==================== frame_gen_flat
frame_gen_flat, metal 3:
Scale bar: 50 um.
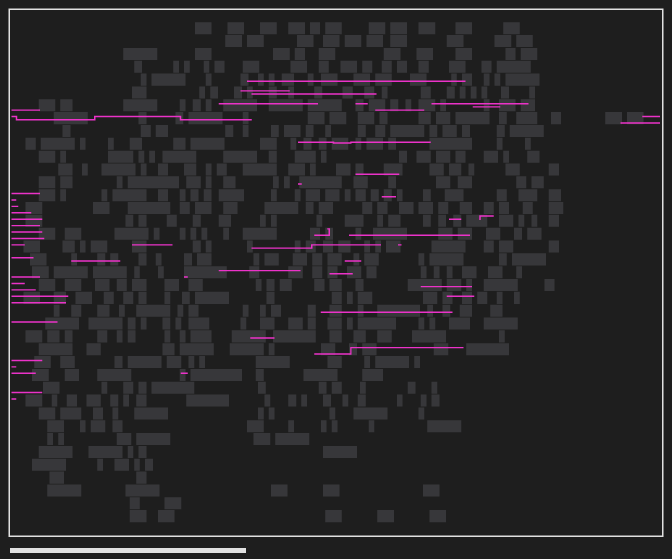

===== config.mk =====
export PLATFORM = sky130hd
export DESIGN_NAME = frame_gen_flat
export DESIGN_NICKNAME = d
export VERILOG_FILES = /design/src/rtl/frame_gen_if.sv /design/src/rtl/frame_gen.sv /design/src/flat_wrapper.sv
export SDC_FILE = /design/constraint.sdc
export NUM_CORES = 1
export LEC_CHECK = 0
export ABC_CLOCK_PERIOD_IN_PS = 8000
export CELL_PAD_IN_SITES_DETAIL_PLACEMENT = 1
export CELL_PAD_IN_SITES_GLOBAL_PLACEMENT = 1
export CORE_ASPECT_RATIO = 0.8
export CORE_MARGIN = 2
export CORE_UTILIZATION = 25
export CTS_BUF_LIST = sky130_fd_sc_hd__clkbuf_8 sky130_fd_sc_hd__clkbuf_16
export CTS_CLUSTER_DIAMETER = 120
export DETAILED_ROUTE_END_ITERATION = 8
export PLACE_DENSITY = 0.7
export REMOVE_ABC_BUFFERS = 1
export SYNTH_ARGS = -nofsm -noshare
export SYNTH_HDL_FRONTEND = slang
export SYNTH_SLANG_ARGS = --single-unit

===== constraint.sdc =====
create_clock -name clk_sys -period 8 [get_ports clk_sys]
set_input_delay 1.2 -clock clk_sys [delete_from_list [all_inputs] [get_ports clk_sys]]
set_output_delay 1.2 -clock clk_sys [all_outputs]
set_load 0.1 [all_outputs]

===== src/rtl/frame_gen_if.sv =====
// Frame output bus: byte stream plus per-frame control and priority sideband.
interface frame_gen_if #(
  parameter int DATA_W = 8
);
  logic [DATA_W-1:0] f_data_in;
  logic              f_rec_data_valid;
  logic              f_rec_frame_valid;
  logic [23:0]       f_ctrl_in;
  logic              f_hi_priority;

  modport master (
    output f_data_in, f_rec_data_valid, f_rec_frame_valid, f_ctrl_in, f_hi_priority
  );
  modport slave (
    input f_data_in, f_rec_data_valid, f_rec_frame_valid, f_ctrl_in, f_hi_priority
  );
endinterface


===== src/rtl/frame_gen.sv =====
// Run-based frame generator: each frame is HEAD pad, BODY payload, TAIL pad,
// separated by optional idle gaps; a run is cfg_num frames or stops early on abort.
module frame_gen #(
  parameter int                DATA_W    = 8,
  parameter int                LEN_W     = 12,
  parameter int                CNT_W     = 8,
  parameter int                PAD_BYTES = 4,
  parameter logic [DATA_W-1:0] HEAD_PAT  = 8'h00,
  parameter logic [DATA_W-1:0] BODY_PAT  = 8'hFF
) (
  input  logic             clk_sys,
  input  logic             reset,
  input  logic             start,
  input  logic             abort,
  input  logic [LEN_W-1:0] cfg_len,
  input  logic [CNT_W-1:0] cfg_num,
  input  logic [7:0]       cfg_gap,
  input  logic             cfg_hi_priority,
  input  logic             cfg_alt_pri,
  input  logic             cfg_incr,
  frame_gen_if.master      fo,
  output logic             busy,
  output logic             done,
  output logic             err,
  output logic [CNT_W-1:0] frames_sent
);
  // Phase counter must hold both body lengths and gap lengths.
  localparam int CW = (LEN_W > 8) ? LEN_W : 8;

  typedef enum logic [2:0] {IDLE, HEAD, BODY, TAIL, GAP} state_t;

  state_t           state_q, state_d;
  logic [CW-1:0]    cnt_q;
  logic [LEN_W-1:0] len_q;
  logic [CNT_W-1:0] rem_q;
  logic [7:0]       gap_q;
  logic             incr_q, alt_q, pri_q, abort_pend;

  logic [CW-1:0] pad_last, body_last, gap_last;
  logic          len_ok, abort_eff, more, frame_end;
  logic          launch, reject, empty, done_d;
  logic          valid, first;
  logic [11:0]   len12;

  assign pad_last  = CW'(PAD_BYTES - 1);
  assign body_last = CW'(len_q - LEN_W'(2 * PAD_BYTES + 1));
  assign gap_last  = CW'(gap_q) - CW'(1);
  assign len_ok    = ({1'b0, cfg_len} >= (LEN_W + 1)'(2 * PAD_BYTES + 1));
  assign abort_eff = abort | abort_pend;
  assign more      = (rem_q > CNT_W'(1));
  assign frame_end = (state_q == TAIL) && (cnt_q == pad_last);

  always_comb begin
    state_d = state_q;
    launch  = 1'b0;
    reject  = 1'b0;
    empty   = 1'b0;
    done_d  = 1'b0;
    case (state_q)
      IDLE: if (start) begin
        if (!len_ok)              reject = 1'b1;
        else if (cfg_num == '0) begin
          empty  = 1'b1;
          done_d = 1'b1;
        end else begin
          launch  = 1'b1;
          state_d = HEAD;
        end
      end
      HEAD: if (cnt_q == pad_last)  state_d = BODY;
      BODY: if (cnt_q == body_last) state_d = TAIL;
      TAIL: if (cnt_q == pad_last) begin
        if (more && !abort_eff) state_d = (gap_q == '0) ? HEAD : GAP;
        else begin
          state_d = IDLE;
          done_d  = 1'b1;
        end
      end
      GAP: begin
        // Abort inside a gap does not wait for another frame.
        if (abort_eff) begin
          state_d = IDLE;
          done_d  = 1'b1;
        end else if (cnt_q == gap_last) state_d = HEAD;
      end
      default: state_d = IDLE;
    endcase
  end

  always_ff @(posedge clk_sys) begin
    if (reset) begin
      state_q     <= IDLE;
      cnt_q       <= '0;
      len_q       <= '0;
      rem_q       <= '0;
      gap_q       <= '0;
      incr_q      <= 1'b0;
      alt_q       <= 1'b0;
      pri_q       <= 1'b0;
      abort_pend  <= 1'b0;
      done        <= 1'b0;
      err         <= 1'b0;
      frames_sent <= '0;
    end else begin
      state_q    <= state_d;
      cnt_q      <= (state_d != state_q || state_q == IDLE) ? '0 : cnt_q + CW'(1);
      done       <= done_d;
      err        <= reject;
      abort_pend <= (state_d == IDLE) ? 1'b0 : (abort_pend | (abort & (state_q != IDLE)));
      if (launch || empty) begin
        len_q       <= cfg_len;
        rem_q       <= cfg_num;
        gap_q       <= cfg_gap;
        incr_q      <= cfg_incr;
        alt_q       <= cfg_alt_pri;
        pri_q       <= cfg_hi_priority;
        frames_sent <= '0;
      end else if (frame_end) begin
        rem_q <= rem_q - CNT_W'(1);
        if (alt_q) pri_q <= ~pri_q;
        if (frames_sent != '1) frames_sent <= frames_sent + CNT_W'(1);
      end
    end
  end

  assign valid = (state_q == HEAD) || (state_q == BODY) || (state_q == TAIL);
  assign first = (state_q == HEAD) && (cnt_q == '0);
  assign len12 = 12'(len_q);
  assign busy  = (state_q != IDLE);

  assign fo.f_rec_data_valid  = valid;
  assign fo.f_rec_frame_valid = first;
  assign fo.f_ctrl_in         = first ? {len12, len12} : 24'h000000;
  assign fo.f_hi_priority     = valid & pri_q;
  assign fo.f_data_in         = (state_q != BODY) ? HEAD_PAT :
                                incr_q ? DATA_W'(cnt_q) : BODY_PAT;
endmodule


===== src/flat_wrapper.sv =====
// flat-port wrapper written by rule: the top's interface ports become plain ports
module frame_gen_flat 
#(
  parameter int                DATA_W    = 8,
  parameter int                LEN_W     = 12,
  parameter int                CNT_W     = 8,
  parameter int                PAD_BYTES = 4,
  parameter logic [DATA_W-1:0] HEAD_PAT  = 8'h00,
  parameter logic [DATA_W-1:0] BODY_PAT  = 8'hFF
)
  (clk_sys, reset, start, abort, cfg_len, cfg_num, cfg_gap, cfg_hi_priority, cfg_alt_pri, cfg_incr, busy, done, err, frames_sent, fo_f_data_in, fo_f_rec_data_valid, fo_f_rec_frame_valid, fo_f_ctrl_in, fo_f_hi_priority);
  frame_gen_if #(.DATA_W(DATA_W)) fo_i ();
  input  logic clk_sys;
  input  logic reset;
  input  logic start;
  input  logic abort;
  input  logic [LEN_W-1:0] cfg_len;
  input  logic [CNT_W-1:0] cfg_num;
  input  logic [7:0] cfg_gap;
  input  logic cfg_hi_priority;
  input  logic cfg_alt_pri;
  input  logic cfg_incr;
  output logic busy;
  output logic done;
  output logic err;
  output logic [CNT_W-1:0] frames_sent;
  output wire logic [$bits(fo_i.f_data_in)-1:0] fo_f_data_in;
  output wire logic [$bits(fo_i.f_rec_data_valid)-1:0] fo_f_rec_data_valid;
  output wire logic [$bits(fo_i.f_rec_frame_valid)-1:0] fo_f_rec_frame_valid;
  output wire logic [$bits(fo_i.f_ctrl_in)-1:0] fo_f_ctrl_in;
  output wire logic [$bits(fo_i.f_hi_priority)-1:0] fo_f_hi_priority;
  assign fo_f_data_in = fo_i.f_data_in;
  assign fo_f_rec_data_valid = fo_i.f_rec_data_valid;
  assign fo_f_rec_frame_valid = fo_i.f_rec_frame_valid;
  assign fo_f_ctrl_in = fo_i.f_ctrl_in;
  assign fo_f_hi_priority = fo_i.f_hi_priority;
  frame_gen #(.DATA_W(DATA_W), .LEN_W(LEN_W), .CNT_W(CNT_W), .PAD_BYTES(PAD_BYTES), .HEAD_PAT(HEAD_PAT), .BODY_PAT(BODY_PAT)) u_core (.clk_sys(clk_sys), .reset(reset), .start(start), .abort(abort), .cfg_len(cfg_len), .cfg_num(cfg_num), .cfg_gap(cfg_gap), .cfg_hi_priority(cfg_hi_priority), .cfg_alt_pri(cfg_alt_pri), .cfg_incr(cfg_incr), .fo(fo_i), .busy(busy), .done(done), .err(err), .frames_sent(frames_sent));
endmodule

==================== spi_slave_phy_flat
===== src/rtl/spi_slave_phy_if.sv =====
// ---------------------------------------------------------------------------
// spi_slave_phy_if
//   Byte-level handshake between the SPI slave front-end and the SPI command
//   controller that sits downstream of it.
//
//   slave  modport : the PHY side (produces received bytes and frame events,
//                    consumes bytes to transmit).
//   master modport : the command-controller side.
//
//   rx_data/rx_valid/rx_first  received byte, 1-cycle strobe, first-of-frame
//   tx_data/tx_valid/tx_ready  byte to transmit, write strobe, holding empty
//   tx_underrun                byte boundary found the holding register empty
//   frame_start/frame_end      CS_N fall / rise pulses
//   frame_abort                qualifies frame_end: frame ended mid-byte
// ---------------------------------------------------------------------------
interface spi_slave_phy_if;
  logic [7:0] rx_data;
  logic       rx_valid;
  logic       rx_first;
  logic [7:0] tx_data;
  logic       tx_valid;
  logic       tx_ready;
  logic       tx_underrun;
  logic       frame_start;
  logic       frame_end;
  logic       frame_abort;

  modport slave (
    output rx_data, rx_valid, rx_first,
    input  tx_data, tx_valid,
    output tx_ready, tx_underrun,
    output frame_start, frame_end, frame_abort
  );

  modport master (
    input  rx_data, rx_valid, rx_first,
    output tx_data, tx_valid,
    input  tx_ready, tx_underrun,
    input  frame_start, frame_end, frame_abort
  );
endinterface


===== src/rtl/spi_slave_phy.sv =====
// ---------------------------------------------------------------------------
// spi_slave_phy
//   SPI mode-0 slave front-end (MSB first, MOSI sampled on SCLK rise, MISO
//   changed on SCLK fall). The SPI pins are oversampled in the clk domain, so
//   clk must run at least 8x the SCLK frequency. Received bytes are handed to
//   the command controller; controller-supplied bytes are shifted out in full
//   duplex through a single-entry holding register.
//
//   Ports
//     clk, rst   system clock, synchronous active-high reset
//     sclk       SPI clock pin (asynchronous)
//     mosi       SPI data-in pin (asynchronous)
//     cs_n       SPI chip-select pin, active-low (asynchronous)
//     miso       SPI data-out pin (0 while deselected)
//     ctrl       byte handshake to the command controller (slave modport)
//
//   Parameters
//     SYNC_STAGES  flops per pin synchronizer (>= 2)
//     TX_IDLE      byte sent when the controller has supplied nothing
// ---------------------------------------------------------------------------
module spi_slave_phy #(
  parameter int          SYNC_STAGES = 2,
  parameter logic [7:0]  TX_IDLE     = 8'h00
) (
  input  logic          clk,
  input  logic          rst,
  input  logic          sclk,
  input  logic          mosi,
  input  logic          cs_n,
  output logic          miso,
  spi_slave_phy_if.slave ctrl
);

  typedef enum logic {IDLE, ACTIVE} state_t;

  // -------------------------------------------------------------------------
  // Pin synchronizers. MOSI goes through the same number of stages as SCLK so
  // the bit sampled on a detected rise is the one present at the pin rise.
  // -------------------------------------------------------------------------
  logic [SYNC_STAGES-1:0] sclk_sync;
  logic [SYNC_STAGES-1:0] mosi_sync;
  logic [SYNC_STAGES-1:0] cs_sync;
  logic                   sclk_hist;
  logic                   cs_hist;

  // NOTE: every clocked assignment uses <= so all flops sample pre-edge
  // values; blocking = here would chain the synchronizer into a single flop.
  always_ff @(posedge clk) begin
    if (rst) begin
      // Reset to the idle pin levels so releasing reset never fakes an edge.
      sclk_sync <= '0;
      mosi_sync <= '0;
      cs_sync   <= '1;
      sclk_hist <= 1'b0;
      cs_hist   <= 1'b1;
    end else begin
      sclk_sync <= {sclk_sync[SYNC_STAGES-2:0], sclk};
      mosi_sync <= {mosi_sync[SYNC_STAGES-2:0], mosi};
      cs_sync   <= {cs_sync[SYNC_STAGES-2:0], cs_n};
      sclk_hist <= sclk_sync[SYNC_STAGES-1];
      cs_hist   <= cs_sync[SYNC_STAGES-1];
    end
  end

  logic sclk_s, mosi_s, cs_s;
  logic sclk_rise, sclk_fall, cs_rise, cs_fall;

  assign sclk_s    = sclk_sync[SYNC_STAGES-1];
  assign mosi_s    = mosi_sync[SYNC_STAGES-1];
  assign cs_s      = cs_sync[SYNC_STAGES-1];
  assign sclk_rise =  sclk_s & ~sclk_hist;
  assign sclk_fall = ~sclk_s &  sclk_hist;
  assign cs_rise   =  cs_s   & ~cs_hist;
  assign cs_fall   = ~cs_s   &  cs_hist;

  // -------------------------------------------------------------------------
  // Frame state, shift registers and holding register
  // -------------------------------------------------------------------------
  state_t     state;
  logic [2:0] bit_cnt;
  logic [7:0] rx_shift;
  logic [7:0] tx_shift;
  logic [7:0] hold;
  logic       hold_full;
  logic       first_flag;
  logic       rx_pending;

  logic [7:0] rx_data_q;
  logic       rx_valid_q;
  logic       rx_first_q;
  logic       tx_underrun_q;
  logic       frame_start_q;
  logic       frame_end_q;
  logic       frame_abort_q;

  logic in_frame;   // ACTIVE and not leaving this cycle; SCLK edges count
  logic reload;     // tx_shift takes the next byte this cycle
  logic tx_step;    // tx_shift advances one bit this cycle

  // CS is evaluated before SCLK: a CS edge in the same cycle as an SCLK edge
  // masks the SCLK edge.
  assign in_frame = (state == ACTIVE) && !cs_rise;
  assign reload   = ((state == IDLE) && cs_fall) ||
                    (in_frame && sclk_fall && (bit_cnt == 3'd0));
  assign tx_step  = in_frame && sclk_fall && (bit_cnt != 3'd0);

  always_ff @(posedge clk) begin
    if (rst) begin
      state         <= IDLE;
      bit_cnt       <= 3'd0;
      rx_shift      <= 8'h00;
      tx_shift      <= 8'h00;
      hold          <= 8'h00;
      hold_full     <= 1'b0;
      first_flag    <= 1'b0;
      rx_pending    <= 1'b0;
      rx_data_q     <= 8'h00;
      rx_valid_q    <= 1'b0;
      rx_first_q    <= 1'b0;
      tx_underrun_q <= 1'b0;
      frame_start_q <= 1'b0;
      frame_end_q   <= 1'b0;
      frame_abort_q <= 1'b0;
    end else begin
      rx_valid_q    <= 1'b0;
      rx_pending    <= 1'b0;
      tx_underrun_q <= 1'b0;
      frame_start_q <= 1'b0;
      frame_end_q   <= 1'b0;
      frame_abort_q <= 1'b0;

      // A byte completed last cycle: publish it. first_flag is consumed here
      // (not at the 8th rise) so rx_first still sees it.
      if (rx_pending) begin
        rx_data_q  <= rx_shift;
        rx_valid_q <= 1'b1;
        rx_first_q <= first_flag;
        first_flag <= 1'b0;
      end

      // Holding register write. During a reload with an empty holding
      // register the written byte bypasses straight into tx_shift below.
      if (ctrl.tx_valid && !hold_full && !reload) begin
        hold      <= ctrl.tx_data;
        hold_full <= 1'b1;
      end

      if (reload) begin
        if (hold_full) begin
          tx_shift  <= hold;
          hold_full <= 1'b0;
        end else if (ctrl.tx_valid) begin
          tx_shift  <= ctrl.tx_data;
        end else begin
          tx_shift      <= TX_IDLE;
          tx_underrun_q <= 1'b1;
        end
      end else if (tx_step) begin
        tx_shift <= {tx_shift[6:0], 1'b0};
      end

      unique case (state)
        IDLE: begin
          if (cs_fall) begin
            state         <= ACTIVE;
            bit_cnt       <= 3'd0;
            first_flag    <= 1'b1;
            frame_start_q <= 1'b1;
          end
        end
        ACTIVE: begin
          if (cs_rise) begin
            // Any partial byte is dropped; the next frame restarts at bit 0.
            state         <= IDLE;
            frame_end_q   <= 1'b1;
            frame_abort_q <= (bit_cnt != 3'd0);
            bit_cnt       <= 3'd0;
          end else if (sclk_rise) begin
            rx_shift <= {rx_shift[6:0], mosi_s};
            bit_cnt  <= bit_cnt + 3'd1;   // 7 -> 0 wraps at the byte boundary
            if (bit_cnt == 3'd7) rx_pending <= 1'b1;
          end
        end
        default: state <= IDLE;
      endcase
    end
  end

  // Both terms are flops, so the pin is driven from registered state.
  assign miso             = (state == ACTIVE) && tx_shift[7];

  assign ctrl.rx_data     = rx_data_q;
  assign ctrl.rx_valid    = rx_valid_q;
  assign ctrl.rx_first    = rx_first_q;
  assign ctrl.tx_ready    = ~hold_full;
  assign ctrl.tx_underrun = tx_underrun_q;
  assign ctrl.frame_start = frame_start_q;
  assign ctrl.frame_end   = frame_end_q;
  assign ctrl.frame_abort = frame_abort_q;

endmodule


===== src/flat_wrapper.sv =====
// flat-port wrapper written by rule: the top's interface ports become plain ports
module spi_slave_phy_flat 
#(
  parameter int          SYNC_STAGES = 2,
  parameter logic [7:0]  TX_IDLE     = 8'h00
)
  (clk, rst, sclk, mosi, cs_n, miso, ctrl_rx_data, ctrl_rx_valid, ctrl_rx_first, ctrl_tx_data, ctrl_tx_valid, ctrl_tx_ready, ctrl_tx_underrun, ctrl_frame_start, ctrl_frame_end, ctrl_frame_abort);
  spi_slave_phy_if ctrl_i ();
  input  logic clk;
  input  logic rst;
  input  logic sclk;
  input  logic mosi;
  input  logic cs_n;
  output logic miso;
  output wire logic [$bits(ctrl_i.rx_data)-1:0] ctrl_rx_data;
  output wire logic [$bits(ctrl_i.rx_valid)-1:0] ctrl_rx_valid;
  output wire logic [$bits(ctrl_i.rx_first)-1:0] ctrl_rx_first;
  input wire logic [$bits(ctrl_i.tx_data)-1:0] ctrl_tx_data;
  input wire logic [$bits(ctrl_i.tx_valid)-1:0] ctrl_tx_valid;
  output wire logic [$bits(ctrl_i.tx_ready)-1:0] ctrl_tx_ready;
  output wire logic [$bits(ctrl_i.tx_underrun)-1:0] ctrl_tx_underrun;
  output wire logic [$bits(ctrl_i.frame_start)-1:0] ctrl_frame_start;
  output wire logic [$bits(ctrl_i.frame_end)-1:0] ctrl_frame_end;
  output wire logic [$bits(ctrl_i.frame_abort)-1:0] ctrl_frame_abort;
  assign ctrl_rx_data = ctrl_i.rx_data;
  assign ctrl_rx_valid = ctrl_i.rx_valid;
  assign ctrl_rx_first = ctrl_i.rx_first;
  assign ctrl_i.tx_data = ctrl_tx_data;
  assign ctrl_i.tx_valid = ctrl_tx_valid;
  assign ctrl_tx_ready = ctrl_i.tx_ready;
  assign ctrl_tx_underrun = ctrl_i.tx_underrun;
  assign ctrl_frame_start = ctrl_i.frame_start;
  assign ctrl_frame_end = ctrl_i.frame_end;
  assign ctrl_frame_abort = ctrl_i.frame_abort;
  spi_slave_phy #(.SYNC_STAGES(SYNC_STAGES), .TX_IDLE(TX_IDLE)) u_core (.clk(clk), .rst(rst), .sclk(sclk), .mosi(mosi), .cs_n(cs_n), .miso(miso), .ctrl(ctrl_i));
endmodule

===== config.mk =====
export PLATFORM = sky130hd
export DESIGN_NAME = spi_slave_phy_flat
export DESIGN_NICKNAME = d
export VERILOG_FILES = /design/src/rtl/spi_slave_phy_if.sv /design/src/rtl/spi_slave_phy.sv /design/src/flat_wrapper.sv
export SDC_FILE = /design/constraint.sdc
export NUM_CORES = 1
export LEC_CHECK = 0
export ABC_AREA = 1
export CAP_MARGIN = 10
export CORE_UTILIZATION = 48
export CTS_CLUSTER_SIZE = 14
export DETAILED_ROUTE_END_ITERATION = 10
export GPL_TIMING_DRIVEN = 0
export PLACE_DENSITY = 0.77
export REMOVE_ABC_BUFFERS = 1
export SYNTH_ARGS = -nofsm -noshare
export SYNTH_HDL_FRONTEND = slang
export SYNTH_SLANG_ARGS = --single-unit

===== constraint.sdc =====
create_clock -name clk -period 1.4 [get_ports clk]
set_input_delay 0.21 -clock clk [delete_from_list [all_inputs] [get_ports clk]]
set_output_delay 0.21 -clock clk [all_outputs]
set_load 0.005 [all_outputs]


==> notes/layouts.md <==
Pictures saved along the way, in no particular order.

Clock network drawn from the DEF.
Plate I
Scale bar: 50 um.
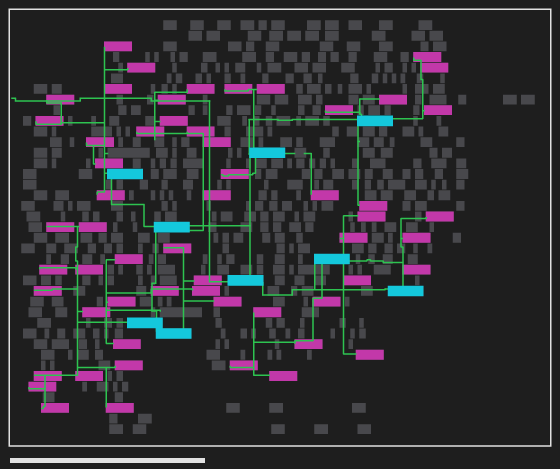
Plate II
Scale bar: 20 um.
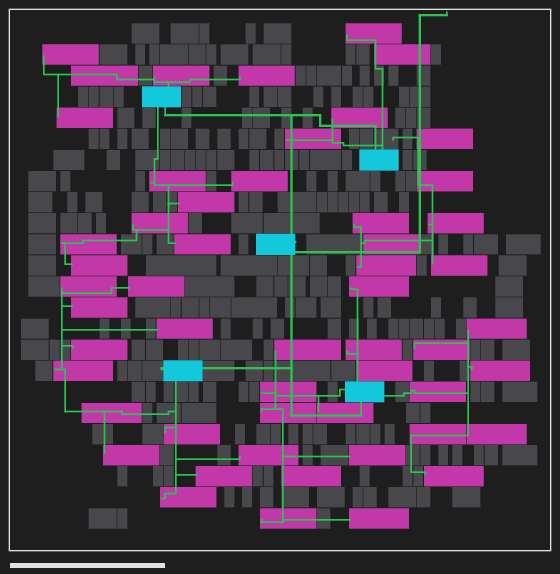
- spi_slave_phy_flat = Plate II
- frame_gen_flat = Plate I
- largest die: Plate I

frame_gen_flat, signal wires by layer:
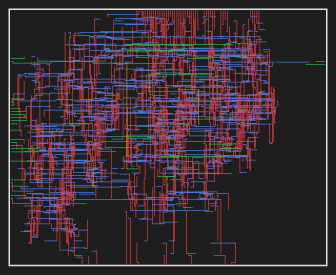
met3: marked green, wire length 548 um. met4: marked orange, wire length 91.4 um. met1: marked blue, wire length 5,410 um. met2: marked red, wire length 5,840 um.

## Picture notes: 'metal 3' of frame_gen_flat
The wires run mostly horizontal. 45 nets have wire on it. The layer carries 548 um of wire. The layer holds 4.6% of the routed length.

==> changes_impl.md, frame_gen_flat <==
## Implementation

- Adder Share, Synth: 0.0243
- Top cells, area: dfxtp_1 (32%), nand2_1 (7.8%), a21oi_1 (6.3%), xnor2_1 (5.4%), nor2_1 (4.6%)
- Fmax: ~220 MHz
- Critical Path Sink: fo_f_ctrl_in[2]
- H-tree Lvls: 3
- Setup TNS: 0 ns
- Startpoint type of the worst setup path: register
- RSZ-0062 raised after global routing: false
- Post-CTS sizing: 0
- M1 WL: 5.41 mm
- EDFF count, synth: 0
- Crit path from: u_core.cnt_q[8]
- Yosys Chip Area: ~0.0036 mm^2
- Hold Fails Final Rpt: 0
- Gr usage total: 0.156
- Main logic family: simple AND/OR/NAND/NOR gates
- Final WL: approximately 12 mm
- DR vias: approximately 3,600
- Cell Type Count: 58
- Hpwl dp: slightly below 9 mm
- Final slew viol count: 0
- Cell area after layout: 0.00477 mm^2
- IO Pins: between 80 and 90
- Core box area: approximately 0.014 mm^2
- Hold endpoint: u_core.alt_q
- Hold_buf cts: 0
- Slowest stage delay, CP: around 1.2 ns
- Placer Congestion: between 0.8 and 0.9
- Met3 WL: 548 um
- Met2 Use GR: 0.261
- TritonCTS buffer count: 9
- Logic area: between 0.002 and 0.0025 mm^2
- Sequential share of cell area: 0.239
- Worst-path clk slew: about 0.060 ns
- Yosys warning tally: 0
- CP Max Fanout: 13
- Die width: roughly 140 um
- Worst Hold Depth: 2
- Initial antenna violation count: 0
- Max IR drop VDD: a little under 0.09 mV
- Outcome: complete, no violations
- Hold Crit Class: register to register
[frame_gen_flat: logic make-up after synthesis]
logic type | after synthesis
buffers and inverters | 62
and+or+nand+nor | 228
xor gates and xnor gates | 40
muxes | 1
DFF | 57
adders and majority gates | 7
AOI/OAI and AO/OA | 88
[frame_gen_flat: where the power goes]
part / total (uW) / leakage, uW / switching (uW) / internal (uW)
Clock: 425 / 0.000153 / 150 / 275
Sequential: 316 / 0.000465 / 20.1 / 296
Combinational: 168 / 0.00109 / 105 / 62.8
Total: 909 / 0.00171 / 275 / 633
spi_slave_phy_flat, metal 3:
Scale bar: 20 um.
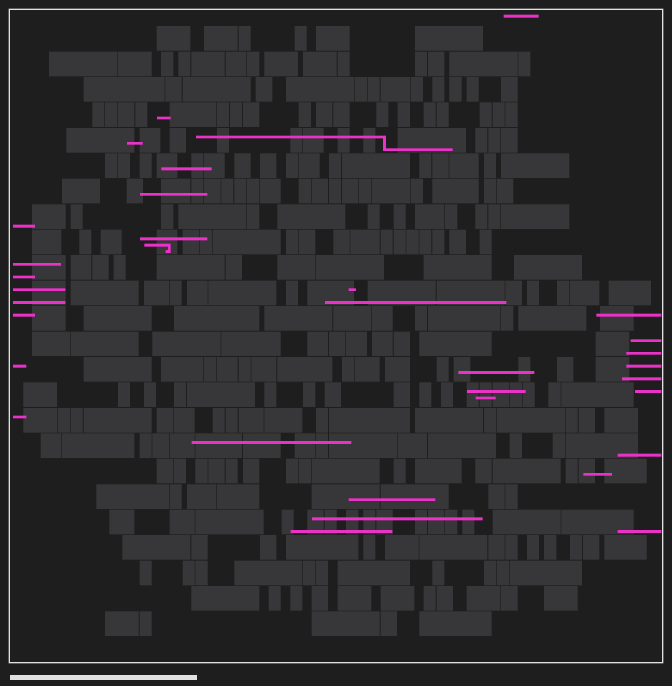
The layer carries 204 um of wire. The layer holds 4.7% of the routed length. The longest straight run is 20.0 um. The wires run mostly horizontal.

spi_slave_phy_flat, the metal 2 layer:
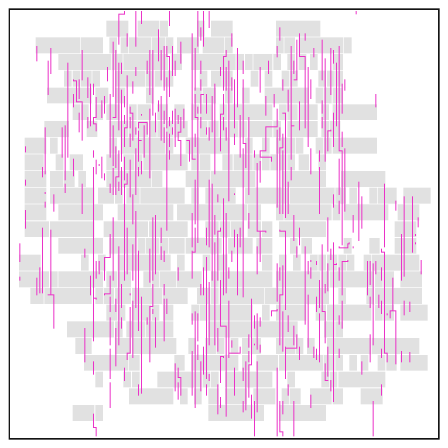
The wires run mostly vertical. The layer holds 46% of the routed length. The longest straight run is 28.2 um. The layer carries 2,030 um of wire. 255 nets have wire on it.

==> changes_impl.md, spi_slave_phy_flat <==
## Implementation

- Tool warnings: 26
- Clk latency of the worst-skew pair: 0.32 ns
- R2r startpoint: u_core.bit_cnt[0]
- Setup CP Type: register to output port
- Comb pwr share: 0.147
- Hpwl dp: approximately 2.7 mm
- Die width: approximately 70 um
- Fmax: approximately 740 MHz
- Max cap viols: 0
- DIE AREA: about 0.005 mm^2
- Critical Path Sink: ctrl_rx_data[2]
- Slowest stage delay, CP: approximately 0.5 ns
- Worst Hold Depth: 3
- Fill count: ~380
- Max IR drop VDD: 0.633 mV
- Outcome: complete, no violations
- Global-route wire length before repair: around 7.4 mm
- Yosys Chip Area: 0.00220 mm^2
- Tapcell Cnt: 52
- Sequential power: 1600 uW
- Setup bufs post-CTS: 2
- Worst-Margin Slew: between 0.4 and 0.5 ns
- Comb_multi_in: about 200
- Met3 usage: 0.0538
- Clock tree cell share of total cell area: 0.0346
- Leak: approximately 0.0013 uW
- Initial antenna violation count: 0
- Cell area after layout: ~0.0028 mm^2
- DR vias: 1,865
- WP data arrival: ~1.2 ns
- Non-clock inverter count: 30
- Sequential share of power: 0.549
- Hold Crit Class: input port to register
- Port Buf Inserts: 29
- Placer Congestion: 0.760
- Logic area: around 0.0010 mm^2
[spi_slave_phy_flat: metrics by stage]
stage | power [uW] | hold slack, ns | TNS, ns
2_1_floorplan | 1880 | 0.272 | 0
3_3_place_gp | 1980 | 0.390 | -29.69
4_1_cts | 2880 | 0.394 | 0
6_report | 2920 | 0.400 | 0
5_1_grt | 3060 | 0.404 | -0.0512
3_5_place_dp | 1990 | 0.395 | -30.11
[spi_slave_phy_flat: cells by family after synthesis]
group	synth area share
fa+ha+maj	0.0171
simple gates	0.301
flops	0.483
buf+inv	0.0785
compound gates	0.121

==================== ddr5_cmd_responder
ddr5_cmd_responder, metal 3:
Scale bar: 50 um.
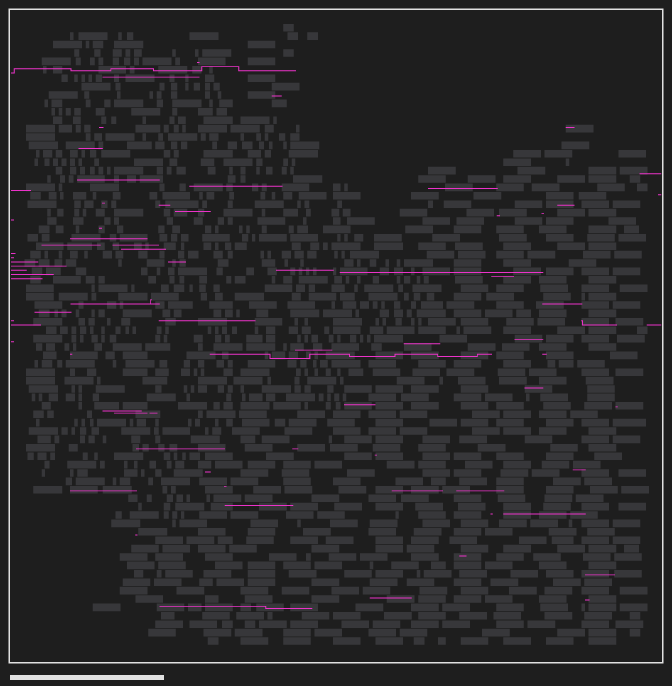

### config.mk
export PLATFORM = sky130hd
export DESIGN_NAME = ddr5_cmd_responder
export DESIGN_NICKNAME = d
export VERILOG_FILES = /design/src/rtl/ddr5_cmd_responder.sv
export SDC_FILE = /design/constraint.sdc
export NUM_CORES = 1
export LEC_CHECK = 0
export CELL_PAD_IN_SITES_DETAIL_PLACEMENT = 1
export CELL_PAD_IN_SITES_GLOBAL_PLACEMENT = 2
export CORE_MARGIN = 4
export CORE_UTILIZATION = 41
export DETAILED_ROUTE_END_ITERATION = 6
export HOLD_SLACK_MARGIN = 0.05
export PLACE_DENSITY = 0.83
export SYNTH_ARGS = -nofsm -noshare
export SYNTH_HDL_FRONTEND = slang
export SYNTH_SLANG_ARGS = --single-unit
export TNS_END_PERCENT = 1
### constraint.sdc
create_clock -name clk -period 17.95 [get_ports clk]
set_clock_uncertainty 0.1 [all_clocks]
set_input_delay 3.59 -clock clk [delete_from_list [all_inputs] [get_ports clk]]
set_output_delay 3.59 -clock clk [all_outputs]
set_load 0.005 [all_outputs]
### src/rtl/ddr5_cmd_responder.sv
// Device-side DDR5 rank model: per-bank state, timing-rule checks on each command,
// accept/reject pulses with a reason code, and read completions tCL cycles after RD.
module ddr5_cmd_responder #(
  parameter int NUM_BG       = 2,
  parameter int BANKS_PER_BG = 2,
  parameter int TAG_W        = 4,
  parameter int CNT_W        = 10
) (
  input  logic                             clk,
  input  logic                             rst,
  input  logic                             cmd_valid,
  input  logic [2:0]                       cmd,
  input  logic [$clog2(NUM_BG)-1:0]        cmd_bg,
  input  logic [$clog2(BANKS_PER_BG)-1:0]  cmd_ba,
  input  logic [15:0]                      cmd_row,
  input  logic [TAG_W-1:0]                 cmd_tag,
  output logic                             acc_valid,
  output logic                             err_valid,
  output logic [3:0]                       err_code,
  output logic                             rd_valid,
  output logic [TAG_W-1:0]                 rd_tag,
  output logic [NUM_BG*BANKS_PER_BG-1:0]   bank_open
);

  localparam int NB  = NUM_BG * BANKS_PER_BG;
  localparam int BGW = $clog2(NUM_BG);
  localparam int BAW = $clog2(BANKS_PER_BG);

  localparam int T_RC = 226, T_RAS = 152, T_RRD_L = 22, T_RRD_S = 14, T_RP = 74;
  localparam int T_RFC = 710, T_CL = 80, T_RCD = 76, T_CCD_L = 22, T_CCD_S = 14;

  localparam logic [2:0] OP_NOP = 3'd0, OP_ACT = 3'd1, OP_RD = 3'd2, OP_WR = 3'd3;
  localparam logic [2:0] OP_PRE = 3'd4, OP_REF = 3'd5;

  localparam logic [CNT_W-1:0] CNT_MAX = '1;
  localparam logic [CNT_W-1:0] CNT_ONE = CNT_W'(1);

  logic [NB-1:0]          open_q, open_d;
  logic [15:0]            row_q [NB];
  logic [15:0]            row_d [NB];
  logic [CNT_W-1:0]       since_act_q [NB];
  logic [CNT_W-1:0]       since_act_d [NB];
  logic [CNT_W-1:0]       since_pre_q [NB];
  logic [CNT_W-1:0]       since_pre_d [NB];
  logic [CNT_W-1:0]       since_rd_q  [NB];
  logic [CNT_W-1:0]       since_rd_d  [NB];
  logic [CNT_W-1:0]       since_act_any_q, since_act_any_d;
  logic [CNT_W-1:0]       since_cas_any_q, since_cas_any_d;
  logic [BGW-1:0]         last_act_bg_q, last_act_bg_d;
  logic [BGW-1:0]         last_cas_bg_q, last_cas_bg_d;
  logic [CNT_W-1:0]       ref_q, ref_d;
  logic                   acc_q, err_q;
  logic [3:0]             code_q;
  logic [TAG_W:0]         pipe_q [T_CL];

  logic [BGW+BAW-1:0]     idx;
  logic                   is_cmd, accept, rd_push, pre_recent;
  logic [3:0]             code;

  assign idx = {cmd_bg, cmd_ba};

  function automatic logic [CNT_W-1:0] sat_inc(input logic [CNT_W-1:0] v);
    return (v == CNT_MAX) ? v : v + CNT_ONE;
  endfunction

  always_comb begin
    pre_recent = 1'b0;
    for (int unsigned i = 0; i < NB; i++)
      if (since_pre_q[i] < CNT_W'(T_RP)) pre_recent = 1'b1;

    is_cmd = cmd_valid && (cmd != OP_NOP);
    code   = 4'd0;
    if (ref_q != '0) begin
      code = 4'd1;
    end else begin
      case (cmd)
        OP_NOP: code = 4'd0;
        OP_ACT: begin
          if (open_q[idx])                                code = 4'd2;
          else if (since_pre_q[idx] < CNT_W'(T_RP))       code = 4'd3;
          else if (since_act_q[idx] < CNT_W'(T_RC))       code = 4'd4;
          else if (since_act_any_q < ((cmd_bg == last_act_bg_q) ?
                   CNT_W'(T_RRD_L) : CNT_W'(T_RRD_S)))    code = 4'd5;
        end
        OP_RD, OP_WR: begin
          if (!open_q[idx])                               code = 4'd6;
          else if (since_act_q[idx] < CNT_W'(T_RCD))      code = 4'd7;
          else if (since_cas_any_q < ((cmd_bg == last_cas_bg_q) ?
                   CNT_W'(T_CCD_L) : CNT_W'(T_CCD_S)))    code = 4'd8;
        end
        OP_PRE: if (open_q[idx] && (since_act_q[idx] < CNT_W'(T_RAS))) code = 4'd9;
        OP_REF: if ((|open_q) || pre_recent)              code = 4'd10;
        default:                                          code = 4'd11;
      endcase
    end
    accept = is_cmd && (code == 4'd0);
  end

  // Counters restart at 1, not 0: a command N cycles after the event must observe N.
  always_comb begin
    open_d          = open_q;
    since_act_any_d = sat_inc(since_act_any_q);
    since_cas_any_d = sat_inc(since_cas_any_q);
    last_act_bg_d   = last_act_bg_q;
    last_cas_bg_d   = last_cas_bg_q;
    ref_d           = (ref_q != '0) ? ref_q - CNT_ONE : '0;
    rd_push         = 1'b0;
    for (int unsigned i = 0; i < NB; i++) begin
      row_d[i]       = row_q[i];
      since_act_d[i] = sat_inc(since_act_q[i]);
      since_pre_d[i] = sat_inc(since_pre_q[i]);
      since_rd_d[i]  = sat_inc(since_rd_q[i]);
    end
    if (accept) begin
      case (cmd)
        OP_ACT: begin
          open_d[idx]      = 1'b1;
          row_d[idx]       = cmd_row;
          since_act_d[idx] = CNT_ONE;
          since_act_any_d  = CNT_ONE;
          last_act_bg_d    = cmd_bg;
        end
        OP_RD, OP_WR: begin
          since_cas_any_d = CNT_ONE;
          last_cas_bg_d   = cmd_bg;
          if (cmd == OP_RD) begin
            since_rd_d[idx] = CNT_ONE;
            rd_push         = 1'b1;
          end
        end
        OP_PRE: if (open_q[idx]) begin
          open_d[idx]      = 1'b0;
          since_pre_d[idx] = CNT_ONE;
        end
        // Loaded one short so the command exactly tRFC cycles later is the first accepted.
        OP_REF: ref_d = CNT_W'(T_RFC - 1);
        default: ;
      endcase
    end
  end

  always_ff @(posedge clk or posedge rst) begin
    if (rst) begin
      open_q          <= '0;
      since_act_any_q <= '1;
      since_cas_any_q <= '1;
      last_act_bg_q   <= '0;
      last_cas_bg_q   <= '0;
      ref_q           <= '0;
      acc_q           <= 1'b0;
      err_q           <= 1'b0;
      code_q          <= '0;
      for (int unsigned i = 0; i < NB; i++) begin
        row_q[i]       <= '0;
        since_act_q[i] <= '1;
        since_pre_q[i] <= '1;
        since_rd_q[i]  <= '1;
      end
      for (int unsigned i = 0; i < T_CL; i++) pipe_q[i] <= '0;
    end else begin
      open_q          <= open_d;
      since_act_any_q <= since_act_any_d;
      since_cas_any_q <= since_cas_any_d;
      last_act_bg_q   <= last_act_bg_d;
      last_cas_bg_q   <= last_cas_bg_d;
      ref_q           <= ref_d;
      acc_q           <= accept;
      err_q           <= is_cmd && (code != 4'd0);
      code_q          <= is_cmd ? code : 4'd0;
      for (int unsigned i = 0; i < NB; i++) begin
        row_q[i]       <= row_d[i];
        since_act_q[i] <= since_act_d[i];
        since_pre_q[i] <= since_pre_d[i];
        since_rd_q[i]  <= since_rd_d[i];
      end
      pipe_q[0] <= rd_push ? {1'b1, cmd_tag} : '0;
      for (int unsigned i = 1; i < T_CL; i++) pipe_q[i] <= pipe_q[i-1];
    end
  end

  assign acc_valid = acc_q;
  assign err_valid = err_q;
  assign err_code  = code_q;
  assign rd_valid  = pipe_q[T_CL-1][TAG_W];
  assign rd_tag    = pipe_q[T_CL-1][TAG_W-1:0];
  assign bank_open = open_q;

endmodule

==================== bcd_convert_scan_ctrl
[src/rtl/bcd_pkg.sv]
// Shared BCD types and the double-dabble digit adjust used by every BCD converter.
package bcd_pkg;

    typedef enum logic [1:0] {IDLE, SHIFT, DONE} bcd_state_t;

    typedef logic [3:0] bcd_digit_t;

    function automatic bcd_digit_t add3_adjust(input bcd_digit_t d);
        return (d >= 4'd5) ? bcd_digit_t'(d + 4'd3) : d;
    endfunction

endpackage

[src/rtl/bcd_scan_mux.sv]
// Free-running digit scanner: steps through the held BCD digits every REFRESH_DIV
// cycles, driving one active-low anode and the matching nibble.
module bcd_scan_mux #(
    parameter int REFRESH_DIV = 50000,
    parameter int DIGITS      = 2
) (
    input  logic                  clk,
    input  logic                  rst,
    input  logic [4*DIGITS-1:0]   bcd,
    output logic [3:0]            digit,
    output logic [DIGITS-1:0]     an
);

    localparam int RW = (REFRESH_DIV > 1) ? $clog2(REFRESH_DIV) : 1;
    localparam int IW = (DIGITS > 1) ? $clog2(DIGITS) : 1;

    logic [RW-1:0] refresh_cnt;
    logic [IW-1:0] idx;

    always_ff @(posedge clk or posedge rst) begin
        if (rst) begin
            refresh_cnt <= '0;
            idx         <= '0;
        end else if (refresh_cnt == RW'(REFRESH_DIV - 1)) begin
            refresh_cnt <= '0;
            idx         <= (idx == IW'(DIGITS - 1)) ? '0 : idx + 1'b1;
        end else begin
            refresh_cnt <= refresh_cnt + 1'b1;
        end
    end

    // Digit follows bcd combinationally so a fresh result shows without moving the anode.
    always_comb begin
        digit = '0;
        an    = '1;
        for (int unsigned i = 0; i < DIGITS; i++) begin
            if (idx == IW'(i)) begin
                digit = bcd[4*i +: 4];
                an[i] = 1'b0;
            end
        end
    end

endmodule

[src/rtl/bcd_convert_scan_ctrl.sv]
// Iterative shift-add-3 binary-to-BCD converter with start/busy/done handshake,
// saturating overflow and a time-multiplexed 7-seg digit scan of the held result.
module bcd_convert_scan_ctrl
    import bcd_pkg::*;
#(
    parameter int WIDTH       = 6,
    parameter int DIGITS      = 2,
    parameter int REFRESH_DIV = 50000
) (
    input  logic                  clk,
    input  logic                  rst,
    input  logic                  start,
    input  logic [WIDTH-1:0]      bin,
    output logic                  busy,
    output logic                  done,
    output logic [4*DIGITS-1:0]   bcd_out,
    output logic                  ovf,
    output logic [3:0]            digit,
    output logic [DIGITS-1:0]     an
);

    localparam int ACCW = 4*DIGITS + 4;
    localparam int CW   = $clog2(WIDTH + 1);

    bcd_state_t        state, state_next;
    logic [WIDTH-1:0]  sreg;
    logic [ACCW-1:0]   acc, adj, acc_shift;
    logic [CW-1:0]     bit_cnt;
    logic              lost;
    logic              last_shift;
    logic              res_ovf;

    assign last_shift = (bit_cnt == CW'(WIDTH - 1));

    always_comb begin
        adj = '0;
        for (int unsigned i = 0; i < DIGITS + 1; i++)
            adj[4*i +: 4] = add3_adjust(acc[4*i +: 4]);
        acc_shift = {adj[ACCW-2:0], sreg[WIDTH-1]};
    end

    // Bits falling off the guard digit are remembered so wide operands still flag overflow.
    always_comb begin
        res_ovf = lost | adj[ACCW-1] | (acc_shift[ACCW-1 -: 4] != 4'd0);
        for (int unsigned i = 0; i < DIGITS; i++)
            if (acc_shift[4*i +: 4] > 4'd9)
                res_ovf = 1'b1;
    end

    always_ff @(posedge clk or posedge rst) begin
        if (rst)
            state <= IDLE;
        else
            state <= state_next;
    end

    always_comb begin
        state_next = state;
        busy       = 1'b0;
        done       = 1'b0;
        case (state)
            IDLE:  if (start) state_next = SHIFT;
            SHIFT: begin
                busy = 1'b1;
                if (last_shift) state_next = DONE;
            end
            DONE: begin
                done       = 1'b1;
                state_next = IDLE;
            end
            default: state_next = IDLE;
        endcase
    end

    always_ff @(posedge clk or posedge rst) begin
        if (rst) begin
            sreg    <= '0;
            acc     <= '0;
            bit_cnt <= '0;
            lost    <= 1'b0;
            bcd_out <= '0;
            ovf     <= 1'b0;
        end else if (state == IDLE && start) begin
            sreg    <= bin;
            acc     <= '0;
            bit_cnt <= '0;
            lost    <= 1'b0;
        end else if (state == SHIFT) begin
            sreg    <= sreg << 1;
            acc     <= acc_shift;
            bit_cnt <= bit_cnt + 1'b1;
            lost    <= lost | adj[ACCW-1];
            if (last_shift) begin
                bcd_out <= res_ovf ? {DIGITS{4'h9}} : acc_shift[4*DIGITS-1:0];
                ovf     <= res_ovf;
            end
        end
    end

    bcd_scan_mux #(
        .REFRESH_DIV (REFRESH_DIV),
        .DIGITS      (DIGITS)
    ) u_scan (
        .clk   (clk),
        .rst   (rst),
        .bcd   (bcd_out),
        .digit (digit),
        .an    (an)
    );

endmodule

[config.mk]
export PLATFORM = sky130hd
export DESIGN_NAME = bcd_convert_scan_ctrl
export DESIGN_NICKNAME = d
export VERILOG_FILES = /design/src/rtl/bcd_pkg.sv /design/src/rtl/bcd_scan_mux.sv /design/src/rtl/bcd_convert_scan_ctrl.sv
export SDC_FILE = /design/constraint.sdc
export NUM_CORES = 1
export LEC_CHECK = 0
export CORE_ASPECT_RATIO = 1.1
export CORE_MARGIN = 10
export CORE_UTILIZATION = 25
export CTS_BUF_LIST = sky130_fd_sc_hd__clkbuf_8
export DETAILED_ROUTE_END_ITERATION = 7
export PLACE_DENSITY = 0.48
export RECOVER_POWER = 50
export SLEW_MARGIN = 20
export SYNTH_ARGS = -nofsm -noshare
export SYNTH_HDL_FRONTEND = slang
export SYNTH_SLANG_ARGS = --single-unit
[constraint.sdc]
create_clock -name clk -period 2.7 [get_ports clk]
set_clock_uncertainty 0.05 [all_clocks]
set_input_delay 0.54 -clock clk [delete_from_list [all_inputs] [get_ports clk]]
set_output_delay 0.54 -clock clk [all_outputs]
set_load 0.01 [all_outputs]
==================== hazard_forward_unit_flat
===== src/rtl/hazard_forward_unit_pkg.sv =====
// -----------------------------------------------------------------------------
// hazard_forward_unit_pkg
//
// Shared definitions for the hazard/forwarding unit of the five-stage pipeline:
//   - FWD_RF / FWD_EX / FWD_MEM / FWD_WB : operand source select encodings
//   - fwd_sel_t                          : type of an operand select
//   - hfu_state_t                        : load-use stall FSM states (RUN, LSTALL)
// -----------------------------------------------------------------------------
package hazard_forward_unit_pkg;

    typedef logic [1:0] fwd_sel_t;

    localparam fwd_sel_t FWD_RF  = 2'b00;
    localparam fwd_sel_t FWD_EX  = 2'b01;
    localparam fwd_sel_t FWD_MEM = 2'b10;
    localparam fwd_sel_t FWD_WB  = 2'b11;

    typedef enum logic {
        RUN    = 1'b0,
        LSTALL = 1'b1
    } hfu_state_t;

endpackage


===== src/rtl/hazard_forward_unit_if.sv =====
// -----------------------------------------------------------------------------
// hazard_forward_unit_if
//
// Bundle between the pipeline datapath and the hazard/forwarding unit.
//   ID_RS, ID_RT          : source register specifiers of the instruction in ID
//   ID_USES_RS/ID_USES_RT : ID instruction actually reads rs / rt
//   ID_RF_ENABLE          : ID instruction writes the register file
//   ID_LOAD_INSTR         : ID instruction is a load
//   ID_DEST               : already-selected destination register of ID instruction
//   FLUSH                 : squash the instruction in ID (taken branch/jump)
//   FWD_A_SEL/FWD_B_SEL   : operand source, 00 RF / 01 EX / 10 MEM / 11 WB
//   STALL                 : hold PC and IF/ID
//   BUBBLE                : zero the ID/EX control signals this cycle
//   STALL_COUNT           : saturating count of load-use stall cycles
//
// Modports:
//   master : the pipeline side, drives ID information and consumes decisions
//   slave  : the hazard unit side
// -----------------------------------------------------------------------------
interface hazard_forward_unit_if
    import hazard_forward_unit_pkg::*;
#(
    parameter int REG_W = 5,
    parameter int CNT_W = 16
);

    logic [REG_W-1:0] ID_RS;
    logic [REG_W-1:0] ID_RT;
    logic             ID_USES_RS;
    logic             ID_USES_RT;
    logic             ID_RF_ENABLE;
    logic             ID_LOAD_INSTR;
    logic [REG_W-1:0] ID_DEST;
    logic             FLUSH;

    fwd_sel_t         FWD_A_SEL;
    fwd_sel_t         FWD_B_SEL;
    logic             STALL;
    logic             BUBBLE;
    logic [CNT_W-1:0] STALL_COUNT;

    modport master (
        output ID_RS, ID_RT, ID_USES_RS, ID_USES_RT,
               ID_RF_ENABLE, ID_LOAD_INSTR, ID_DEST, FLUSH,
        input  FWD_A_SEL, FWD_B_SEL, STALL, BUBBLE, STALL_COUNT
    );

    modport slave (
        input  ID_RS, ID_RT, ID_USES_RS, ID_USES_RT,
               ID_RF_ENABLE, ID_LOAD_INSTR, ID_DEST, FLUSH,
        output FWD_A_SEL, FWD_B_SEL, STALL, BUBBLE, STALL_COUNT
    );

endinterface


===== src/rtl/hazard_forward_unit_fwd_select.sv =====
// -----------------------------------------------------------------------------
// fwd_select
//
// Computes the forwarding source for one source operand of the ID instruction.
// A stage matches only if it is going to write the operand register, and the
// youngest matching stage wins (EX > MEM > WB > RF).
//
// Ports:
//   src                : operand register specifier
//   uses               : the ID instruction actually reads this operand
//   ex_wr/mem_wr/wb_wr : stage holds a valid instruction that writes the RF
//   ex_dest/...        : destination register of each stage
//   sel                : resulting operand source select
//   ex_hit             : EX stage writes this operand (feeds load-use detection)
// -----------------------------------------------------------------------------
module fwd_select
    import hazard_forward_unit_pkg::*;
#(
    parameter int REG_W = 5
)
(
    input  logic [REG_W-1:0] src,
    input  logic             uses,
    input  logic             ex_wr,
    input  logic [REG_W-1:0] ex_dest,
    input  logic             mem_wr,
    input  logic [REG_W-1:0] mem_dest,
    input  logic             wb_wr,
    input  logic [REG_W-1:0] wb_dest,
    output fwd_sel_t         sel,
    output logic             ex_hit
);

    logic live;
    logic mem_hit;
    logic wb_hit;

    // Register 0 is hard-wired to zero and an unread operand needs no data,
    // so neither ever takes a forwarded value.
    assign live    = uses && (src != '0);
    assign ex_hit  = live && ex_wr  && (ex_dest  == src);
    assign mem_hit = live && mem_wr && (mem_dest == src);
    assign wb_hit  = live && wb_wr  && (wb_dest  == src);

    // The youngest producer holds the architecturally current value.
    always_comb begin
        sel = FWD_RF;
        if (ex_hit) begin
            sel = FWD_EX;
        end else if (mem_hit) begin
            sel = FWD_MEM;
        end else if (wb_hit) begin
            sel = FWD_WB;
        end
    end

endmodule


===== src/rtl/hazard_forward_unit.sv =====
// -----------------------------------------------------------------------------
// hazard_forward_unit
//
// Tracks shadow copies of the EX, MEM and WB stages and, from them, decides
// operand forwarding for the instruction in ID and detects load-use hazards.
// A load-use hazard stalls exactly one cycle; FLUSH always overrides a stall.
//
// Ports:
//   Clk   : pipeline clock, all state updates on the rising edge
//   Reset : synchronous, active-high; clears shadows, FSM and stall counter
//   hfu   : hazard_forward_unit_if.slave bundle (ID info in, decisions out)
//
// Parameters:
//   REG_W : register specifier width
//   CNT_W : stall counter width
// -----------------------------------------------------------------------------
module hazard_forward_unit
    import hazard_forward_unit_pkg::*;
#(
    parameter int REG_W = 5,
    parameter int CNT_W = 16
)
(
    input  logic                  Clk,
    input  logic                  Reset,
    hazard_forward_unit_if.slave  hfu
);

    // Only the EX shadow needs the load flag: a load can only cause a hazard
    // while it is one stage ahead of its consumer. Later stages just forward.
    typedef struct packed {
        logic             valid;
        logic             rf_en;
        logic             load;
        logic [REG_W-1:0] dest;
    } ex_stage_t;

    typedef struct packed {
        logic             valid;
        logic             rf_en;
        logic [REG_W-1:0] dest;
    } wr_stage_t;

    ex_stage_t  ex_q;
    wr_stage_t  mem_q;
    wr_stage_t  wb_q;

    hfu_state_t state_q;
    hfu_state_t state_d;

    logic [CNT_W-1:0] stall_count_q;

    fwd_sel_t sel_a;
    fwd_sel_t sel_b;
    logic     ex_hit_a;
    logic     ex_hit_b;
    logic     load_use;
    logic     stall;
    logic     bubble;

    // Per-operand forwarding selection.
    fwd_select #(.REG_W(REG_W)) u_fwd_a (
        .src      (hfu.ID_RS),
        .uses     (hfu.ID_USES_RS),
        .ex_wr    (ex_q.valid && ex_q.rf_en),
        .ex_dest  (ex_q.dest),
        .mem_wr   (mem_q.valid && mem_q.rf_en),
        .mem_dest (mem_q.dest),
        .wb_wr    (wb_q.valid && wb_q.rf_en),
        .wb_dest  (wb_q.dest),
        .sel      (sel_a),
        .ex_hit   (ex_hit_a)
    );

    fwd_select #(.REG_W(REG_W)) u_fwd_b (
        .src      (hfu.ID_RT),
        .uses     (hfu.ID_USES_RT),
        .ex_wr    (ex_q.valid && ex_q.rf_en),
        .ex_dest  (ex_q.dest),
        .mem_wr   (mem_q.valid && mem_q.rf_en),
        .mem_dest (mem_q.dest),
        .wb_wr    (wb_q.valid && wb_q.rf_en),
        .wb_dest  (wb_q.dest),
        .sel      (sel_b),
        .ex_hit   (ex_hit_b)
    );

    // An EX-stage match on a load means the data does not exist yet.
    assign load_use = ex_q.load && (ex_hit_a || ex_hit_b);

    // Shadow pipeline: advances every cycle; a bubble (stall or flush) enters
    // EX as an invalid slot while the held ID instruction waits.
    always_ff @(posedge Clk) begin
        if (Reset) begin
            ex_q  <= '0;
            mem_q <= '0;
            wb_q  <= '0;
        end else begin
            wb_q  <= mem_q;
            mem_q <= '{valid: ex_q.valid, rf_en: ex_q.rf_en, dest: ex_q.dest};
            if (bubble) begin
                ex_q <= '0;
            end else begin
                ex_q <= '{valid: 1'b1,
                          rf_en: hfu.ID_RF_ENABLE,
                          load:  hfu.ID_LOAD_INSTR,
                          dest:  hfu.ID_DEST};
            end
        end
    end

    // FSM state register.
    always_ff @(posedge Clk) begin
        if (Reset) begin
            state_q <= RUN;
        end else begin
            state_q <= state_d;
        end
    end

    // FSM next state: a stall lasts exactly one cycle, after which the load
    // has moved to MEM and can be forwarded.
    always_comb begin
        state_d = state_q;
        unique case (state_q)
            RUN:     if (stall) state_d = LSTALL;
            LSTALL:  state_d = RUN;
            default: state_d = RUN;
        endcase
    end

    // FSM outputs. In LSTALL the EX shadow is already a bubble so a hazard
    // cannot be seen there; gating by RUN keeps the one-cycle guarantee
    // explicit. FLUSH squashes the consumer, so it wins over a stall.
    always_comb begin
        stall  = 1'b0;
        bubble = 1'b0;
        if (Reset) begin
            bubble = 1'b1;
        end else begin
            stall  = (state_q == RUN) && load_use && !hfu.FLUSH;
            bubble = stall || hfu.FLUSH;
        end
    end

    // Saturating count of stall cycles.
    always_ff @(posedge Clk) begin
        if (Reset) begin
            stall_count_q <= '0;
        end else if (stall && (stall_count_q != '1)) begin
            stall_count_q <= stall_count_q + CNT_W'(1);
        end
    end

    assign hfu.STALL       = stall;
    assign hfu.BUBBLE      = bubble;
    assign hfu.FWD_A_SEL   = Reset ? FWD_RF : sel_a;
    assign hfu.FWD_B_SEL   = Reset ? FWD_RF : sel_b;
    assign hfu.STALL_COUNT = stall_count_q;

endmodule


===== src/flat_wrapper.sv =====
// flat-port wrapper written by rule: the top's interface ports become plain ports
module hazard_forward_unit_flat import hazard_forward_unit_pkg::*;
#(
    parameter int REG_W = 5,
    parameter int CNT_W = 16
)
  (Clk, Reset, hfu_ID_RS, hfu_ID_RT, hfu_ID_USES_RS, hfu_ID_USES_RT, hfu_ID_RF_ENABLE, hfu_ID_LOAD_INSTR, hfu_ID_DEST, hfu_FLUSH, hfu_FWD_A_SEL, hfu_FWD_B_SEL, hfu_STALL, hfu_BUBBLE, hfu_STALL_COUNT);
  hazard_forward_unit_if #(.REG_W(REG_W), .CNT_W(CNT_W)) hfu_i ();
  input  logic Clk;
  input  logic Reset;
  input wire logic [$bits(hfu_i.ID_RS)-1:0] hfu_ID_RS;
  input wire logic [$bits(hfu_i.ID_RT)-1:0] hfu_ID_RT;
  input wire logic [$bits(hfu_i.ID_USES_RS)-1:0] hfu_ID_USES_RS;
  input wire logic [$bits(hfu_i.ID_USES_RT)-1:0] hfu_ID_USES_RT;
  input wire logic [$bits(hfu_i.ID_RF_ENABLE)-1:0] hfu_ID_RF_ENABLE;
  input wire logic [$bits(hfu_i.ID_LOAD_INSTR)-1:0] hfu_ID_LOAD_INSTR;
  input wire logic [$bits(hfu_i.ID_DEST)-1:0] hfu_ID_DEST;
  input wire logic [$bits(hfu_i.FLUSH)-1:0] hfu_FLUSH;
  output wire logic [$bits(hfu_i.FWD_A_SEL)-1:0] hfu_FWD_A_SEL;
  output wire logic [$bits(hfu_i.FWD_B_SEL)-1:0] hfu_FWD_B_SEL;
  output wire logic [$bits(hfu_i.STALL)-1:0] hfu_STALL;
  output wire logic [$bits(hfu_i.BUBBLE)-1:0] hfu_BUBBLE;
  output wire logic [$bits(hfu_i.STALL_COUNT)-1:0] hfu_STALL_COUNT;
  assign hfu_i.ID_RS = hfu_ID_RS;
  assign hfu_i.ID_RT = hfu_ID_RT;
  assign hfu_i.ID_USES_RS = hfu_ID_USES_RS;
  assign hfu_i.ID_USES_RT = hfu_ID_USES_RT;
  assign hfu_i.ID_RF_ENABLE = hfu_ID_RF_ENABLE;
  assign hfu_i.ID_LOAD_INSTR = hfu_ID_LOAD_INSTR;
  assign hfu_i.ID_DEST = hfu_ID_DEST;
  assign hfu_i.FLUSH = hfu_FLUSH;
  assign hfu_FWD_A_SEL = hfu_i.FWD_A_SEL;
  assign hfu_FWD_B_SEL = hfu_i.FWD_B_SEL;
  assign hfu_STALL = hfu_i.STALL;
  assign hfu_BUBBLE = hfu_i.BUBBLE;
  assign hfu_STALL_COUNT = hfu_i.STALL_COUNT;
  hazard_forward_unit #(.REG_W(REG_W), .CNT_W(CNT_W)) u_core (.Clk(Clk), .Reset(Reset), .hfu(hfu_i));
endmodule

===== config.mk =====
export PLATFORM = sky130hd
export DESIGN_NAME = hazard_forward_unit_flat
export DESIGN_NICKNAME = d
export VERILOG_FILES = /design/src/rtl/hazard_forward_unit_pkg.sv /design/src/rtl/hazard_forward_unit_if.sv /design/src/rtl/hazard_forward_unit_fwd_select.sv /design/src/rtl/hazard_forward_unit.sv /design/src/flat_wrapper.sv
export SDC_FILE = /design/constraint.sdc
export NUM_CORES = 1
export LEC_CHECK = 0
export CORE_MARGIN = 4
export CORE_UTILIZATION = 45
export DETAILED_ROUTE_END_ITERATION = 7
export PLACE_DENSITY_LB_ADDON = 0.25
export SYNTH_ARGS = -nofsm -noshare
export SYNTH_HDL_FRONTEND = slang
export SYNTH_SLANG_ARGS = --single-unit

===== constraint.sdc =====
create_clock -name Clk -period 8.6 [get_ports Clk]
set_clock_uncertainty 0.15 [all_clocks]
set_input_delay 2.15 -clock Clk [delete_from_list [all_inputs] [get_ports Clk]]
set_output_delay 2.15 -clock Clk [all_outputs]
set_load 0.03 [all_outputs]

==================== regfile_wr_arbiter
<file path="config.mk">
export PLATFORM = sky130hd
export DESIGN_NAME = regfile_wr_arbiter
export DESIGN_NICKNAME = d
export VERILOG_FILES = /design/src/rtl/regfile_wr_arbiter.sv
export SDC_FILE = /design/constraint.sdc
export NUM_CORES = 1
export LEC_CHECK = 0
export ABC_AREA = 0
export ABC_CLOCK_PERIOD_IN_PS = 2800
export CELL_PAD_IN_SITES_DETAIL_PLACEMENT = 1
export CELL_PAD_IN_SITES_GLOBAL_PLACEMENT = 1
export CORE_MARGIN = 2
export CORE_UTILIZATION = 30
export DETAILED_ROUTE_END_ITERATION = 12
export GPL_ROUTABILITY_DRIVEN = 0
export PLACE_DENSITY_LB_ADDON = 0.1
export SYNTH_ARGS = -nofsm -noshare
export SYNTH_HDL_FRONTEND = slang
export SYNTH_SLANG_ARGS = --single-unit
</file>
<file path="constraint.sdc">
create_clock -name clk -period 2.8 [get_ports clk]
set_clock_uncertainty 0.2 [all_clocks]
set_input_delay 0.84 -clock clk [delete_from_list [all_inputs] [get_ports clk]]
set_output_delay 0.84 -clock clk [all_outputs]
set_load 0.01 [all_outputs]
</file>
<file path="src/rtl/regfile_wr_arbiter.sv">
// Purpose: shares the integer regfile write port between writeback (priority) and a buffered long-latency unit.
// Latency: writeback passes through combinationally; a long-latency result reaches the port 1 cycle after push at the earliest.
// Backpressure: lu_ready drops when the buffer is full; stall_req asks the pipeline to idle one cycle when the head starves.
module regfile_wr_arbiter #(
  parameter int DEPTH    = 4,
  parameter int MAX_WAIT = 3,
  parameter int IDX_W    = 5,
  parameter int DATA_W   = 32
) (
  input  logic                         clk,
  input  logic                         rst,
  input  logic                         pipe_we,
  input  logic [IDX_W-1:0]             pipe_idx,
  input  logic [DATA_W-1:0]            pipe_data,
  input  logic                         lu_valid,
  output logic                         lu_ready,
  input  logic [IDX_W-1:0]             lu_idx,
  input  logic [DATA_W-1:0]            lu_data,
  output logic                         reg_we,
  output logic [IDX_W-1:0]             reg_idx,
  output logic [DATA_W-1:0]            reg_data,
  output logic                         stall_req,
  output logic [$clog2(DEPTH+1)-1:0]   pend_cnt,
  output logic                         protocol_err
);

  localparam int PTR_W  = (DEPTH > 1) ? $clog2(DEPTH) : 1;
  localparam int CNT_W  = $clog2(DEPTH+1);
  localparam int WAIT_W = $clog2(MAX_WAIT+1);

  // Buffer storage. ent_vld marks occupied slots so a writeback kill only
  // touches entries that were already queued at the start of the cycle.
  logic [IDX_W-1:0]  ent_idx  [DEPTH];
  logic [DATA_W-1:0] ent_data [DEPTH];
  logic [DEPTH-1:0]  ent_vld;
  logic [DEPTH-1:0]  ent_live;

  logic [PTR_W-1:0]  wr_ptr;
  logic [PTR_W-1:0]  rd_ptr;
  logic [CNT_W-1:0]  cnt;
  logic [WAIT_W-1:0] wait_cnt;
  logic [WAIT_W-1:0] wait_nxt;
  logic              stall_q;
  logic              perr_q;

  logic              empty;
  logic              push;
  logic              pop;
  logic              kill_en;
  logic [IDX_W-1:0]  head_idx;
  logic [DATA_W-1:0] head_data;
  logic              head_live;

  assign empty     = (cnt == '0);
  assign head_idx  = ent_idx[rd_ptr];
  assign head_data = ent_data[rd_ptr];
  assign head_live = ent_live[rd_ptr];

  // Acceptance uses only the registered count: a same-cycle pop does not
  // free a slot for the incoming result.
  assign lu_ready = !rst && (cnt < CNT_W'(DEPTH));
  assign push     = lu_valid && lu_ready;

  // Writeback owns the port whenever it asks; the head drains only in idle cycles.
  assign pop      = !rst && !pipe_we && !empty;

  // A younger writeback to the same register makes older buffered results stale.
  assign kill_en  = !rst && pipe_we && (pipe_idx != '0);

  assign stall_req    = stall_q;
  assign pend_cnt     = cnt;
  assign protocol_err = perr_q;

  // Write-port mux: writeback first, then buffer head; r0 and dead entries never write.
  always_comb begin
    reg_we   = 1'b0;
    reg_idx  = pipe_idx;
    reg_data = pipe_data;
    if (!rst) begin
      if (pipe_we) begin
        reg_we = (pipe_idx != '0);
      end else if (!empty) begin
        reg_we   = head_live && (head_idx != '0);
        reg_idx  = head_idx;
        reg_data = head_data;
      end
    end
  end

  // Starvation counter: counts blocked cycles of a waiting head, saturating at MAX_WAIT.
  always_comb begin
    wait_nxt = wait_cnt;
    if (empty || pop) begin
      wait_nxt = '0;
    end else if (wait_cnt < WAIT_W'(MAX_WAIT)) begin
      wait_nxt = wait_cnt + 1'b1;
    end
  end

  // Buffer update: kill stale entries, then pop head and append the new result.
  always_ff @(posedge clk) begin
    if (rst) begin
      wr_ptr   <= '0;
      rd_ptr   <= '0;
      cnt      <= '0;
      ent_vld  <= '0;
      ent_live <= '0;
    end else begin
      for (int i = 0; i < DEPTH; i++) begin
        if (kill_en && ent_vld[i] && (ent_idx[i] == pipe_idx)) begin
          ent_live[i] <= 1'b0;
        end
      end
      if (pop) begin
        ent_vld[rd_ptr] <= 1'b0;
        rd_ptr          <= rd_ptr + 1'b1;
      end
      // The push slot is never a valid entry, so it cannot collide with the
      // kill above; the new entry is younger than the writeback and stays live.
      if (push) begin
        ent_idx[wr_ptr]  <= lu_idx;
        ent_data[wr_ptr] <= lu_data;
        ent_vld[wr_ptr]  <= 1'b1;
        ent_live[wr_ptr] <= 1'b1;
        wr_ptr           <= wr_ptr + 1'b1;
      end
      case ({push, pop})
        2'b10:   cnt <= cnt + 1'b1;
        2'b01:   cnt <= cnt - 1'b1;
        default: cnt <= cnt;
      endcase
    end
  end

  // Status registers: wait counter, one-shot stall request, sticky protocol error.
  always_ff @(posedge clk) begin
    if (rst) begin
      wait_cnt <= '0;
      stall_q  <= 1'b0;
      perr_q   <= 1'b0;
    end else begin
      wait_cnt <= wait_nxt;
      stall_q  <= !pop && !empty && (wait_nxt == WAIT_W'(MAX_WAIT));
      perr_q   <= perr_q || (pipe_we && stall_q);
    end
  end

endmodule
</file>

==> layout pictures side by side <==
Signal wires by layer.
shot_01.png
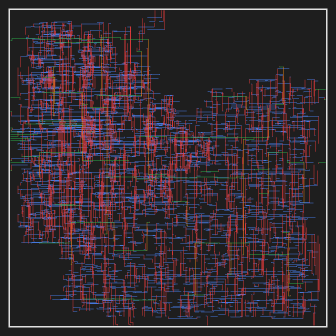
shot_02.png
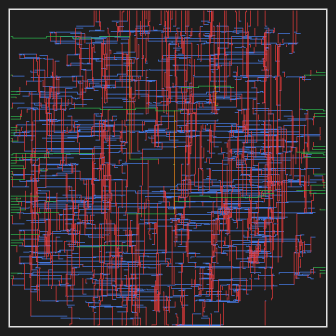
shot_03.png
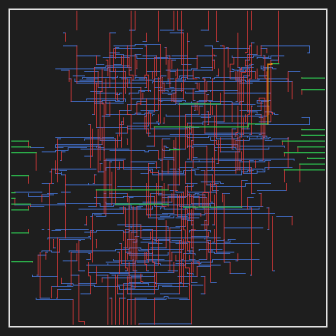
shot_04.png
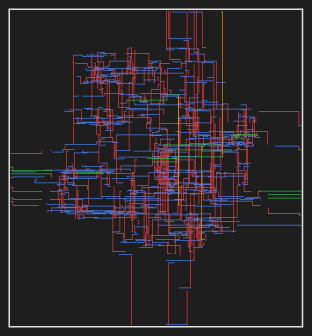
ddr5_cmd_responder is shot_01.png.
hazard_forward_unit_flat is shot_03.png.
bcd_convert_scan_ctrl is shot_04.png.
regfile_wr_arbiter is shot_02.png.
Of these, most wire: shot_01.png
Of these, least wire: shot_03.png

bcd_convert_scan_ctrl, clock network drawn from the DEF:
Scale bar: 20 um.
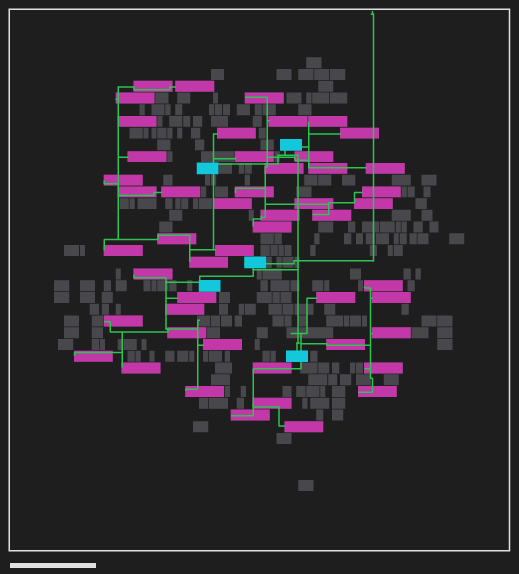
flip-flops: marked magenta, count 50. cells driving clock nets: marked cyan, count 5. clock wires: marked green, length 667 um.
There are 6 routed clock nets.

==> changes_impl.md, bcd_convert_scan_ctrl <==
## Implementation

- Outcome: complete, no violations
- Net count, final: around 300
- Sequential share of cell area: 0.414
- Top cells excl fill/tap: dfrtp_1 (50), nand2_1 (25), clkdlybuf4s50_1 (23)
- Final Power: between 2000 and 3000 uW
- Cell type with the largest total area: dfrtp_1
- TritonCTS clock tree: built
- Placer Congestion: a little under 0.8
- Sequential share of power: 0.393
- AO/OA Area Share: 0.158
- Final setup vio count: 0
- Mapped Area: 0.00251 mm^2
- Leak: 0.00124 uW
- Tool warnings: 30
- Comb_multi_in: about 180
- Worst-Margin Slew: 0.894 ns
- DP Cell Count: about 400
- TritonCTS buffer count: 5
- IO Pins: 26
- Yosys warning tally: 0
- Final Util: 0.307
- Most numerous logic cell after layout: dfrtp_1
- WHS: 0.440 ns
- Startpoint type of the worst setup path: register
## bcd_convert_scan_ctrl: per-layer routing
layer,vias up,global-route usage,part of all wire
met3,7,0.0215,0.043
met1,904,0.109,0.49
met2,37,0.126,0.44
li1,938,-,-
met4,0,0.0381,0.024
met5,-,0,0
## bcd_convert_scan_ctrl: registers in the layout, indices dropped and copies added (netlist names)
| signal | cells |
|---|---|
| acc | 12 |
| bcd_out | 8 |
| bit_cnt | 3 |
| lost | 1 |
| ovf | 1 |
| sreg | 6 |
| state | 2 |
| u_scan.idx | 1 |
| u_scan.refresh_cnt | 16 |
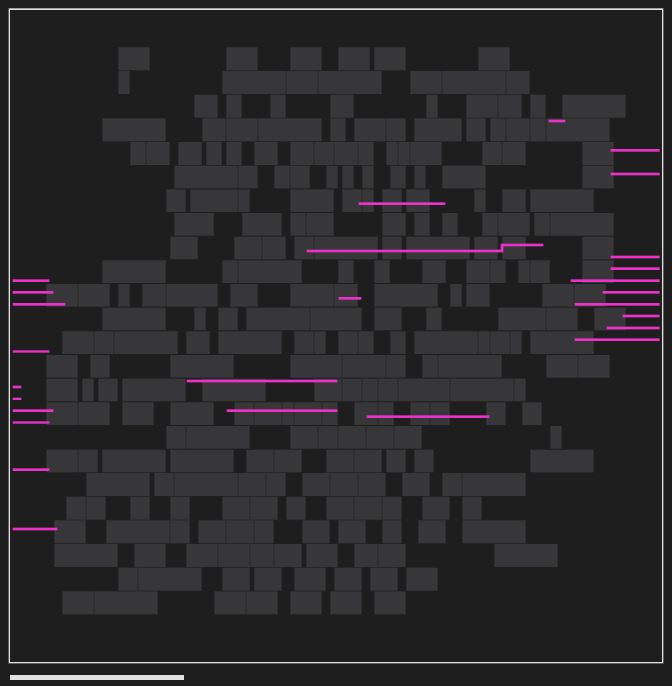
hazard_forward_unit_flat: metal 3
Scale bar: 20 um.
24 nets have wire on it. The layer holds 4.4% of the routed length. The wires run mostly horizontal.
met3 usage: 0.0441
DR vias: 1,624
final WL: 4.24 mm

==> changes_impl.md, hazard_forward_unit_flat <==
## Implementation

- Outcome: complete, no violations
- R2r worst-path depth: 7
- Cells after Synth: 213
- Synth top cells by count: dfxtp_1 (39), xnor2_1 (28), nor2b_1 (19), a21oi_1 (12), or4_1 (12)
- WHS: 0.348 ns
- Fill count: between 300 and 400
- Setup WS pre-CTS: around 1.7 ns
- Drt first pass iters: 4
- Die width: around 75 um
- Root Driver: clkbuf_8
- Drt drc: 0
- Setup TNS: 0 ns
- GRT busiest layer: met1
- Cycle use final: 0.805
- Max cap viols: 0
- # Cells Yosys: 213
- Registers: 39
- Top sig layer: met4
- Wire per inst: between 10 and 15 um
- EDFF count, synth: 0
- CP Max Fanout: 31
- Clock sinks: 39
- Count leader, synth: dfxtp_1
- Port Buf Inserts: between 40 and 50
==> hazard_forward_unit_flat: worst min-delay path, cell delays in order (launching register included) <==
cell,delay (ns)
dfxtp_1,0.33
o31ai_1,0.07
a21oi_1,0.05
==> hazard_forward_unit_flat: state kept, by name, indices dropped and copies added, names as in the netlist <==
| name | flops |
|---|---|
| u_core.ex_q | 8 |
| u_core.hfu.STALL_COUNT | 16 |
| u_core.wb_q | 7 |
| u_core.state_q | 1 |
| u_core.mem_q | 7 |
==> hazard_forward_unit_flat: power breakdown <==
part	switching, uW	internal, uW
Combinational	14.1	18.6
Sequential	3.05	184
Clock	67.7	56.4
ddr5_cmd_responder, the metal 2 layer:
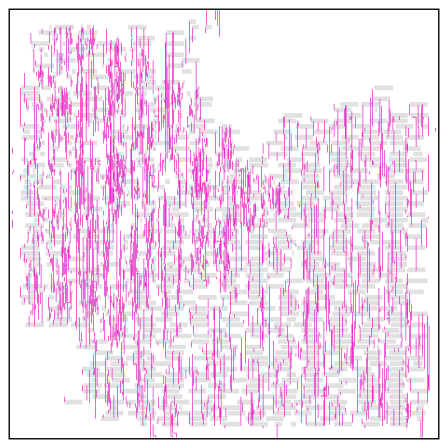
The wires run mostly vertical. The longest straight run is 74.5 um. 1,098 nets have wire on it. The layer holds 49% of the routed length.

ddr5_cmd_responder, clock network drawn from the DEF:
Scale bar: 50 um.
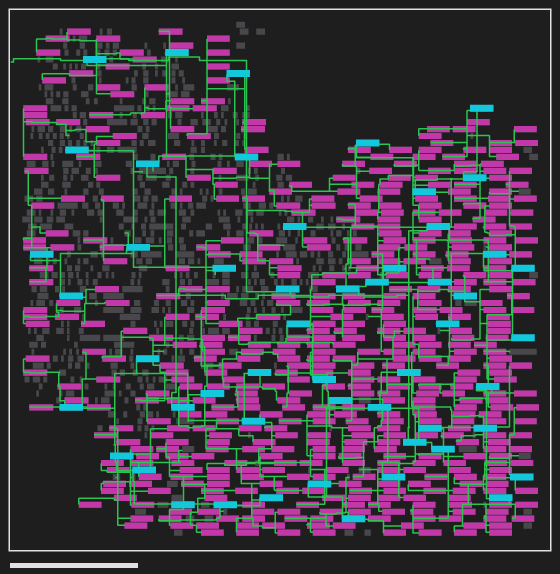
cells driving clock nets: marked cyan, count 52. flip-flops: marked magenta, count 522. clock wires: marked green, length 6,130 um.
Position of the flops: widely spread. There are 53 routed clock nets.

Notes on 'metal 3' of ddr5_cmd_responder above:
The longest straight run is 65.6 um. The wires run mostly horizontal. The layer holds 3.3% of the routed length.
met3 usage: 0.0273
final WL: 29.8 mm
DR vias: 8,510

==> changes_impl.md, ddr5_cmd_responder <==
## Implementation

- Met2 Use GR: 0.228
- Crit path buffers/inverters: 3
- Hold Crit Class: register to register
- WHS: around 0.24 ns
- Final Util: 0.477
- Antenna-violating nets left: 0
- Count leader, synth: dfrtp_1
- Outcome: complete, no violations
- TritonCTS clock tree: built
- Setup bufs post-CTS: 0
- Final Power: 2630 uW
- Placed cell areas: 0.0178 mm^2
- H-tree Lvls: 2
- P_int: between 1500 and 2000 uW
- Most numerous logic cell after layout: dfrtp_1
- Comb/total area: 0.180
- Chip Height: 211 um
- Cycle use final: 0.374
- Worst-path clk slew: approximately 0.060 ns
- Post-Syn Nets: around 1,100
- Setup CP Type: input port to register
- Gr usage total: 0.141
- Worst Hold Depth: 0
- Initial antenna violation count: 0
- Comb pwr share: 0.083
- Avg Vias per Cell: between 4 and 5
- Antenna cells: 0
- Leak: 0.00922 uW
- Post-CTS sizing: 0
## ddr5_cmd_responder: flip-flops by register name (all words and copies together) (netlist names), named ones only
register         count
last_cas_bg_q        1
since_act_any_q     10
acc_valid            1
err_valid            1
ref_q               10
err_code             4
rd_valid             1
since_pre_q         40
last_act_bg_q        1
pipe_q             395
since_act_q         40
since_cas_any_q     10
rd_tag               4
## ddr5_cmd_responder: kinds of logic (layout without fill, tap and decap cells)
kind of cell	Yosys count	count (layout)
DFF	522	522
buffers and inverters	41	146
AOI/OAI and AO/OA	98	98
muxes	25	25
xor gates and xnor gates	54	54
adders and majority gates	15	15
and+or+nand+nor	347	347
regfile_wr_arbiter, the metal 2 layer:
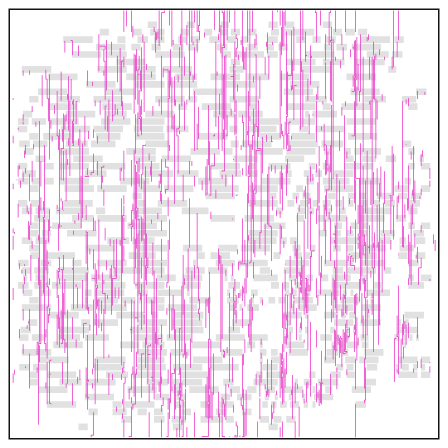
The wires run mostly vertical. The layer carries 9,180 um of wire. The layer holds 51% of the routed length. 613 nets have wire on it. The longest straight run is 80.7 um.

==> changes_impl.md, regfile_wr_arbiter <==
## Implementation

- Outcome: finished, violations left
- Failing checks: setup timing
- Synth top cells by count: edfxtp_1 (148), mux2_1 (37), mux4_2 (35), xnor2_1 (22), dfxtp_1 (21)
- TritonCTS buffer count: 17
- Setup CP Type: register to output port
- Chip Height: approximately 160 um
- Cell area after layout: a little over 0.01 mm^2
- Hold endpoint: wait_cnt[0]
- Non-clock inverter count: 13
- Largest registers: ent_data x128, ent_idx x20
- DR iter-0 viols: 179
- Fin worst setup slack: -0.576 ns
- Max reg flops: ~130
- Met3 WL: around 630 um
- Drt drc: 0
- Avg Vias per Cell: ~4.7
- Final non-clock buffer share: 0.220
- GRT busiest layer: met2
- Final Power: 6190 uW
- Register Area: approximately 0.0049 mm^2
- # Cells Yosys: approximately 380
- Top reg by flops: ent_data
- Slowest stage delay, CP: ~0.56 ns
- Max cap viols: 0
- CP Max Fanout: 8
- Gr usage total: 0.156
- Max transition margin: 0.793
- Logic area: ~0.0021 mm^2
- Top sig layer: met4
- Clock tree cell share of total cell area: 0.0597
- Area leader share: 0.638
- Largest cell class by area: registers
- Worst path top cell family by delay: simple AND/OR/NAND/NOR gates
- Die width: 156 um
- Met3 usage: 0.0393
- Met2 Use GR: 0.266
- Final setup vio count: 38
- Clock period minus worst slack: roughly 3.4 ns
- Count leader, synth: edfxtp_1
- Layout area overhead: 46.9%
regfile_wr_arbiter: logic make-up after synthesis:
logic type,share of synthesized area
adder cells (fa/ha/maj),0.0190
multiplexers,0.184
XOR/XNOR,0.0302
flip-flops,0.699
AND/OR/NAND/NOR,0.0282
AND-OR/OR-AND,0.0183
buffers and inverters,0.0212
regfile_wr_arbiter: power by group:
group,switching [uW],internal (uW),total [uW]
clock network,1000,1420,2430
registers,30.4,2820,2850
logic,366,547,912

==================== move_validator_flat
--- config.mk ---
export PLATFORM = sky130hd
export DESIGN_NAME = move_validator_flat
export DESIGN_NICKNAME = d
export VERILOG_FILES = /design/src/rtl/othello_pkg.sv /design/src/rtl/move_validator_if.sv /design/src/rtl/move_validator_coord_stepper.sv /design/src/rtl/move_validator.sv /design/src/flat_wrapper.sv
export SDC_FILE = /design/constraint.sdc
export NUM_CORES = 1
export LEC_CHECK = 0
export ABC_AREA = 1
export ABC_CLOCK_PERIOD_IN_PS = 3820
export CORE_ASPECT_RATIO = 1.25
export CORE_MARGIN = 2
export CORE_UTILIZATION = 58
export CTS_CLUSTER_DIAMETER = 60
export DETAILED_ROUTE_END_ITERATION = 8
export GPL_TIMING_DRIVEN = 0
export PLACE_DENSITY = 0.87
export REMOVE_ABC_BUFFERS = 1
export SLEW_MARGIN = 20
export SYNTH_ARGS = -nofsm -noshare
export SYNTH_HDL_FRONTEND = slang
export SYNTH_SLANG_ARGS = --single-unit
--- constraint.sdc ---
create_clock -name clock -period 3.82 [get_ports clock]
set_input_delay 0.764 -clock clock [delete_from_list [all_inputs] [get_ports clock]]
set_output_delay 0.764 -clock clock [all_outputs]
set_load 0.02 [all_outputs]
--- src/rtl/othello_pkg.sv ---
// Shared Othello definitions: cell encoding, direction enum, step tables and
// the own/opponent cell codes for the player to move.
package othello_pkg;

    localparam logic [1:0] CELL_EMPTY = 2'b00;
    localparam logic [1:0] CELL_BLACK = 2'b01;
    localparam logic [1:0] CELL_WHITE = 2'b10;
    localparam logic [1:0] CELL_INV   = 2'b11;

    typedef enum logic [2:0] {
        DIR_N, DIR_NE, DIR_E, DIR_SE, DIR_S, DIR_SW, DIR_W, DIR_NW
    } dir_t;

    // Row/column step per direction, indexed by dir_t
    localparam int DR [0:7] = '{-1, -1, 0, 1, 1, 1, 0, -1};
    localparam int DC [0:7] = '{ 0,  1, 1, 1, 0, -1, -1, -1};

    // player 0 = black, 1 = white
    function automatic logic [1:0] own_cell(input logic player);
        return player ? CELL_WHITE : CELL_BLACK;
    endfunction

    function automatic logic [1:0] opp_cell(input logic player);
        return player ? CELL_BLACK : CELL_WHITE;
    endfunction

endpackage

--- src/rtl/move_validator_if.sv ---
// Request/result bus between the game-control FSM (master) and the move
// validator (slave).
//   start/s_addr_in/player : request from master
//   busy_o/done_o          : status from validator
//   dir_mask_o/valid_o/flip_cnt_o : result, held until the next accepted start
interface move_validator_if #(
    parameter int unsigned ADDR_W = 7,
    parameter int unsigned FLIP_W = 6
) ();
    logic              start;
    logic [ADDR_W-1:0] s_addr_in;
    logic              player;
    logic              busy_o;
    logic              done_o;
    logic [7:0]        dir_mask_o;
    logic              valid_o;
    logic [FLIP_W-1:0] flip_cnt_o;

    modport master (
        output start, s_addr_in, player,
        input  busy_o, done_o, dir_mask_o, valid_o, flip_cnt_o
    );

    modport slave (
        input  start, s_addr_in, player,
        output busy_o, done_o, dir_mask_o, valid_o, flip_cnt_o
    );
endinterface

--- src/rtl/move_validator_coord_stepper.sv ---
// Combinational one-cell step on the board in a given direction.
//   row/col/dir        : current coordinates and direction
//   next_row/next_col  : stepped coordinates (meaningful only when on_board)
//   on_board           : stepped cell lies inside the board
//   next_idx           : next_row*BOARD_W + next_col
module coord_stepper
    import othello_pkg::*;
#(
    parameter int unsigned BOARD_W = 8,
    parameter int unsigned BOARD_H = 8,
    parameter int unsigned ADDR_W  = 7,
    parameter int unsigned ROW_W   = $clog2(BOARD_H),
    parameter int unsigned COL_W   = $clog2(BOARD_W)
) (
    input  logic [ROW_W-1:0]  row,
    input  logic [COL_W-1:0]  col,
    input  dir_t              dir,
    output logic [ROW_W-1:0]  next_row,
    output logic [COL_W-1:0]  next_col,
    output logic              on_board,
    output logic [ADDR_W-1:0] next_idx
);

    int nr;
    int nc;

    // Signed coordinate arithmetic so a step off either edge is detected
    always_comb begin
        nr       = int'(row) + DR[dir];
        nc       = int'(col) + DC[dir];
        on_board = (nr >= 0) && (nr < int'(BOARD_H)) && (nc >= 0) && (nc < int'(BOARD_W));
        next_row = ROW_W'(nr);
        next_col = COL_W'(nc);
        next_idx = ADDR_W'(nr * int'(BOARD_W) + nc);
    end

endmodule

--- src/rtl/move_validator.sv ---
// Othello move validator: walks all 8 directions from a candidate cell via the
// board RAM read port and reports flanking directions and total flip count.
//   clock, reset (sync, active low)
//   ctl        : request/result bus (slave side)
//   ram_rd_o/ram_addr_o : one-cycle read strobe and address
//   ram_data_i : cell value, valid RD_LAT cycles after the strobe
module move_validator
    import othello_pkg::*;
#(
    parameter int unsigned BOARD_W = 8,
    parameter int unsigned BOARD_H = 8,
    parameter int unsigned ADDR_W  = 7,
    parameter int unsigned RD_LAT  = 1,
    parameter int unsigned FLIP_W  = 6
) (
    input  logic              clock,
    input  logic              reset,
    move_validator_if.slave   ctl,
    output logic              ram_rd_o,
    output logic [ADDR_W-1:0] ram_addr_o,
    input  logic [1:0]        ram_data_i
);

    localparam int unsigned CELLS  = BOARD_W * BOARD_H;
    localparam int unsigned ROW_W  = $clog2(BOARD_H);
    localparam int unsigned COL_W  = $clog2(BOARD_W);
    localparam int unsigned WAIT_W = $clog2(RD_LAT + 1);

    typedef enum logic [3:0] {
        IDLE, ORG_RD, ORG_WAIT, STEP, RD, WAIT, EVAL, NEXT_DIR, DONE
    } state_t;

    state_t              state_q, state_n;
    logic                player_q, player_n;
    logic [ROW_W-1:0]    org_row_q, org_row_n, cur_row_q, cur_row_n;
    logic [COL_W-1:0]    org_col_q, org_col_n, cur_col_q, cur_col_n;
    dir_t                dir_q, dir_n;
    logic [FLIP_W-1:0]   run_q, run_n, acc_q, acc_n;
    logic [7:0]          mask_q, mask_n;
    logic [WAIT_W-1:0]   wait_q, wait_n;
    logic [1:0]          data_q, data_n;
    logic                ram_rd_q, ram_rd_n;
    logic [ADDR_W-1:0]   ram_addr_q, ram_addr_n;
    logic                busy_q, busy_n, done_q, done_n;
    logic [7:0]          out_mask_q, out_mask_n;
    logic                out_valid_q, out_valid_n;
    logic [FLIP_W-1:0]   out_flip_q, out_flip_n;
    logic [FLIP_W:0]     acc_sum;
    logic                sat_hit;

    logic [ROW_W-1:0]    step_row;
    logic [COL_W-1:0]    step_col;
    logic                step_on;
    logic [ADDR_W-1:0]   step_idx;

    coord_stepper #(
        .BOARD_W (BOARD_W),
        .BOARD_H (BOARD_H),
        .ADDR_W  (ADDR_W)
    ) u_step (
        .row      (cur_row_q),
        .col      (cur_col_q),
        .dir      (dir_q),
        .next_row (step_row),
        .next_col (step_col),
        .on_board (step_on),
        .next_idx (step_idx)
    );

    // State and datapath registers
    always_ff @(posedge clock) begin
        if (!reset) begin
            state_q     <= IDLE;
            player_q    <= 1'b0;
            org_row_q   <= '0;
            org_col_q   <= '0;
            cur_row_q   <= '0;
            cur_col_q   <= '0;
            dir_q       <= DIR_N;
            run_q       <= '0;
            acc_q       <= '0;
            mask_q      <= '0;
            wait_q      <= '0;
            data_q      <= CELL_EMPTY;
            ram_rd_q    <= 1'b0;
            ram_addr_q  <= '0;
            busy_q      <= 1'b0;
            done_q      <= 1'b0;
            out_mask_q  <= '0;
            out_valid_q <= 1'b0;
            out_flip_q  <= '0;
        end else begin
            state_q     <= state_n;
            player_q    <= player_n;
            org_row_q   <= org_row_n;
            org_col_q   <= org_col_n;
            cur_row_q   <= cur_row_n;
            cur_col_q   <= cur_col_n;
            dir_q       <= dir_n;
            run_q       <= run_n;
            acc_q       <= acc_n;
            mask_q      <= mask_n;
            wait_q      <= wait_n;
            data_q      <= data_n;
            ram_rd_q    <= ram_rd_n;
            ram_addr_q  <= ram_addr_n;
            busy_q      <= busy_n;
            done_q      <= done_n;
            out_mask_q  <= out_mask_n;
            out_valid_q <= out_valid_n;
            out_flip_q  <= out_flip_n;
        end
    end

    // Next-state, datapath and registered-output logic
    always_comb begin
        state_n     = state_q;
        player_n    = player_q;
        org_row_n   = org_row_q;
        org_col_n   = org_col_q;
        cur_row_n   = cur_row_q;
        cur_col_n   = cur_col_q;
        dir_n       = dir_q;
        run_n       = run_q;
        acc_n       = acc_q;
        mask_n      = mask_q;
        wait_n      = wait_q;
        data_n      = data_q;
        ram_addr_n  = ram_addr_q;
        out_mask_n  = out_mask_q;
        out_valid_n = out_valid_q;
        out_flip_n  = out_flip_q;
        done_n      = 1'b0;
        sat_hit     = 1'b0;
        acc_sum     = {1'b0, acc_q} + {1'b0, run_q};

        unique case (state_q)
            IDLE: begin
                if (ctl.start) begin
                    player_n    = ctl.player;
                    mask_n      = '0;
                    acc_n       = '0;
                    out_mask_n  = '0;
                    out_valid_n = 1'b0;
                    out_flip_n  = '0;
                    org_row_n   = ROW_W'(ctl.s_addr_in / ADDR_W'(BOARD_W));
                    org_col_n   = COL_W'(ctl.s_addr_in % ADDR_W'(BOARD_W));
                    if (int'(ctl.s_addr_in) >= int'(CELLS)) begin
                        state_n = DONE;
                    end else begin
                        ram_addr_n = ctl.s_addr_in;
                        state_n    = ORG_RD;
                    end
                end
            end
            ORG_RD: begin
                wait_n  = '0;
                state_n = ORG_WAIT;
            end
            // Origin data is judged directly on its arrival cycle
            ORG_WAIT: begin
                if (wait_q == WAIT_W'(RD_LAT - 1)) begin
                    if (ram_data_i != CELL_EMPTY) begin
                        state_n = DONE;
                    end else begin
                        dir_n     = DIR_N;
                        run_n     = '0;
                        cur_row_n = org_row_q;
                        cur_col_n = org_col_q;
                        state_n   = STEP;
                    end
                end else begin
                    wait_n = wait_q + WAIT_W'(1);
                end
            end
            STEP: begin
                if (!step_on) begin
                    state_n = NEXT_DIR;
                end else begin
                    cur_row_n  = step_row;
                    cur_col_n  = step_col;
                    ram_addr_n = step_idx;
                    state_n    = RD;
                end
            end
            RD: begin
                wait_n  = '0;
                state_n = WAIT;
            end
            WAIT: begin
                if (wait_q == WAIT_W'(RD_LAT - 1)) begin
                    data_n  = ram_data_i;
                    state_n = EVAL;
                end else begin
                    wait_n = wait_q + WAIT_W'(1);
                end
            end
            // Empty, invalid, or own with no run all end the line unflanked
            EVAL: begin
                if (data_q == opp_cell(player_q)) begin
                    run_n   = run_q + FLIP_W'(1);
                    state_n = STEP;
                end else begin
                    if (data_q == own_cell(player_q) && run_q != '0) begin
                        mask_n[dir_q] = 1'b1;
                        if (acc_sum[FLIP_W]) begin
                            acc_n   = '1;
                            sat_hit = 1'b1;
                        end else begin
                            acc_n = acc_sum[FLIP_W-1:0];
                        end
                    end
                    state_n = NEXT_DIR;
                end
            end
            NEXT_DIR: begin
                if (dir_q == DIR_NW) begin
                    state_n = DONE;
                end else begin
                    dir_n     = dir_t'(dir_q + 3'd1);
                    run_n     = '0;
                    cur_row_n = org_row_q;
                    cur_col_n = org_col_q;
                    state_n   = STEP;
                end
            end
            DONE: begin
                state_n = IDLE;
            end
            default: begin
                state_n = IDLE;
            end
        endcase

        // Results become visible together with the done pulse
        if (state_n == DONE) begin
            done_n      = 1'b1;
            out_mask_n  = mask_n;
            out_valid_n = |mask_n;
            out_flip_n  = acc_n;
        end
        ram_rd_n = (state_n == ORG_RD) || (state_n == RD);
        busy_n   = (state_n != IDLE);
    end

    // Flip accumulator must never reach saturation with legal parameters
    assert property (@(posedge clock) disable iff (!reset) !sat_hit);

    assign ram_rd_o       = ram_rd_q;
    assign ram_addr_o     = ram_addr_q;
    assign ctl.busy_o     = busy_q;
    assign ctl.done_o     = done_q;
    assign ctl.dir_mask_o = out_mask_q;
    assign ctl.valid_o    = out_valid_q;
    assign ctl.flip_cnt_o = out_flip_q;

endmodule
--- src/flat_wrapper.sv ---
// flat-port wrapper written by rule: the top's interface ports become plain ports
module move_validator_flat import othello_pkg::*;
#(
    parameter int unsigned BOARD_W = 8,
    parameter int unsigned BOARD_H = 8,
    parameter int unsigned ADDR_W  = 7,
    parameter int unsigned RD_LAT  = 1,
    parameter int unsigned FLIP_W  = 6
)
  (clock, reset, ram_rd_o, ram_addr_o, ram_data_i, ctl_start, ctl_s_addr_in, ctl_player, ctl_busy_o, ctl_done_o, ctl_dir_mask_o, ctl_valid_o, ctl_flip_cnt_o);
  move_validator_if #(.ADDR_W(ADDR_W), .FLIP_W(FLIP_W)) ctl_i ();
  input  logic clock;
  input  logic reset;
  output logic ram_rd_o;
  output logic [ADDR_W-1:0] ram_addr_o;
  input  logic [1:0] ram_data_i;
  input wire logic [$bits(ctl_i.start)-1:0] ctl_start;
  input wire logic [$bits(ctl_i.s_addr_in)-1:0] ctl_s_addr_in;
  input wire logic [$bits(ctl_i.player)-1:0] ctl_player;
  output wire logic [$bits(ctl_i.busy_o)-1:0] ctl_busy_o;
  output wire logic [$bits(ctl_i.done_o)-1:0] ctl_done_o;
  output wire logic [$bits(ctl_i.dir_mask_o)-1:0] ctl_dir_mask_o;
  output wire logic [$bits(ctl_i.valid_o)-1:0] ctl_valid_o;
  output wire logic [$bits(ctl_i.flip_cnt_o)-1:0] ctl_flip_cnt_o;
  assign ctl_i.start = ctl_start;
  assign ctl_i.s_addr_in = ctl_s_addr_in;
  assign ctl_i.player = ctl_player;
  assign ctl_busy_o = ctl_i.busy_o;
  assign ctl_done_o = ctl_i.done_o;
  assign ctl_dir_mask_o = ctl_i.dir_mask_o;
  assign ctl_valid_o = ctl_i.valid_o;
  assign ctl_flip_cnt_o = ctl_i.flip_cnt_o;
  move_validator #(.BOARD_W(BOARD_W), .BOARD_H(BOARD_H), .ADDR_W(ADDR_W), .RD_LAT(RD_LAT), .FLIP_W(FLIP_W)) u_core (.clock(clock), .reset(reset), .ctl(ctl_i), .ram_rd_o(ram_rd_o), .ram_addr_o(ram_addr_o), .ram_data_i(ram_data_i));
endmodule
==================== regfile_param
$ cat config.mk
export PLATFORM = sky130hd
export DESIGN_NAME = regfile_param
export DESIGN_NICKNAME = d
export VERILOG_FILES = /design/src/rtl/regfile_param.sv
export SDC_FILE = /design/constraint.sdc
export NUM_CORES = 2
export LEC_CHECK = 0
export CORE_ASPECT_RATIO = 1.75
export CORE_MARGIN = 4
export CORE_UTILIZATION = 40
export DETAILED_ROUTE_END_ITERATION = 8
export MAX_ROUTING_LAYER = met4
export PLACE_DENSITY = 0.64
export REMOVE_ABC_BUFFERS = 1
export SLEW_MARGIN = 20
export SYNTH_ARGS = -nofsm -noshare
export SYNTH_HDL_FRONTEND = slang
export SYNTH_SLANG_ARGS = --single-unit
$ cat constraint.sdc
create_clock -name clk -period 162.4 [get_ports clk]
set_clock_uncertainty 0.05 [all_clocks]
set_input_delay 16.24 -clock clk [delete_from_list [all_inputs] [get_ports clk]]
set_output_delay 16.24 -clock clk [all_outputs]
set_load 0.01 [all_outputs]
$ cat src/rtl/regfile_param.sv
// regfile_param: parameterised register file with combinational read ports,
// one synchronous write port, a hardwired-zero register and a pending-write
// scoreboard that reports a per-port Busy flag.
// Optional feature: define REGFILE_BYPASS_EN to forward the in-flight write
// data (and clear Busy) to any read port addressing the register being written.
module regfile_param #(
  parameter int WIDTH    = 64,
  parameter int ADDR_W   = 5,
  parameter int NUM_RD   = 2,
  parameter int ZERO_IDX = (2 ** ADDR_W) - 1
) (
  input  logic                     clk,
  input  logic                     reset,
  input  logic                     RegWrite,
  input  logic [ADDR_W-1:0]        WriteRegister,
  input  logic [WIDTH-1:0]         WriteData,
  input  logic [NUM_RD*ADDR_W-1:0] ReadRegister,
  output logic [NUM_RD*WIDTH-1:0]  ReadData,
  input  logic                     SetBusy,
  input  logic [ADDR_W-1:0]        SetBusyReg,
  output logic [NUM_RD-1:0]        Busy
);

  localparam int                DEPTH     = 2 ** ADDR_W;
  localparam logic [ADDR_W-1:0] ZERO_ADDR = ADDR_W'(ZERO_IDX);

  logic [WIDTH-1:0] regs_r [DEPTH];
  logic [DEPTH-1:0] pending_r;
  logic [DEPTH-1:0] pending_next_s;
  logic             wr_en_s;

  // Writes to the hardwired-zero register are dropped before they reach storage.
  assign wr_en_s = RegWrite & (WriteRegister != ZERO_ADDR);

  // Register storage: async clear, single write port on the rising edge.
  always_ff @(posedge clk or posedge reset) begin
    if (reset) begin
      for (int i = 0; i < DEPTH; i++) begin
        regs_r[i] <= '0;
      end
    end else if (wr_en_s) begin
      regs_r[WriteRegister] <= WriteData;
    end
  end

  // Scoreboard next state: a write retires the pending bit, an issue sets it,
  // and the issue wins when both target the same register in one cycle.
  always_comb begin
    pending_next_s = pending_r;
    for (int i = 0; i < DEPTH; i++) begin
      if (SetBusy && (SetBusyReg == ADDR_W'(i)) && (ADDR_W'(i) != ZERO_ADDR)) begin
        pending_next_s[i] = 1'b1;
      end else if (RegWrite && (WriteRegister == ADDR_W'(i))) begin
        pending_next_s[i] = 1'b0;
      end else begin
        pending_next_s[i] = pending_r[i];
      end
    end
  end

  // Scoreboard register with async clear.
  always_ff @(posedge clk or posedge reset) begin
    if (reset) begin
      pending_r <= '0;
    end else begin
      pending_r <= pending_next_s;
    end
  end

  for (genvar k = 0; k < NUM_RD; k++) begin : g_port
    logic [ADDR_W-1:0] addr_s;
    logic              fwd_s;
    logic [WIDTH-1:0]  data_s;
    logic              busy_s;

    assign addr_s = ReadRegister[k*ADDR_W +: ADDR_W];

`ifdef REGFILE_BYPASS_EN
    // Forwarding is suppressed during reset so every lane reads zero.
    assign fwd_s = RegWrite & ~reset & (WriteRegister == addr_s);
`else
    assign fwd_s = 1'b0;
`endif

    // Read lane: zero register, then forwarded write, then stored value.
    always_comb begin
      data_s = '0;
      busy_s = 1'b0;
      if (addr_s == ZERO_ADDR) begin
        data_s = '0;
        busy_s = 1'b0;
      end else if (fwd_s) begin
        data_s = WriteData;
        busy_s = 1'b0;
      end else begin
        data_s = regs_r[addr_s];
        busy_s = pending_r[addr_s];
      end
    end

    assign ReadData[k*WIDTH +: WIDTH] = data_s;
    assign Busy[k]                    = busy_s;
  end

endmodule

regfile_param, metal 3:
Scale bar: 100 um.
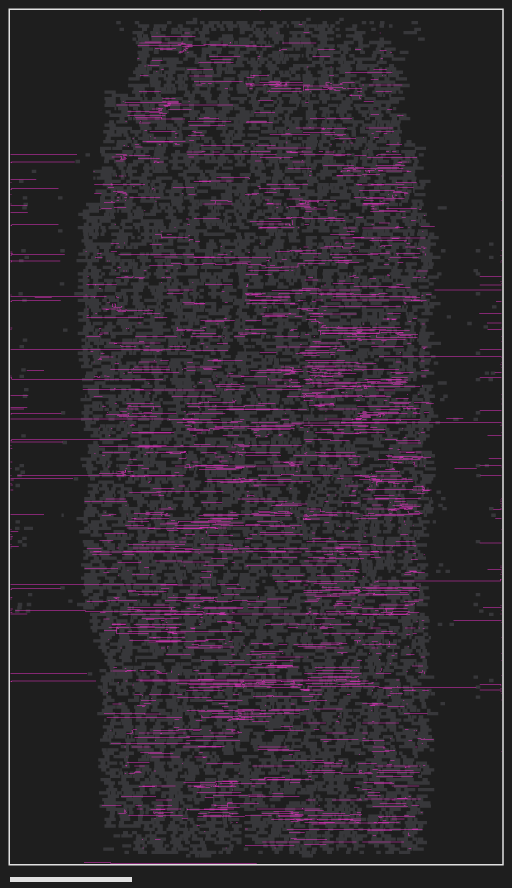
The layer holds 7.0% of the routed length. 776 nets have wire on it. The layer carries 27.0 mm of wire. The longest straight run is 177 um.

==> changes_impl.md, regfile_param <==
## Implementation

- Worst path top cell family by delay: buffers and inverters
- Crit path from: ReadRegister[5]
- Hold Crit Class: register to register
- Switch share: 0.283
- Outcome: complete, no violations
- Largest cell class by area: multi-input combinational cells
- Fmax: 26.6 MHz
- Final Util: 0.442
- AO/OA Area Share: 0.0520
- Sequential share of cell area: 0.429
- Initial antenna violation count: 37
- Slowest stage delay, CP: about 0.86 ns
- Most numerous logic cell after layout: dfrtp_1
- Cycle use final: 0.231
- Hold endpoint: regs_r[4]
- DIE AREA: about 0.28 mm^2
- Avg Vias per Cell: 6.60
- R2r startpoint: regs_r[577]
- IO Pins: about 220
- Comb power: 315 uW
-- regfile_param: registers in the layout (all words and copies together), names as in the netlist --
register   flops
regs_r      2045
pending_r     31
-- regfile_param: metal layers --
metal | routed length, um | track usage
met5 | 0 | -
met4 | 24700 | 0.150
met3 | 27000 | 0.0458
met2 | 187000 | 0.443
met1 | 148000 | 0.336
-- regfile_param: per-stage QoR --
step	std cells	power (uW)	cell area (um^2)
after floorplan	6712	897	106000
after global placement	10678	999	115000
after detailed placement	10681	1010	115000
after CTS	11015	1490	121000
after global routing	11037	1540	121000
final	11043	1490	121000
move_validator_flat, signal wires by layer:
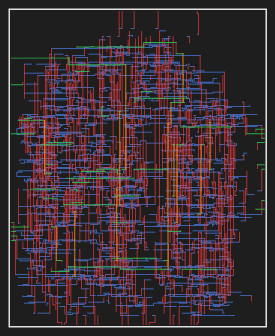
met2: marked red, wire length 4,750 um. met4: marked orange, wire length 270 um. met1: marked blue, wire length 3,840 um. met3: marked green, wire length 364 um.

move_validator_flat, metal 3:
Scale bar: 20 um.
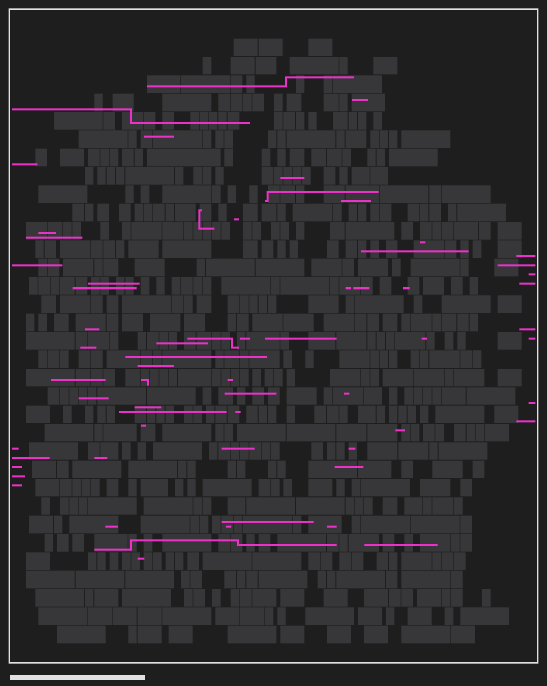
44 nets have wire on it. The longest straight run is 20.7 um.

==> changes_impl.md, move_validator_flat <==
## Implementation

- Port Buf Inserts: 37
- Initial antenna violation count: 0
- Core box area: roughly 0.0066 mm^2
- Main power-consuming group: registers
- Final WL: 9.22 mm
- Outcome: complete, no violations
- Row count: 33
- EDFF count, synth: 0
- AO/OA Area Share: 0.130
- Hold Crit Class: register to register
- Hold_buf cts: 0
- Final Power: 1540 uW
- Top sig layer: met4
- Hpwl dp: approximately 6.6 mm
- Max transition margin: 0.316
- CP Max Fanout: 12
- Clock share of power: 0.395
- Global-route wire length before repair: around 15 mm
- R2r worst-path depth: 17
- Worst-path clk slew: roughly 0.07 ns
- TritonCTS buffer count: 9
[move_validator_flat: area by class of cell]
type                       instances  area (um^2)  area share
inverter                          71          267      0.0578
tap                               87          109      0.0236
multi-input combinational        419         2330       0.505
timing repair buffer              37          365      0.0793
clock inverter                     5         62.6      0.0136
sequential                        67         1340       0.291
clock buffer                      10          138      0.0299
[move_validator_flat: cell families (layout without fill, tap and decap cells)]
kind of cell | after synthesis | count (layout)
and+or+nand+nor | 277 | 277
AOI/OAI and AO/OA | 92 | 92
buffers and inverters | 83 | 123
DFF | 67 | 67
adders and majority gates | 39 | 39
xor gates and xnor gates | 11 | 11

==================== cnn_conv_1x1_weight_feeder
cnn_conv_1x1_weight_feeder, clock network drawn from the DEF:
Scale bar: 20 um.
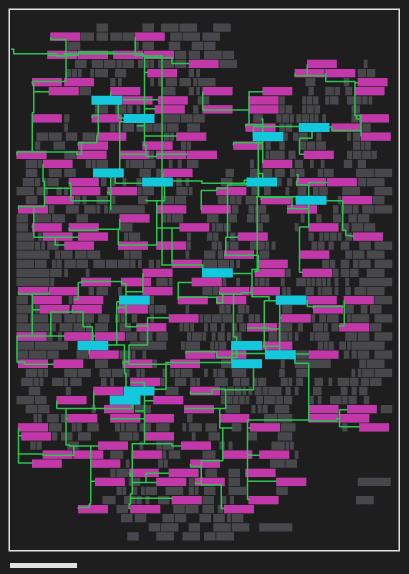

===== src/rtl/cnn_conv_1x1_weight_feeder.sv =====
// Weight streamer for the cnn_conv_1x1 layers: reads CIN*COUT weights from a sync-read
// memory in address order and presents them on a valid/data stream with hold back-pressure.
module cnn_conv_1x1_weight_feeder #(
  parameter int unsigned           DATA_WIDTH      = 32,
  parameter int unsigned           CHANNEL_NUM_IN  = 128,
  parameter int unsigned           CHANNEL_NUM_OUT = 512,
  parameter int unsigned           ADDR_WIDTH      = 16,
  parameter logic [ADDR_WIDTH-1:0] BASE_ADDR       = '0
) (
  input  logic                  clk,
  input  logic                  reset,
  input  logic                  start,
  input  logic                  hold,
  output logic                  mem_rd_en,
  output logic [ADDR_WIDTH-1:0] mem_addr,
  input  logic [DATA_WIDTH-1:0] mem_rdata,
  output logic                  valid_weight_out,
  output logic [DATA_WIDTH-1:0] weight_out,
  output logic                  weight_last,
  output logic                  busy,
  output logic                  done
);

  localparam int unsigned N  = CHANNEL_NUM_IN * CHANNEL_NUM_OUT;
  localparam int unsigned CW = $clog2(N + 1);
  localparam int unsigned IW = (CHANNEL_NUM_IN > 1) ? $clog2(CHANNEL_NUM_IN) : 1;
  localparam int unsigned OW = (CHANNEL_NUM_OUT > 1) ? $clog2(CHANNEL_NUM_OUT) : 1;

  typedef enum logic [1:0] {IDLE, RUN, DRAIN, DONE} state_t;

  state_t                  state, state_nxt;
  logic [CW-1:0]           rd_cnt;
  logic                    data_vld;
  logic [DATA_WIDTH-1:0]   skid0, skid1;
  logic [1:0]              skid_cnt, skid_cnt_nxt;
  logic [IW-1:0]           in_idx;
  logic [OW-1:0]           out_idx;
  logic                    last_group;
  logic                    active, hold_eff, accept, issue, emit, push, pop;
  logic [DATA_WIDTH-1:0]   emit_data;

  always_comb begin
    active    = (state == RUN) || (state == DRAIN);
    hold_eff  = hold && active;
    accept    = (state == IDLE) && start;
    pop       = !hold_eff && (skid_cnt != 2'd0);
    push      = data_vld && (hold_eff || (skid_cnt != 2'd0));
    emit      = !hold_eff && ((skid_cnt != 2'd0) || data_vld);
    emit_data = (skid_cnt != 2'd0) ? skid0 : mem_rdata;

    skid_cnt_nxt = skid_cnt;
    if (push && !pop)
      skid_cnt_nxt = skid_cnt + 2'd1;
    else if (pop && !push)
      skid_cnt_nxt = skid_cnt - 2'd1;

    // A new read is only safe if the skid can still absorb every in-flight word
    // should hold rise on the next edge and stay high.
    issue = accept ||
            ((state == RUN) && !hold_eff &&
             (({1'b0, skid_cnt_nxt} + {2'b00, mem_rd_en}) <= 3'd1));
  end

  always_comb begin
    state_nxt = state;
    case (state)
      IDLE:    if (start) state_nxt = (N == 1) ? DRAIN : RUN;
      RUN:     if (issue && (rd_cnt == CW'(N - 1))) state_nxt = DRAIN;
      DRAIN:   if (valid_weight_out && weight_last && last_group) state_nxt = DONE;
      DONE:    state_nxt = IDLE;
      default: state_nxt = IDLE;
    endcase
  end

  always_ff @(posedge clk or negedge reset) begin
    if (!reset) state <= IDLE;
    else        state <= state_nxt;
  end

  assign busy = active;
  assign done = (state == DONE);

  // Read side: address generator and in-flight tracking.
  always_ff @(posedge clk or negedge reset) begin
    if (!reset) begin
      mem_rd_en <= 1'b0;
      mem_addr  <= '0;
      rd_cnt    <= '0;
      data_vld  <= 1'b0;
    end else begin
      mem_rd_en <= issue;
      data_vld  <= mem_rd_en;
      if (accept) begin
        mem_addr <= BASE_ADDR;
        rd_cnt   <= CW'(1);
      end else if (issue) begin
        mem_addr <= mem_addr + 1'b1;
        rd_cnt   <= rd_cnt + 1'b1;
      end
    end
  end

  // Skid buffer: skid0 is always the oldest held word.
  always_ff @(posedge clk or negedge reset) begin
    if (!reset) begin
      skid0    <= '0;
      skid1    <= '0;
      skid_cnt <= 2'd0;
    end else begin
      if (push) begin
        if (pop) begin
          if (skid_cnt == 2'd2) begin
            skid0 <= skid1;
            skid1 <= mem_rdata;
          end else begin
            skid0 <= mem_rdata;
          end
        end else if (skid_cnt == 2'd0) begin
          skid0 <= mem_rdata;
        end else begin
          skid1 <= mem_rdata;
        end
      end else if (pop) begin
        skid0 <= skid1;
      end
      skid_cnt <= skid_cnt_nxt;
    end
  end

  // Output stage and channel counters.
  always_ff @(posedge clk or negedge reset) begin
    if (!reset) begin
      valid_weight_out <= 1'b0;
      weight_out       <= '0;
      weight_last      <= 1'b0;
      last_group       <= 1'b0;
      in_idx           <= '0;
      out_idx          <= '0;
    end else begin
      valid_weight_out <= emit;
      weight_last      <= emit && (in_idx == IW'(CHANNEL_NUM_IN - 1));
      if (emit) begin
        weight_out <= emit_data;
        last_group <= (out_idx == OW'(CHANNEL_NUM_OUT - 1));
        if (in_idx == IW'(CHANNEL_NUM_IN - 1)) begin
          in_idx  <= '0;
          out_idx <= (out_idx == OW'(CHANNEL_NUM_OUT - 1)) ? '0 : out_idx + 1'b1;
        end else begin
          in_idx <= in_idx + 1'b1;
        end
      end
      if (accept) begin
        in_idx     <= '0;
        out_idx    <= '0;
        last_group <= 1'b0;
      end
    end
  end

endmodule


===== config.mk =====
export PLATFORM = sky130hd
export DESIGN_NAME = cnn_conv_1x1_weight_feeder
export DESIGN_NICKNAME = d
export VERILOG_FILES = /design/src/rtl/cnn_conv_1x1_weight_feeder.sv
export SDC_FILE = /design/constraint.sdc
export NUM_CORES = 1
export LEC_CHECK = 0
export CAP_MARGIN = 40
export CORE_ASPECT_RATIO = 1.4
export CORE_MARGIN = 1.5
export CORE_UTILIZATION = 40
export DETAILED_ROUTE_END_ITERATION = 16
export GPL_TIMING_DRIVEN = 0
export SLEW_MARGIN = 10
export SYNTH_ARGS = -nofsm -noshare
export SYNTH_HDL_FRONTEND = slang
export SYNTH_SLANG_ARGS = --single-unit

===== constraint.sdc =====
create_clock -name clk -period 4.2 [get_ports clk]
set_input_delay 1.05 -clock clk [delete_from_list [all_inputs] [get_ports clk]]
set_output_delay 1.05 -clock clk [all_outputs]
set_load 0.1 [all_outputs]

==================== alu_seq_ctrl
**src/rtl/alu_seq_ctrl.sv**
```systemverilog
// alu_seq_ctrl: accepts one ALU command at a time, waits a settle time, then holds the result for the display path.
// Build option ALU_SEQ_DIV0_EN: a divide by zero goes straight to HOLD with res_err set.

module alu_seq_ctrl #(
  parameter int unsigned SETTLE_CYCLES = 2,
  parameter logic [1:0]  DIV_CODE      = 2'd3
) (
  input  logic       clk,
  input  logic       rst,

  input  logic       cmd_valid,
  output logic       cmd_ready,
  input  logic [3:0] cmd_opa,
  input  logic [3:0] cmd_opb,
  input  logic       cmd_signa,
  input  logic       cmd_signb,
  input  logic [1:0] cmd_asm,

  output logic [3:0] alu_opa,
  output logic [3:0] alu_opb,
  output logic       alu_signa,
  output logic       alu_signb,
  output logic [1:0] alu_asm,
  input  logic [7:0] alu_opc,
  input  logic       alu_signc,

  output logic       res_valid,
  input  logic       res_ready,
  output logic [7:0] res_opc,
  output logic       res_sign,
  output logic       res_err,

  output logic       busy,
  output logic [7:0] op_count
);

  localparam int unsigned OP_W  = 4;
  localparam int unsigned ASM_W = 2;
  localparam int unsigned RES_W = 8;
  localparam int unsigned CNT_W = 4;
  localparam int unsigned OPC_W = 8;

  localparam logic [CNT_W-1:0] SETTLE_LAST = CNT_W'(SETTLE_CYCLES);

  // Settle counter is CNT_W bits wide, so only 1..15 is meaningful.
  if (SETTLE_CYCLES < 1 || SETTLE_CYCLES > 15 || DIV_CODE > 2'd3) begin : g_bad_param
    $error("alu_seq_ctrl: SETTLE_CYCLES must be in 1..15");
  end

  typedef enum logic [1:0] {
    ST_IDLE  = 2'd0,
    ST_DRIVE = 2'd1,
    ST_HOLD  = 2'd2
  } state_t;

  state_t             state_q,     state_d;
  logic [CNT_W-1:0]   cnt_q,       cnt_d;
  logic [OP_W-1:0]    alu_opa_q,   alu_opa_d;
  logic [OP_W-1:0]    alu_opb_q,   alu_opb_d;
  logic               alu_signa_q, alu_signa_d;
  logic               alu_signb_q, alu_signb_d;
  logic [ASM_W-1:0]   alu_asm_q,   alu_asm_d;
  logic [RES_W-1:0]   res_opc_q,   res_opc_d;
  logic               res_sign_q,  res_sign_d;
  logic [OPC_W-1:0]   op_count_q,  op_count_d;
`ifdef ALU_SEQ_DIV0_EN
  logic               res_err_q,   res_err_d;
  logic               div0_q,      div0_d;
`endif

  // Next-state and datapath load decisions.
  always_comb begin
    state_d     = state_q;
    cnt_d       = cnt_q;
    alu_opa_d   = alu_opa_q;
    alu_opb_d   = alu_opb_q;
    alu_signa_d = alu_signa_q;
    alu_signb_d = alu_signb_q;
    alu_asm_d   = alu_asm_q;
    res_opc_d   = res_opc_q;
    res_sign_d  = res_sign_q;
    op_count_d  = op_count_q;
`ifdef ALU_SEQ_DIV0_EN
    res_err_d   = res_err_q;
    div0_d      = div0_q;
`endif

    unique case (state_q)
      ST_IDLE: begin
        if (cmd_valid) begin
          alu_opa_d   = cmd_opa;
          alu_opb_d   = cmd_opb;
          alu_signa_d = cmd_signa;
          alu_signb_d = cmd_signb;
          alu_asm_d   = cmd_asm;
          cnt_d       = '0;
`ifdef ALU_SEQ_DIV0_EN
          div0_d      = (cmd_asm == DIV_CODE) && (cmd_opb == OP_W'(0));
`endif
          state_d     = ST_DRIVE;
        end
      end

      ST_DRIVE: begin
        cnt_d = cnt_q + CNT_W'(1);
`ifdef ALU_SEQ_DIV0_EN
        // Divide by zero never waits on the ALU; its result is fixed.
        if (div0_q) begin
          res_opc_d  = '0;
          res_sign_d = 1'b0;
          res_err_d  = 1'b1;
          state_d    = ST_HOLD;
        end else
`endif
        if (cnt_d == SETTLE_LAST) begin
          res_opc_d  = alu_opc;
          res_sign_d = alu_signc;
`ifdef ALU_SEQ_DIV0_EN
          res_err_d  = 1'b0;
`endif
          state_d    = ST_HOLD;
        end
      end

      ST_HOLD: begin
        if (res_ready) begin
          op_count_d = op_count_q + OPC_W'(1);
          state_d    = ST_IDLE;
        end
      end

      default: state_d = ST_IDLE;
    endcase
  end

  always_ff @(posedge clk) begin
    if (rst) begin
      state_q     <= ST_IDLE;
      cnt_q       <= '0;
      alu_opa_q   <= '0;
      alu_opb_q   <= '0;
      alu_signa_q <= 1'b0;
      alu_signb_q <= 1'b0;
      alu_asm_q   <= '0;
      res_opc_q   <= '0;
      res_sign_q  <= 1'b0;
      op_count_q  <= '0;
`ifdef ALU_SEQ_DIV0_EN
      res_err_q   <= 1'b0;
      div0_q      <= 1'b0;
`endif
    end else begin
      state_q     <= state_d;
      cnt_q       <= cnt_d;
      alu_opa_q   <= alu_opa_d;
      alu_opb_q   <= alu_opb_d;
      alu_signa_q <= alu_signa_d;
      alu_signb_q <= alu_signb_d;
      alu_asm_q   <= alu_asm_d;
      res_opc_q   <= res_opc_d;
      res_sign_q  <= res_sign_d;
      op_count_q  <= op_count_d;
`ifdef ALU_SEQ_DIV0_EN
      res_err_q   <= res_err_d;
      div0_q      <= div0_d;
`endif
    end
  end

  // Handshake flags decode straight from the state register.
  assign cmd_ready = (state_q == ST_IDLE);
  assign busy      = (state_q != ST_IDLE);
  assign res_valid = (state_q == ST_HOLD);

  assign alu_opa   = alu_opa_q;
  assign alu_opb   = alu_opb_q;
  assign alu_signa = alu_signa_q;
  assign alu_signb = alu_signb_q;
  assign alu_asm   = alu_asm_q;
  assign res_opc   = res_opc_q;
  assign res_sign  = res_sign_q;
  assign op_count  = op_count_q;

`ifdef ALU_SEQ_DIV0_EN
  assign res_err   = res_err_q;
`else
  assign res_err   = 1'b0;
`endif

endmodule

```
**config.mk**
```make
export PLATFORM = sky130hd
export DESIGN_NAME = alu_seq_ctrl
export DESIGN_NICKNAME = d
export VERILOG_FILES = /design/src/rtl/alu_seq_ctrl.sv
export SDC_FILE = /design/constraint.sdc
export NUM_CORES = 1
export LEC_CHECK = 0
export ABC_AREA = 1
export CORE_MARGIN = 3
export CORE_UTILIZATION = 45
export CTS_CLUSTER_SIZE = 24
export DETAILED_ROUTE_END_ITERATION = 16
export HOLD_SLACK_MARGIN = 0.05
export PLACE_DENSITY_LB_ADDON = 0.05
export SLEW_MARGIN = 15
export SYNTH_ARGS = -nofsm -noshare
export SYNTH_HDL_FRONTEND = slang
export SYNTH_SLANG_ARGS = --single-unit
```
**constraint.sdc**
```tcl
create_clock -name clk -period 3.4 [get_ports clk]
set_clock_uncertainty 0.2 [all_clocks]
set_input_delay 0.68 -clock clk [delete_from_list [all_inputs] [get_ports clk]]
set_output_delay 0.68 -clock clk [all_outputs]
set_load 0.05 [all_outputs]
```

==> screenshots <==
Routing congestion map.
picture 1
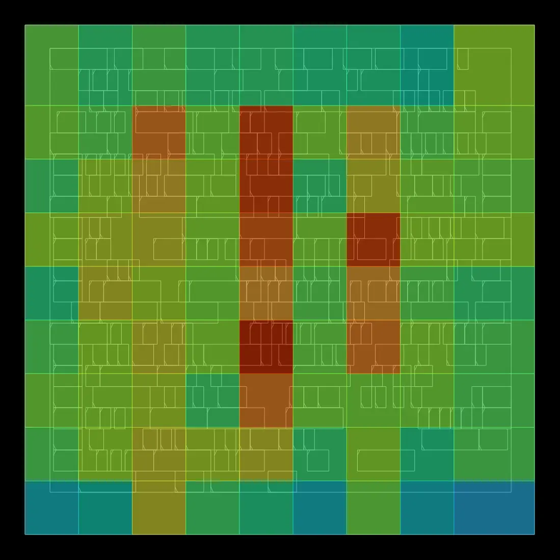
picture 2
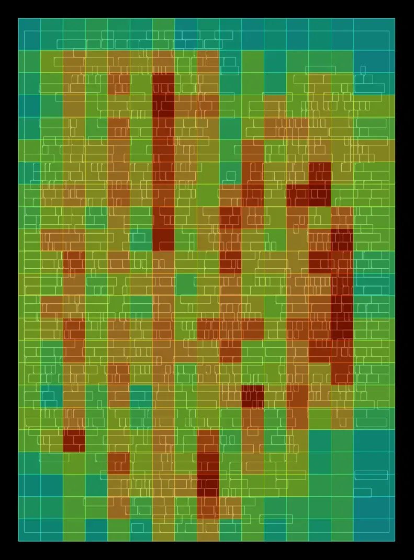
picture 2 -> cnn_conv_1x1_weight_feeder
picture 1 -> alu_seq_ctrl

alu_seq_ctrl, clock network drawn from the DEF:
Scale bar: 20 um.
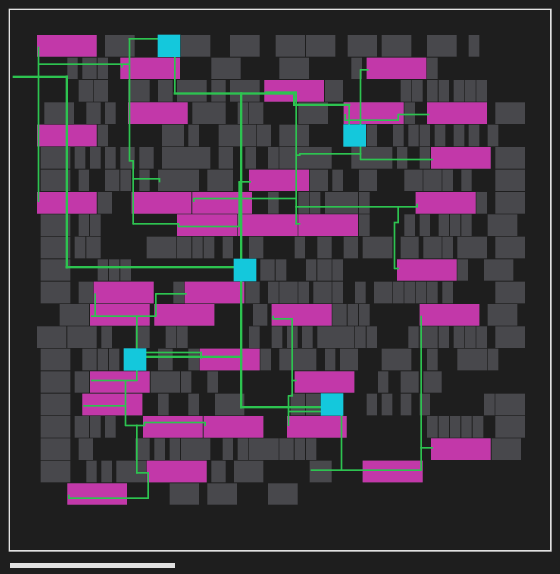
cells driving clock nets: marked cyan, count 5. flip-flops: marked magenta, count 35. clock wires: marked green, length 472 um.
Position of the flops: widely spread.

alu_seq_ctrl, signal wires by layer:
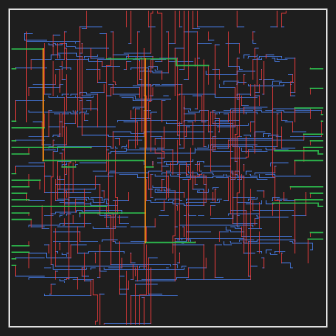
met4: marked orange, wire length 61.2 um. met2: marked red, wire length 1,510 um. met1: marked blue, wire length 1,590 um. met3: marked green, wire length 228 um.
final WL: 3.38 mm
gr usage total: 0.170
wire per inst: 10.3 um
DR vias: 1,469

==> changes_impl.md, alu_seq_ctrl <==
## Implementation

- Worst path depth: 3
- Fin worst setup slack: a little over 0.6 ns
- Core box area: between 0.003 and 0.004 mm^2
- Final slew viol count: 0
- P_sw: ~330 uW
- PwrDens: between 400 and 500 mW/mm^2
- Worst-path clk slew: approximately 0.11 ns
- Root Driver: clkbuf_4
- Outcome: complete, no violations
- Count leader, synth: inv_1
- Drt drc: 0
- Synth Register Bits: 35
- Startpoint type of the worst setup path: register
- Setup TNS: 0 ns
- Global route total overflow: 0
- Clock sinks: 35
- Yosys xor share: 0.00549
- Setup bufs post-CTS: 0
- Drt first pass iters: 4
- Yosys warning tally: 0
- Top sig layer: met4
- Non-clk bufs: around 56
- Avg Vias per Cell: 4.49
- Hold_sp: op_count[5]
- CP Max Fanout: 4
- # Cells Yosys: ~230
- Synth top cells by count: inv_1 (44), nor2_1 (39), nand2_1 (36), dfxtp_1 (35), o21ai_0 (14)
- DR iter-0 viols: between 80 and 90
- Registers: 35
- Antenna cells: 0
- Synth Flop Type: dfxtp_1
- Worst-case clock buffer depth: 2
- TritonCTS buffer count: 5
- Largest net degree at the start of global routing: 28
- Critical Path Sink: res_valid
- AO/OA Area Share: 0.0831
-- alu_seq_ctrl: registers in the layout, summed over array words and instances (netlist names) --
name / cells
op_count: 8
alu_asm: 2
cnt_q: 4
res_sign: 1
res_opc: 8
alu_opb: 4
alu_signa: 1
alu_signb: 1
state_q: 2
alu_opa: 4
-- alu_seq_ctrl: worst reg2reg max path: cells and delay by family, from the launching register on --
kind / cells / cell delay (ns)
buf+inv: 2 / 0.08
flops: 1 / 0.43
simple gates: 6 / 0.99
fa+ha+maj: 1 / 0.20
cnn_conv_1x1_weight_feeder, metal 3:
Scale bar: 20 um.
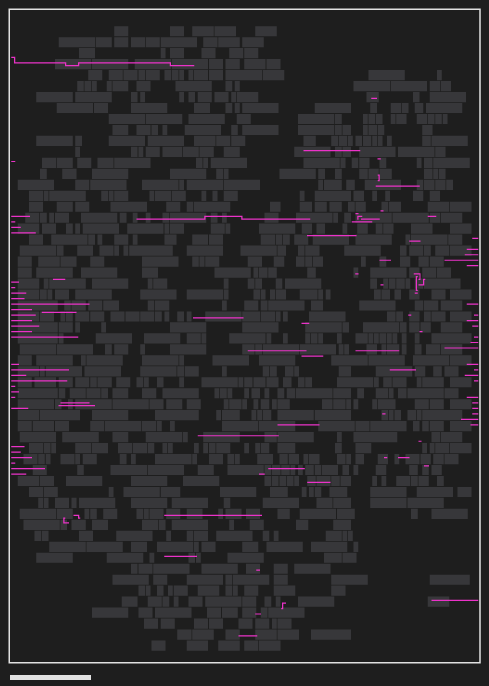
The layer carries 542 um of wire. The layer holds 2.9% of the routed length. The longest straight run is 23.9 um.

cnn_conv_1x1_weight_feeder, signal wires by layer:
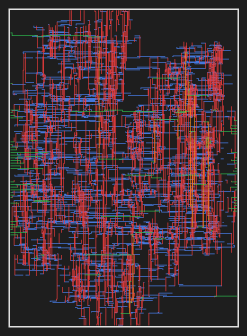
met3: marked green, wire length 542 um. met1: marked blue, wire length 7,590 um. met2: marked red, wire length 9,840 um. met4: marked orange, wire length 409 um.
wire per inst: 16.8 um
gr usage total: 0.209
final WL: 18.4 mm
DR vias: 5,812

About 'clock network drawn from the DEF' of cnn_conv_1x1_weight_feeder:
cells driving clock nets: marked cyan, count 17. flip-flops: marked magenta, count 154. clock wires: marked green, length 1,900 um.
Position of the flops: widely spread. There are 18 routed clock nets.
clk latency of the worst-skew pair: 0.41 ns
clock share of power: 0.191
clk pwr: 1590 uW

==> changes_impl.md, cnn_conv_1x1_weight_feeder <==
## Implementation

- Syn avg cell area: between 10 and 15 um^2
- GRT busiest layer: met2
- Clock period minus worst slack: around 3.2 ns
- Worst path top cell family by delay: buffers and inverters
- Net count, final: 893
- R2r worst-path depth: 10
- Worst-Margin Slew: 0.832 ns
- Sequential share of cell area: 0.388
- Avg Vias per Cell: 5.32
- Hold_buf cts: 0
- Worst-case clock buffer depth: 2
- # Cells Yosys: 682
- Hold endpoint: data_vld
- Outcome: complete, no violations
- Fmax: between 300 and 400 MHz
- Clock sinks: between 150 and 200
- Setup TNS: 0 ns
-- cnn_conv_1x1_weight_feeder: through the flow --
stage                     setup WS, ns  hold WS, ns  instances
after global placement           -4.19        0.461       1006
after global routing             0.840        0.478       1093
after CTS                         1.03        0.459       1093
final                            0.984        0.465       1093
after floorplan                   1.15        0.480        682
after detailed placement         0.601        0.442       1061
-- cnn_conv_1x1_weight_feeder: where the power goes --
part           switching, uW  internal, uW
clock                    619           975
combinational           2630          1680
sequential               372          2070


==> notes/layouts.md <==
Pictures saved along the way, in no particular order.

Clock network drawn from the DEF.
panel A
Scale bar: 20 um.
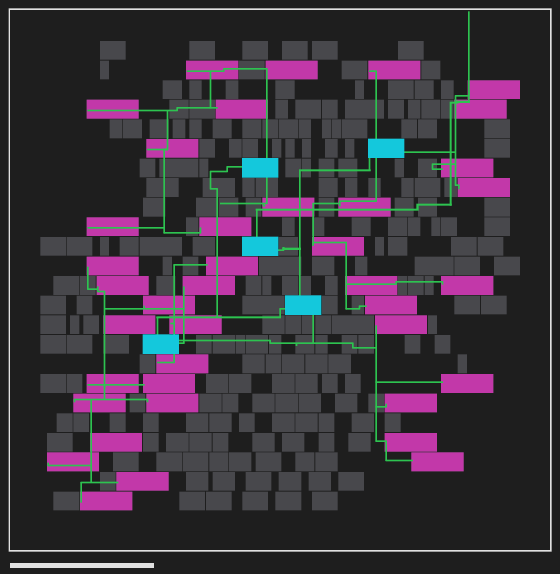
panel B
Scale bar: 100 um.
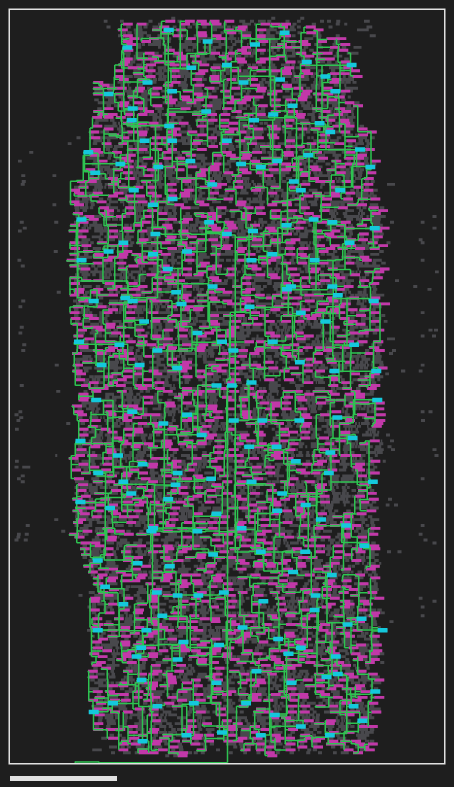
panel C
Scale bar: 20 um.
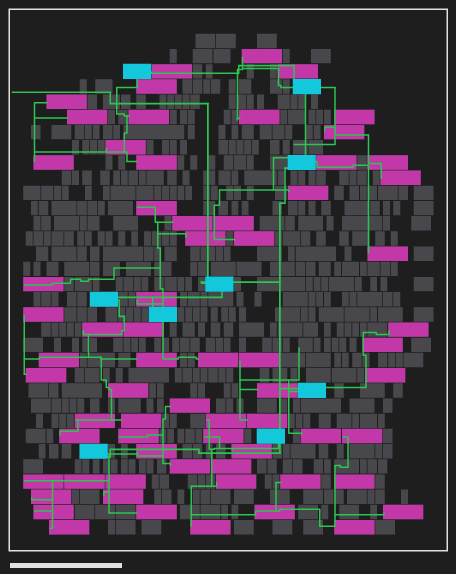
panel D
Scale bar: 50 um.
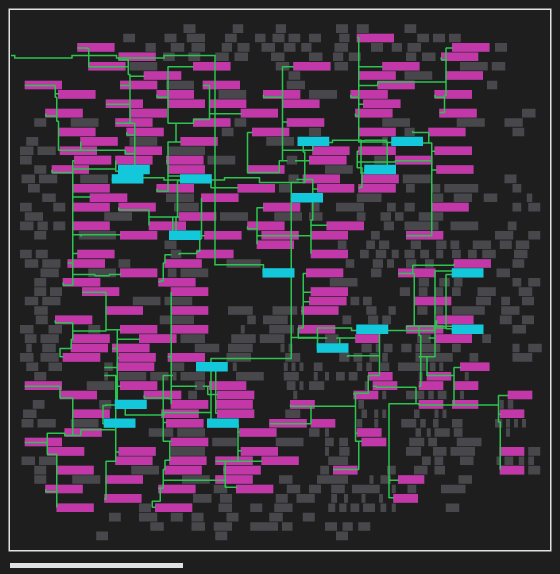
The one with the largest die is panel B.
Panel A is hazard_forward_unit_flat.
Panel D is regfile_wr_arbiter.
Panel B is regfile_param.
Panel C is move_validator_flat.

Key to panel B:
flip-flops: marked magenta, count 2,076. cells driving clock nets: marked cyan, count 192. clock wires: marked green, length 27.4 mm.
There are 193 routed clock nets.


==> screenshots <==
The metal 2 layer.
image #1
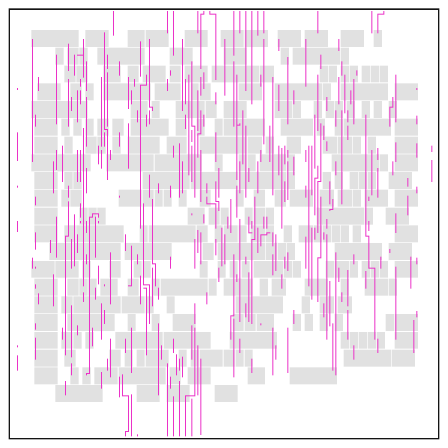
image #2
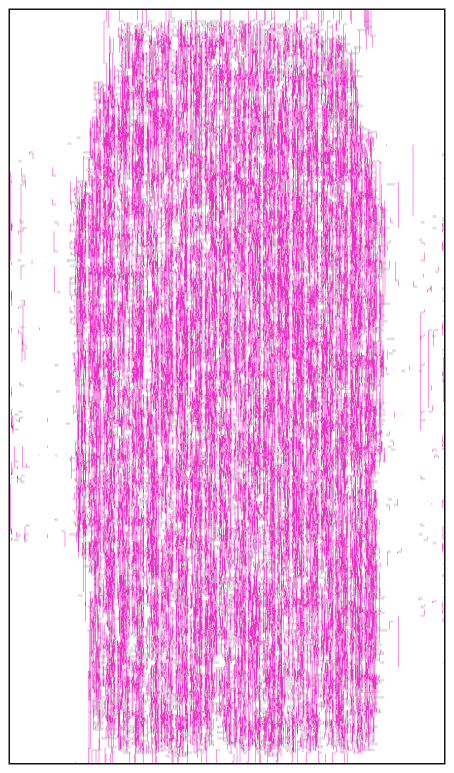
image #3
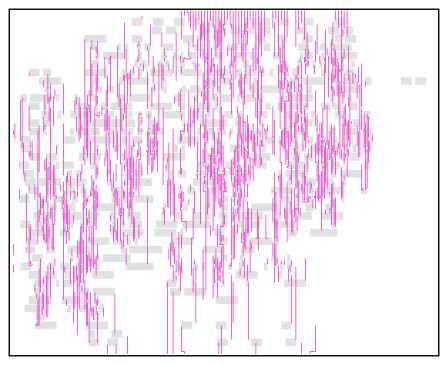
image #4
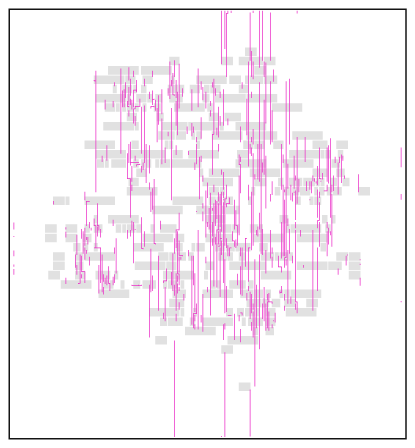
image #5
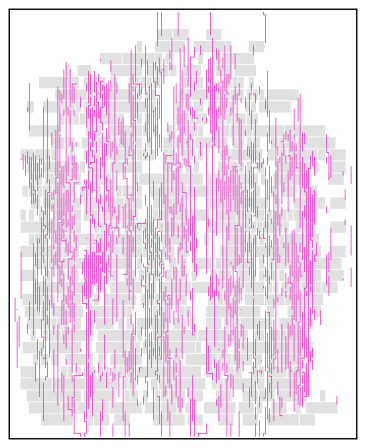
image #6
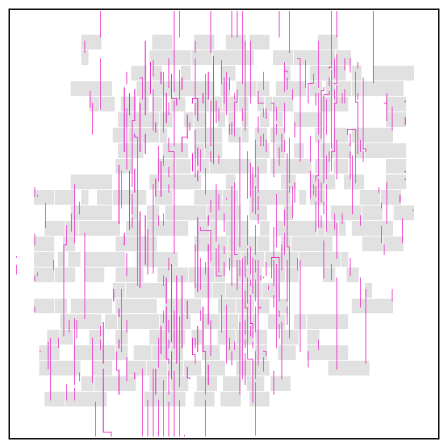
bcd_convert_scan_ctrl is image #4.
hazard_forward_unit_flat is image #6.
move_validator_flat is image #5.
frame_gen_flat is image #3.
regfile_param is image #2.
alu_seq_ctrl is image #1.

Key to image #6:
The wires run mostly vertical. The longest straight run is 26.0 um. The layer carries 1,900 um of wire. The layer holds 45% of the routed length. 236 nets have wire on it.

No activity file was given, so power comes from the tool's default toggle rates.
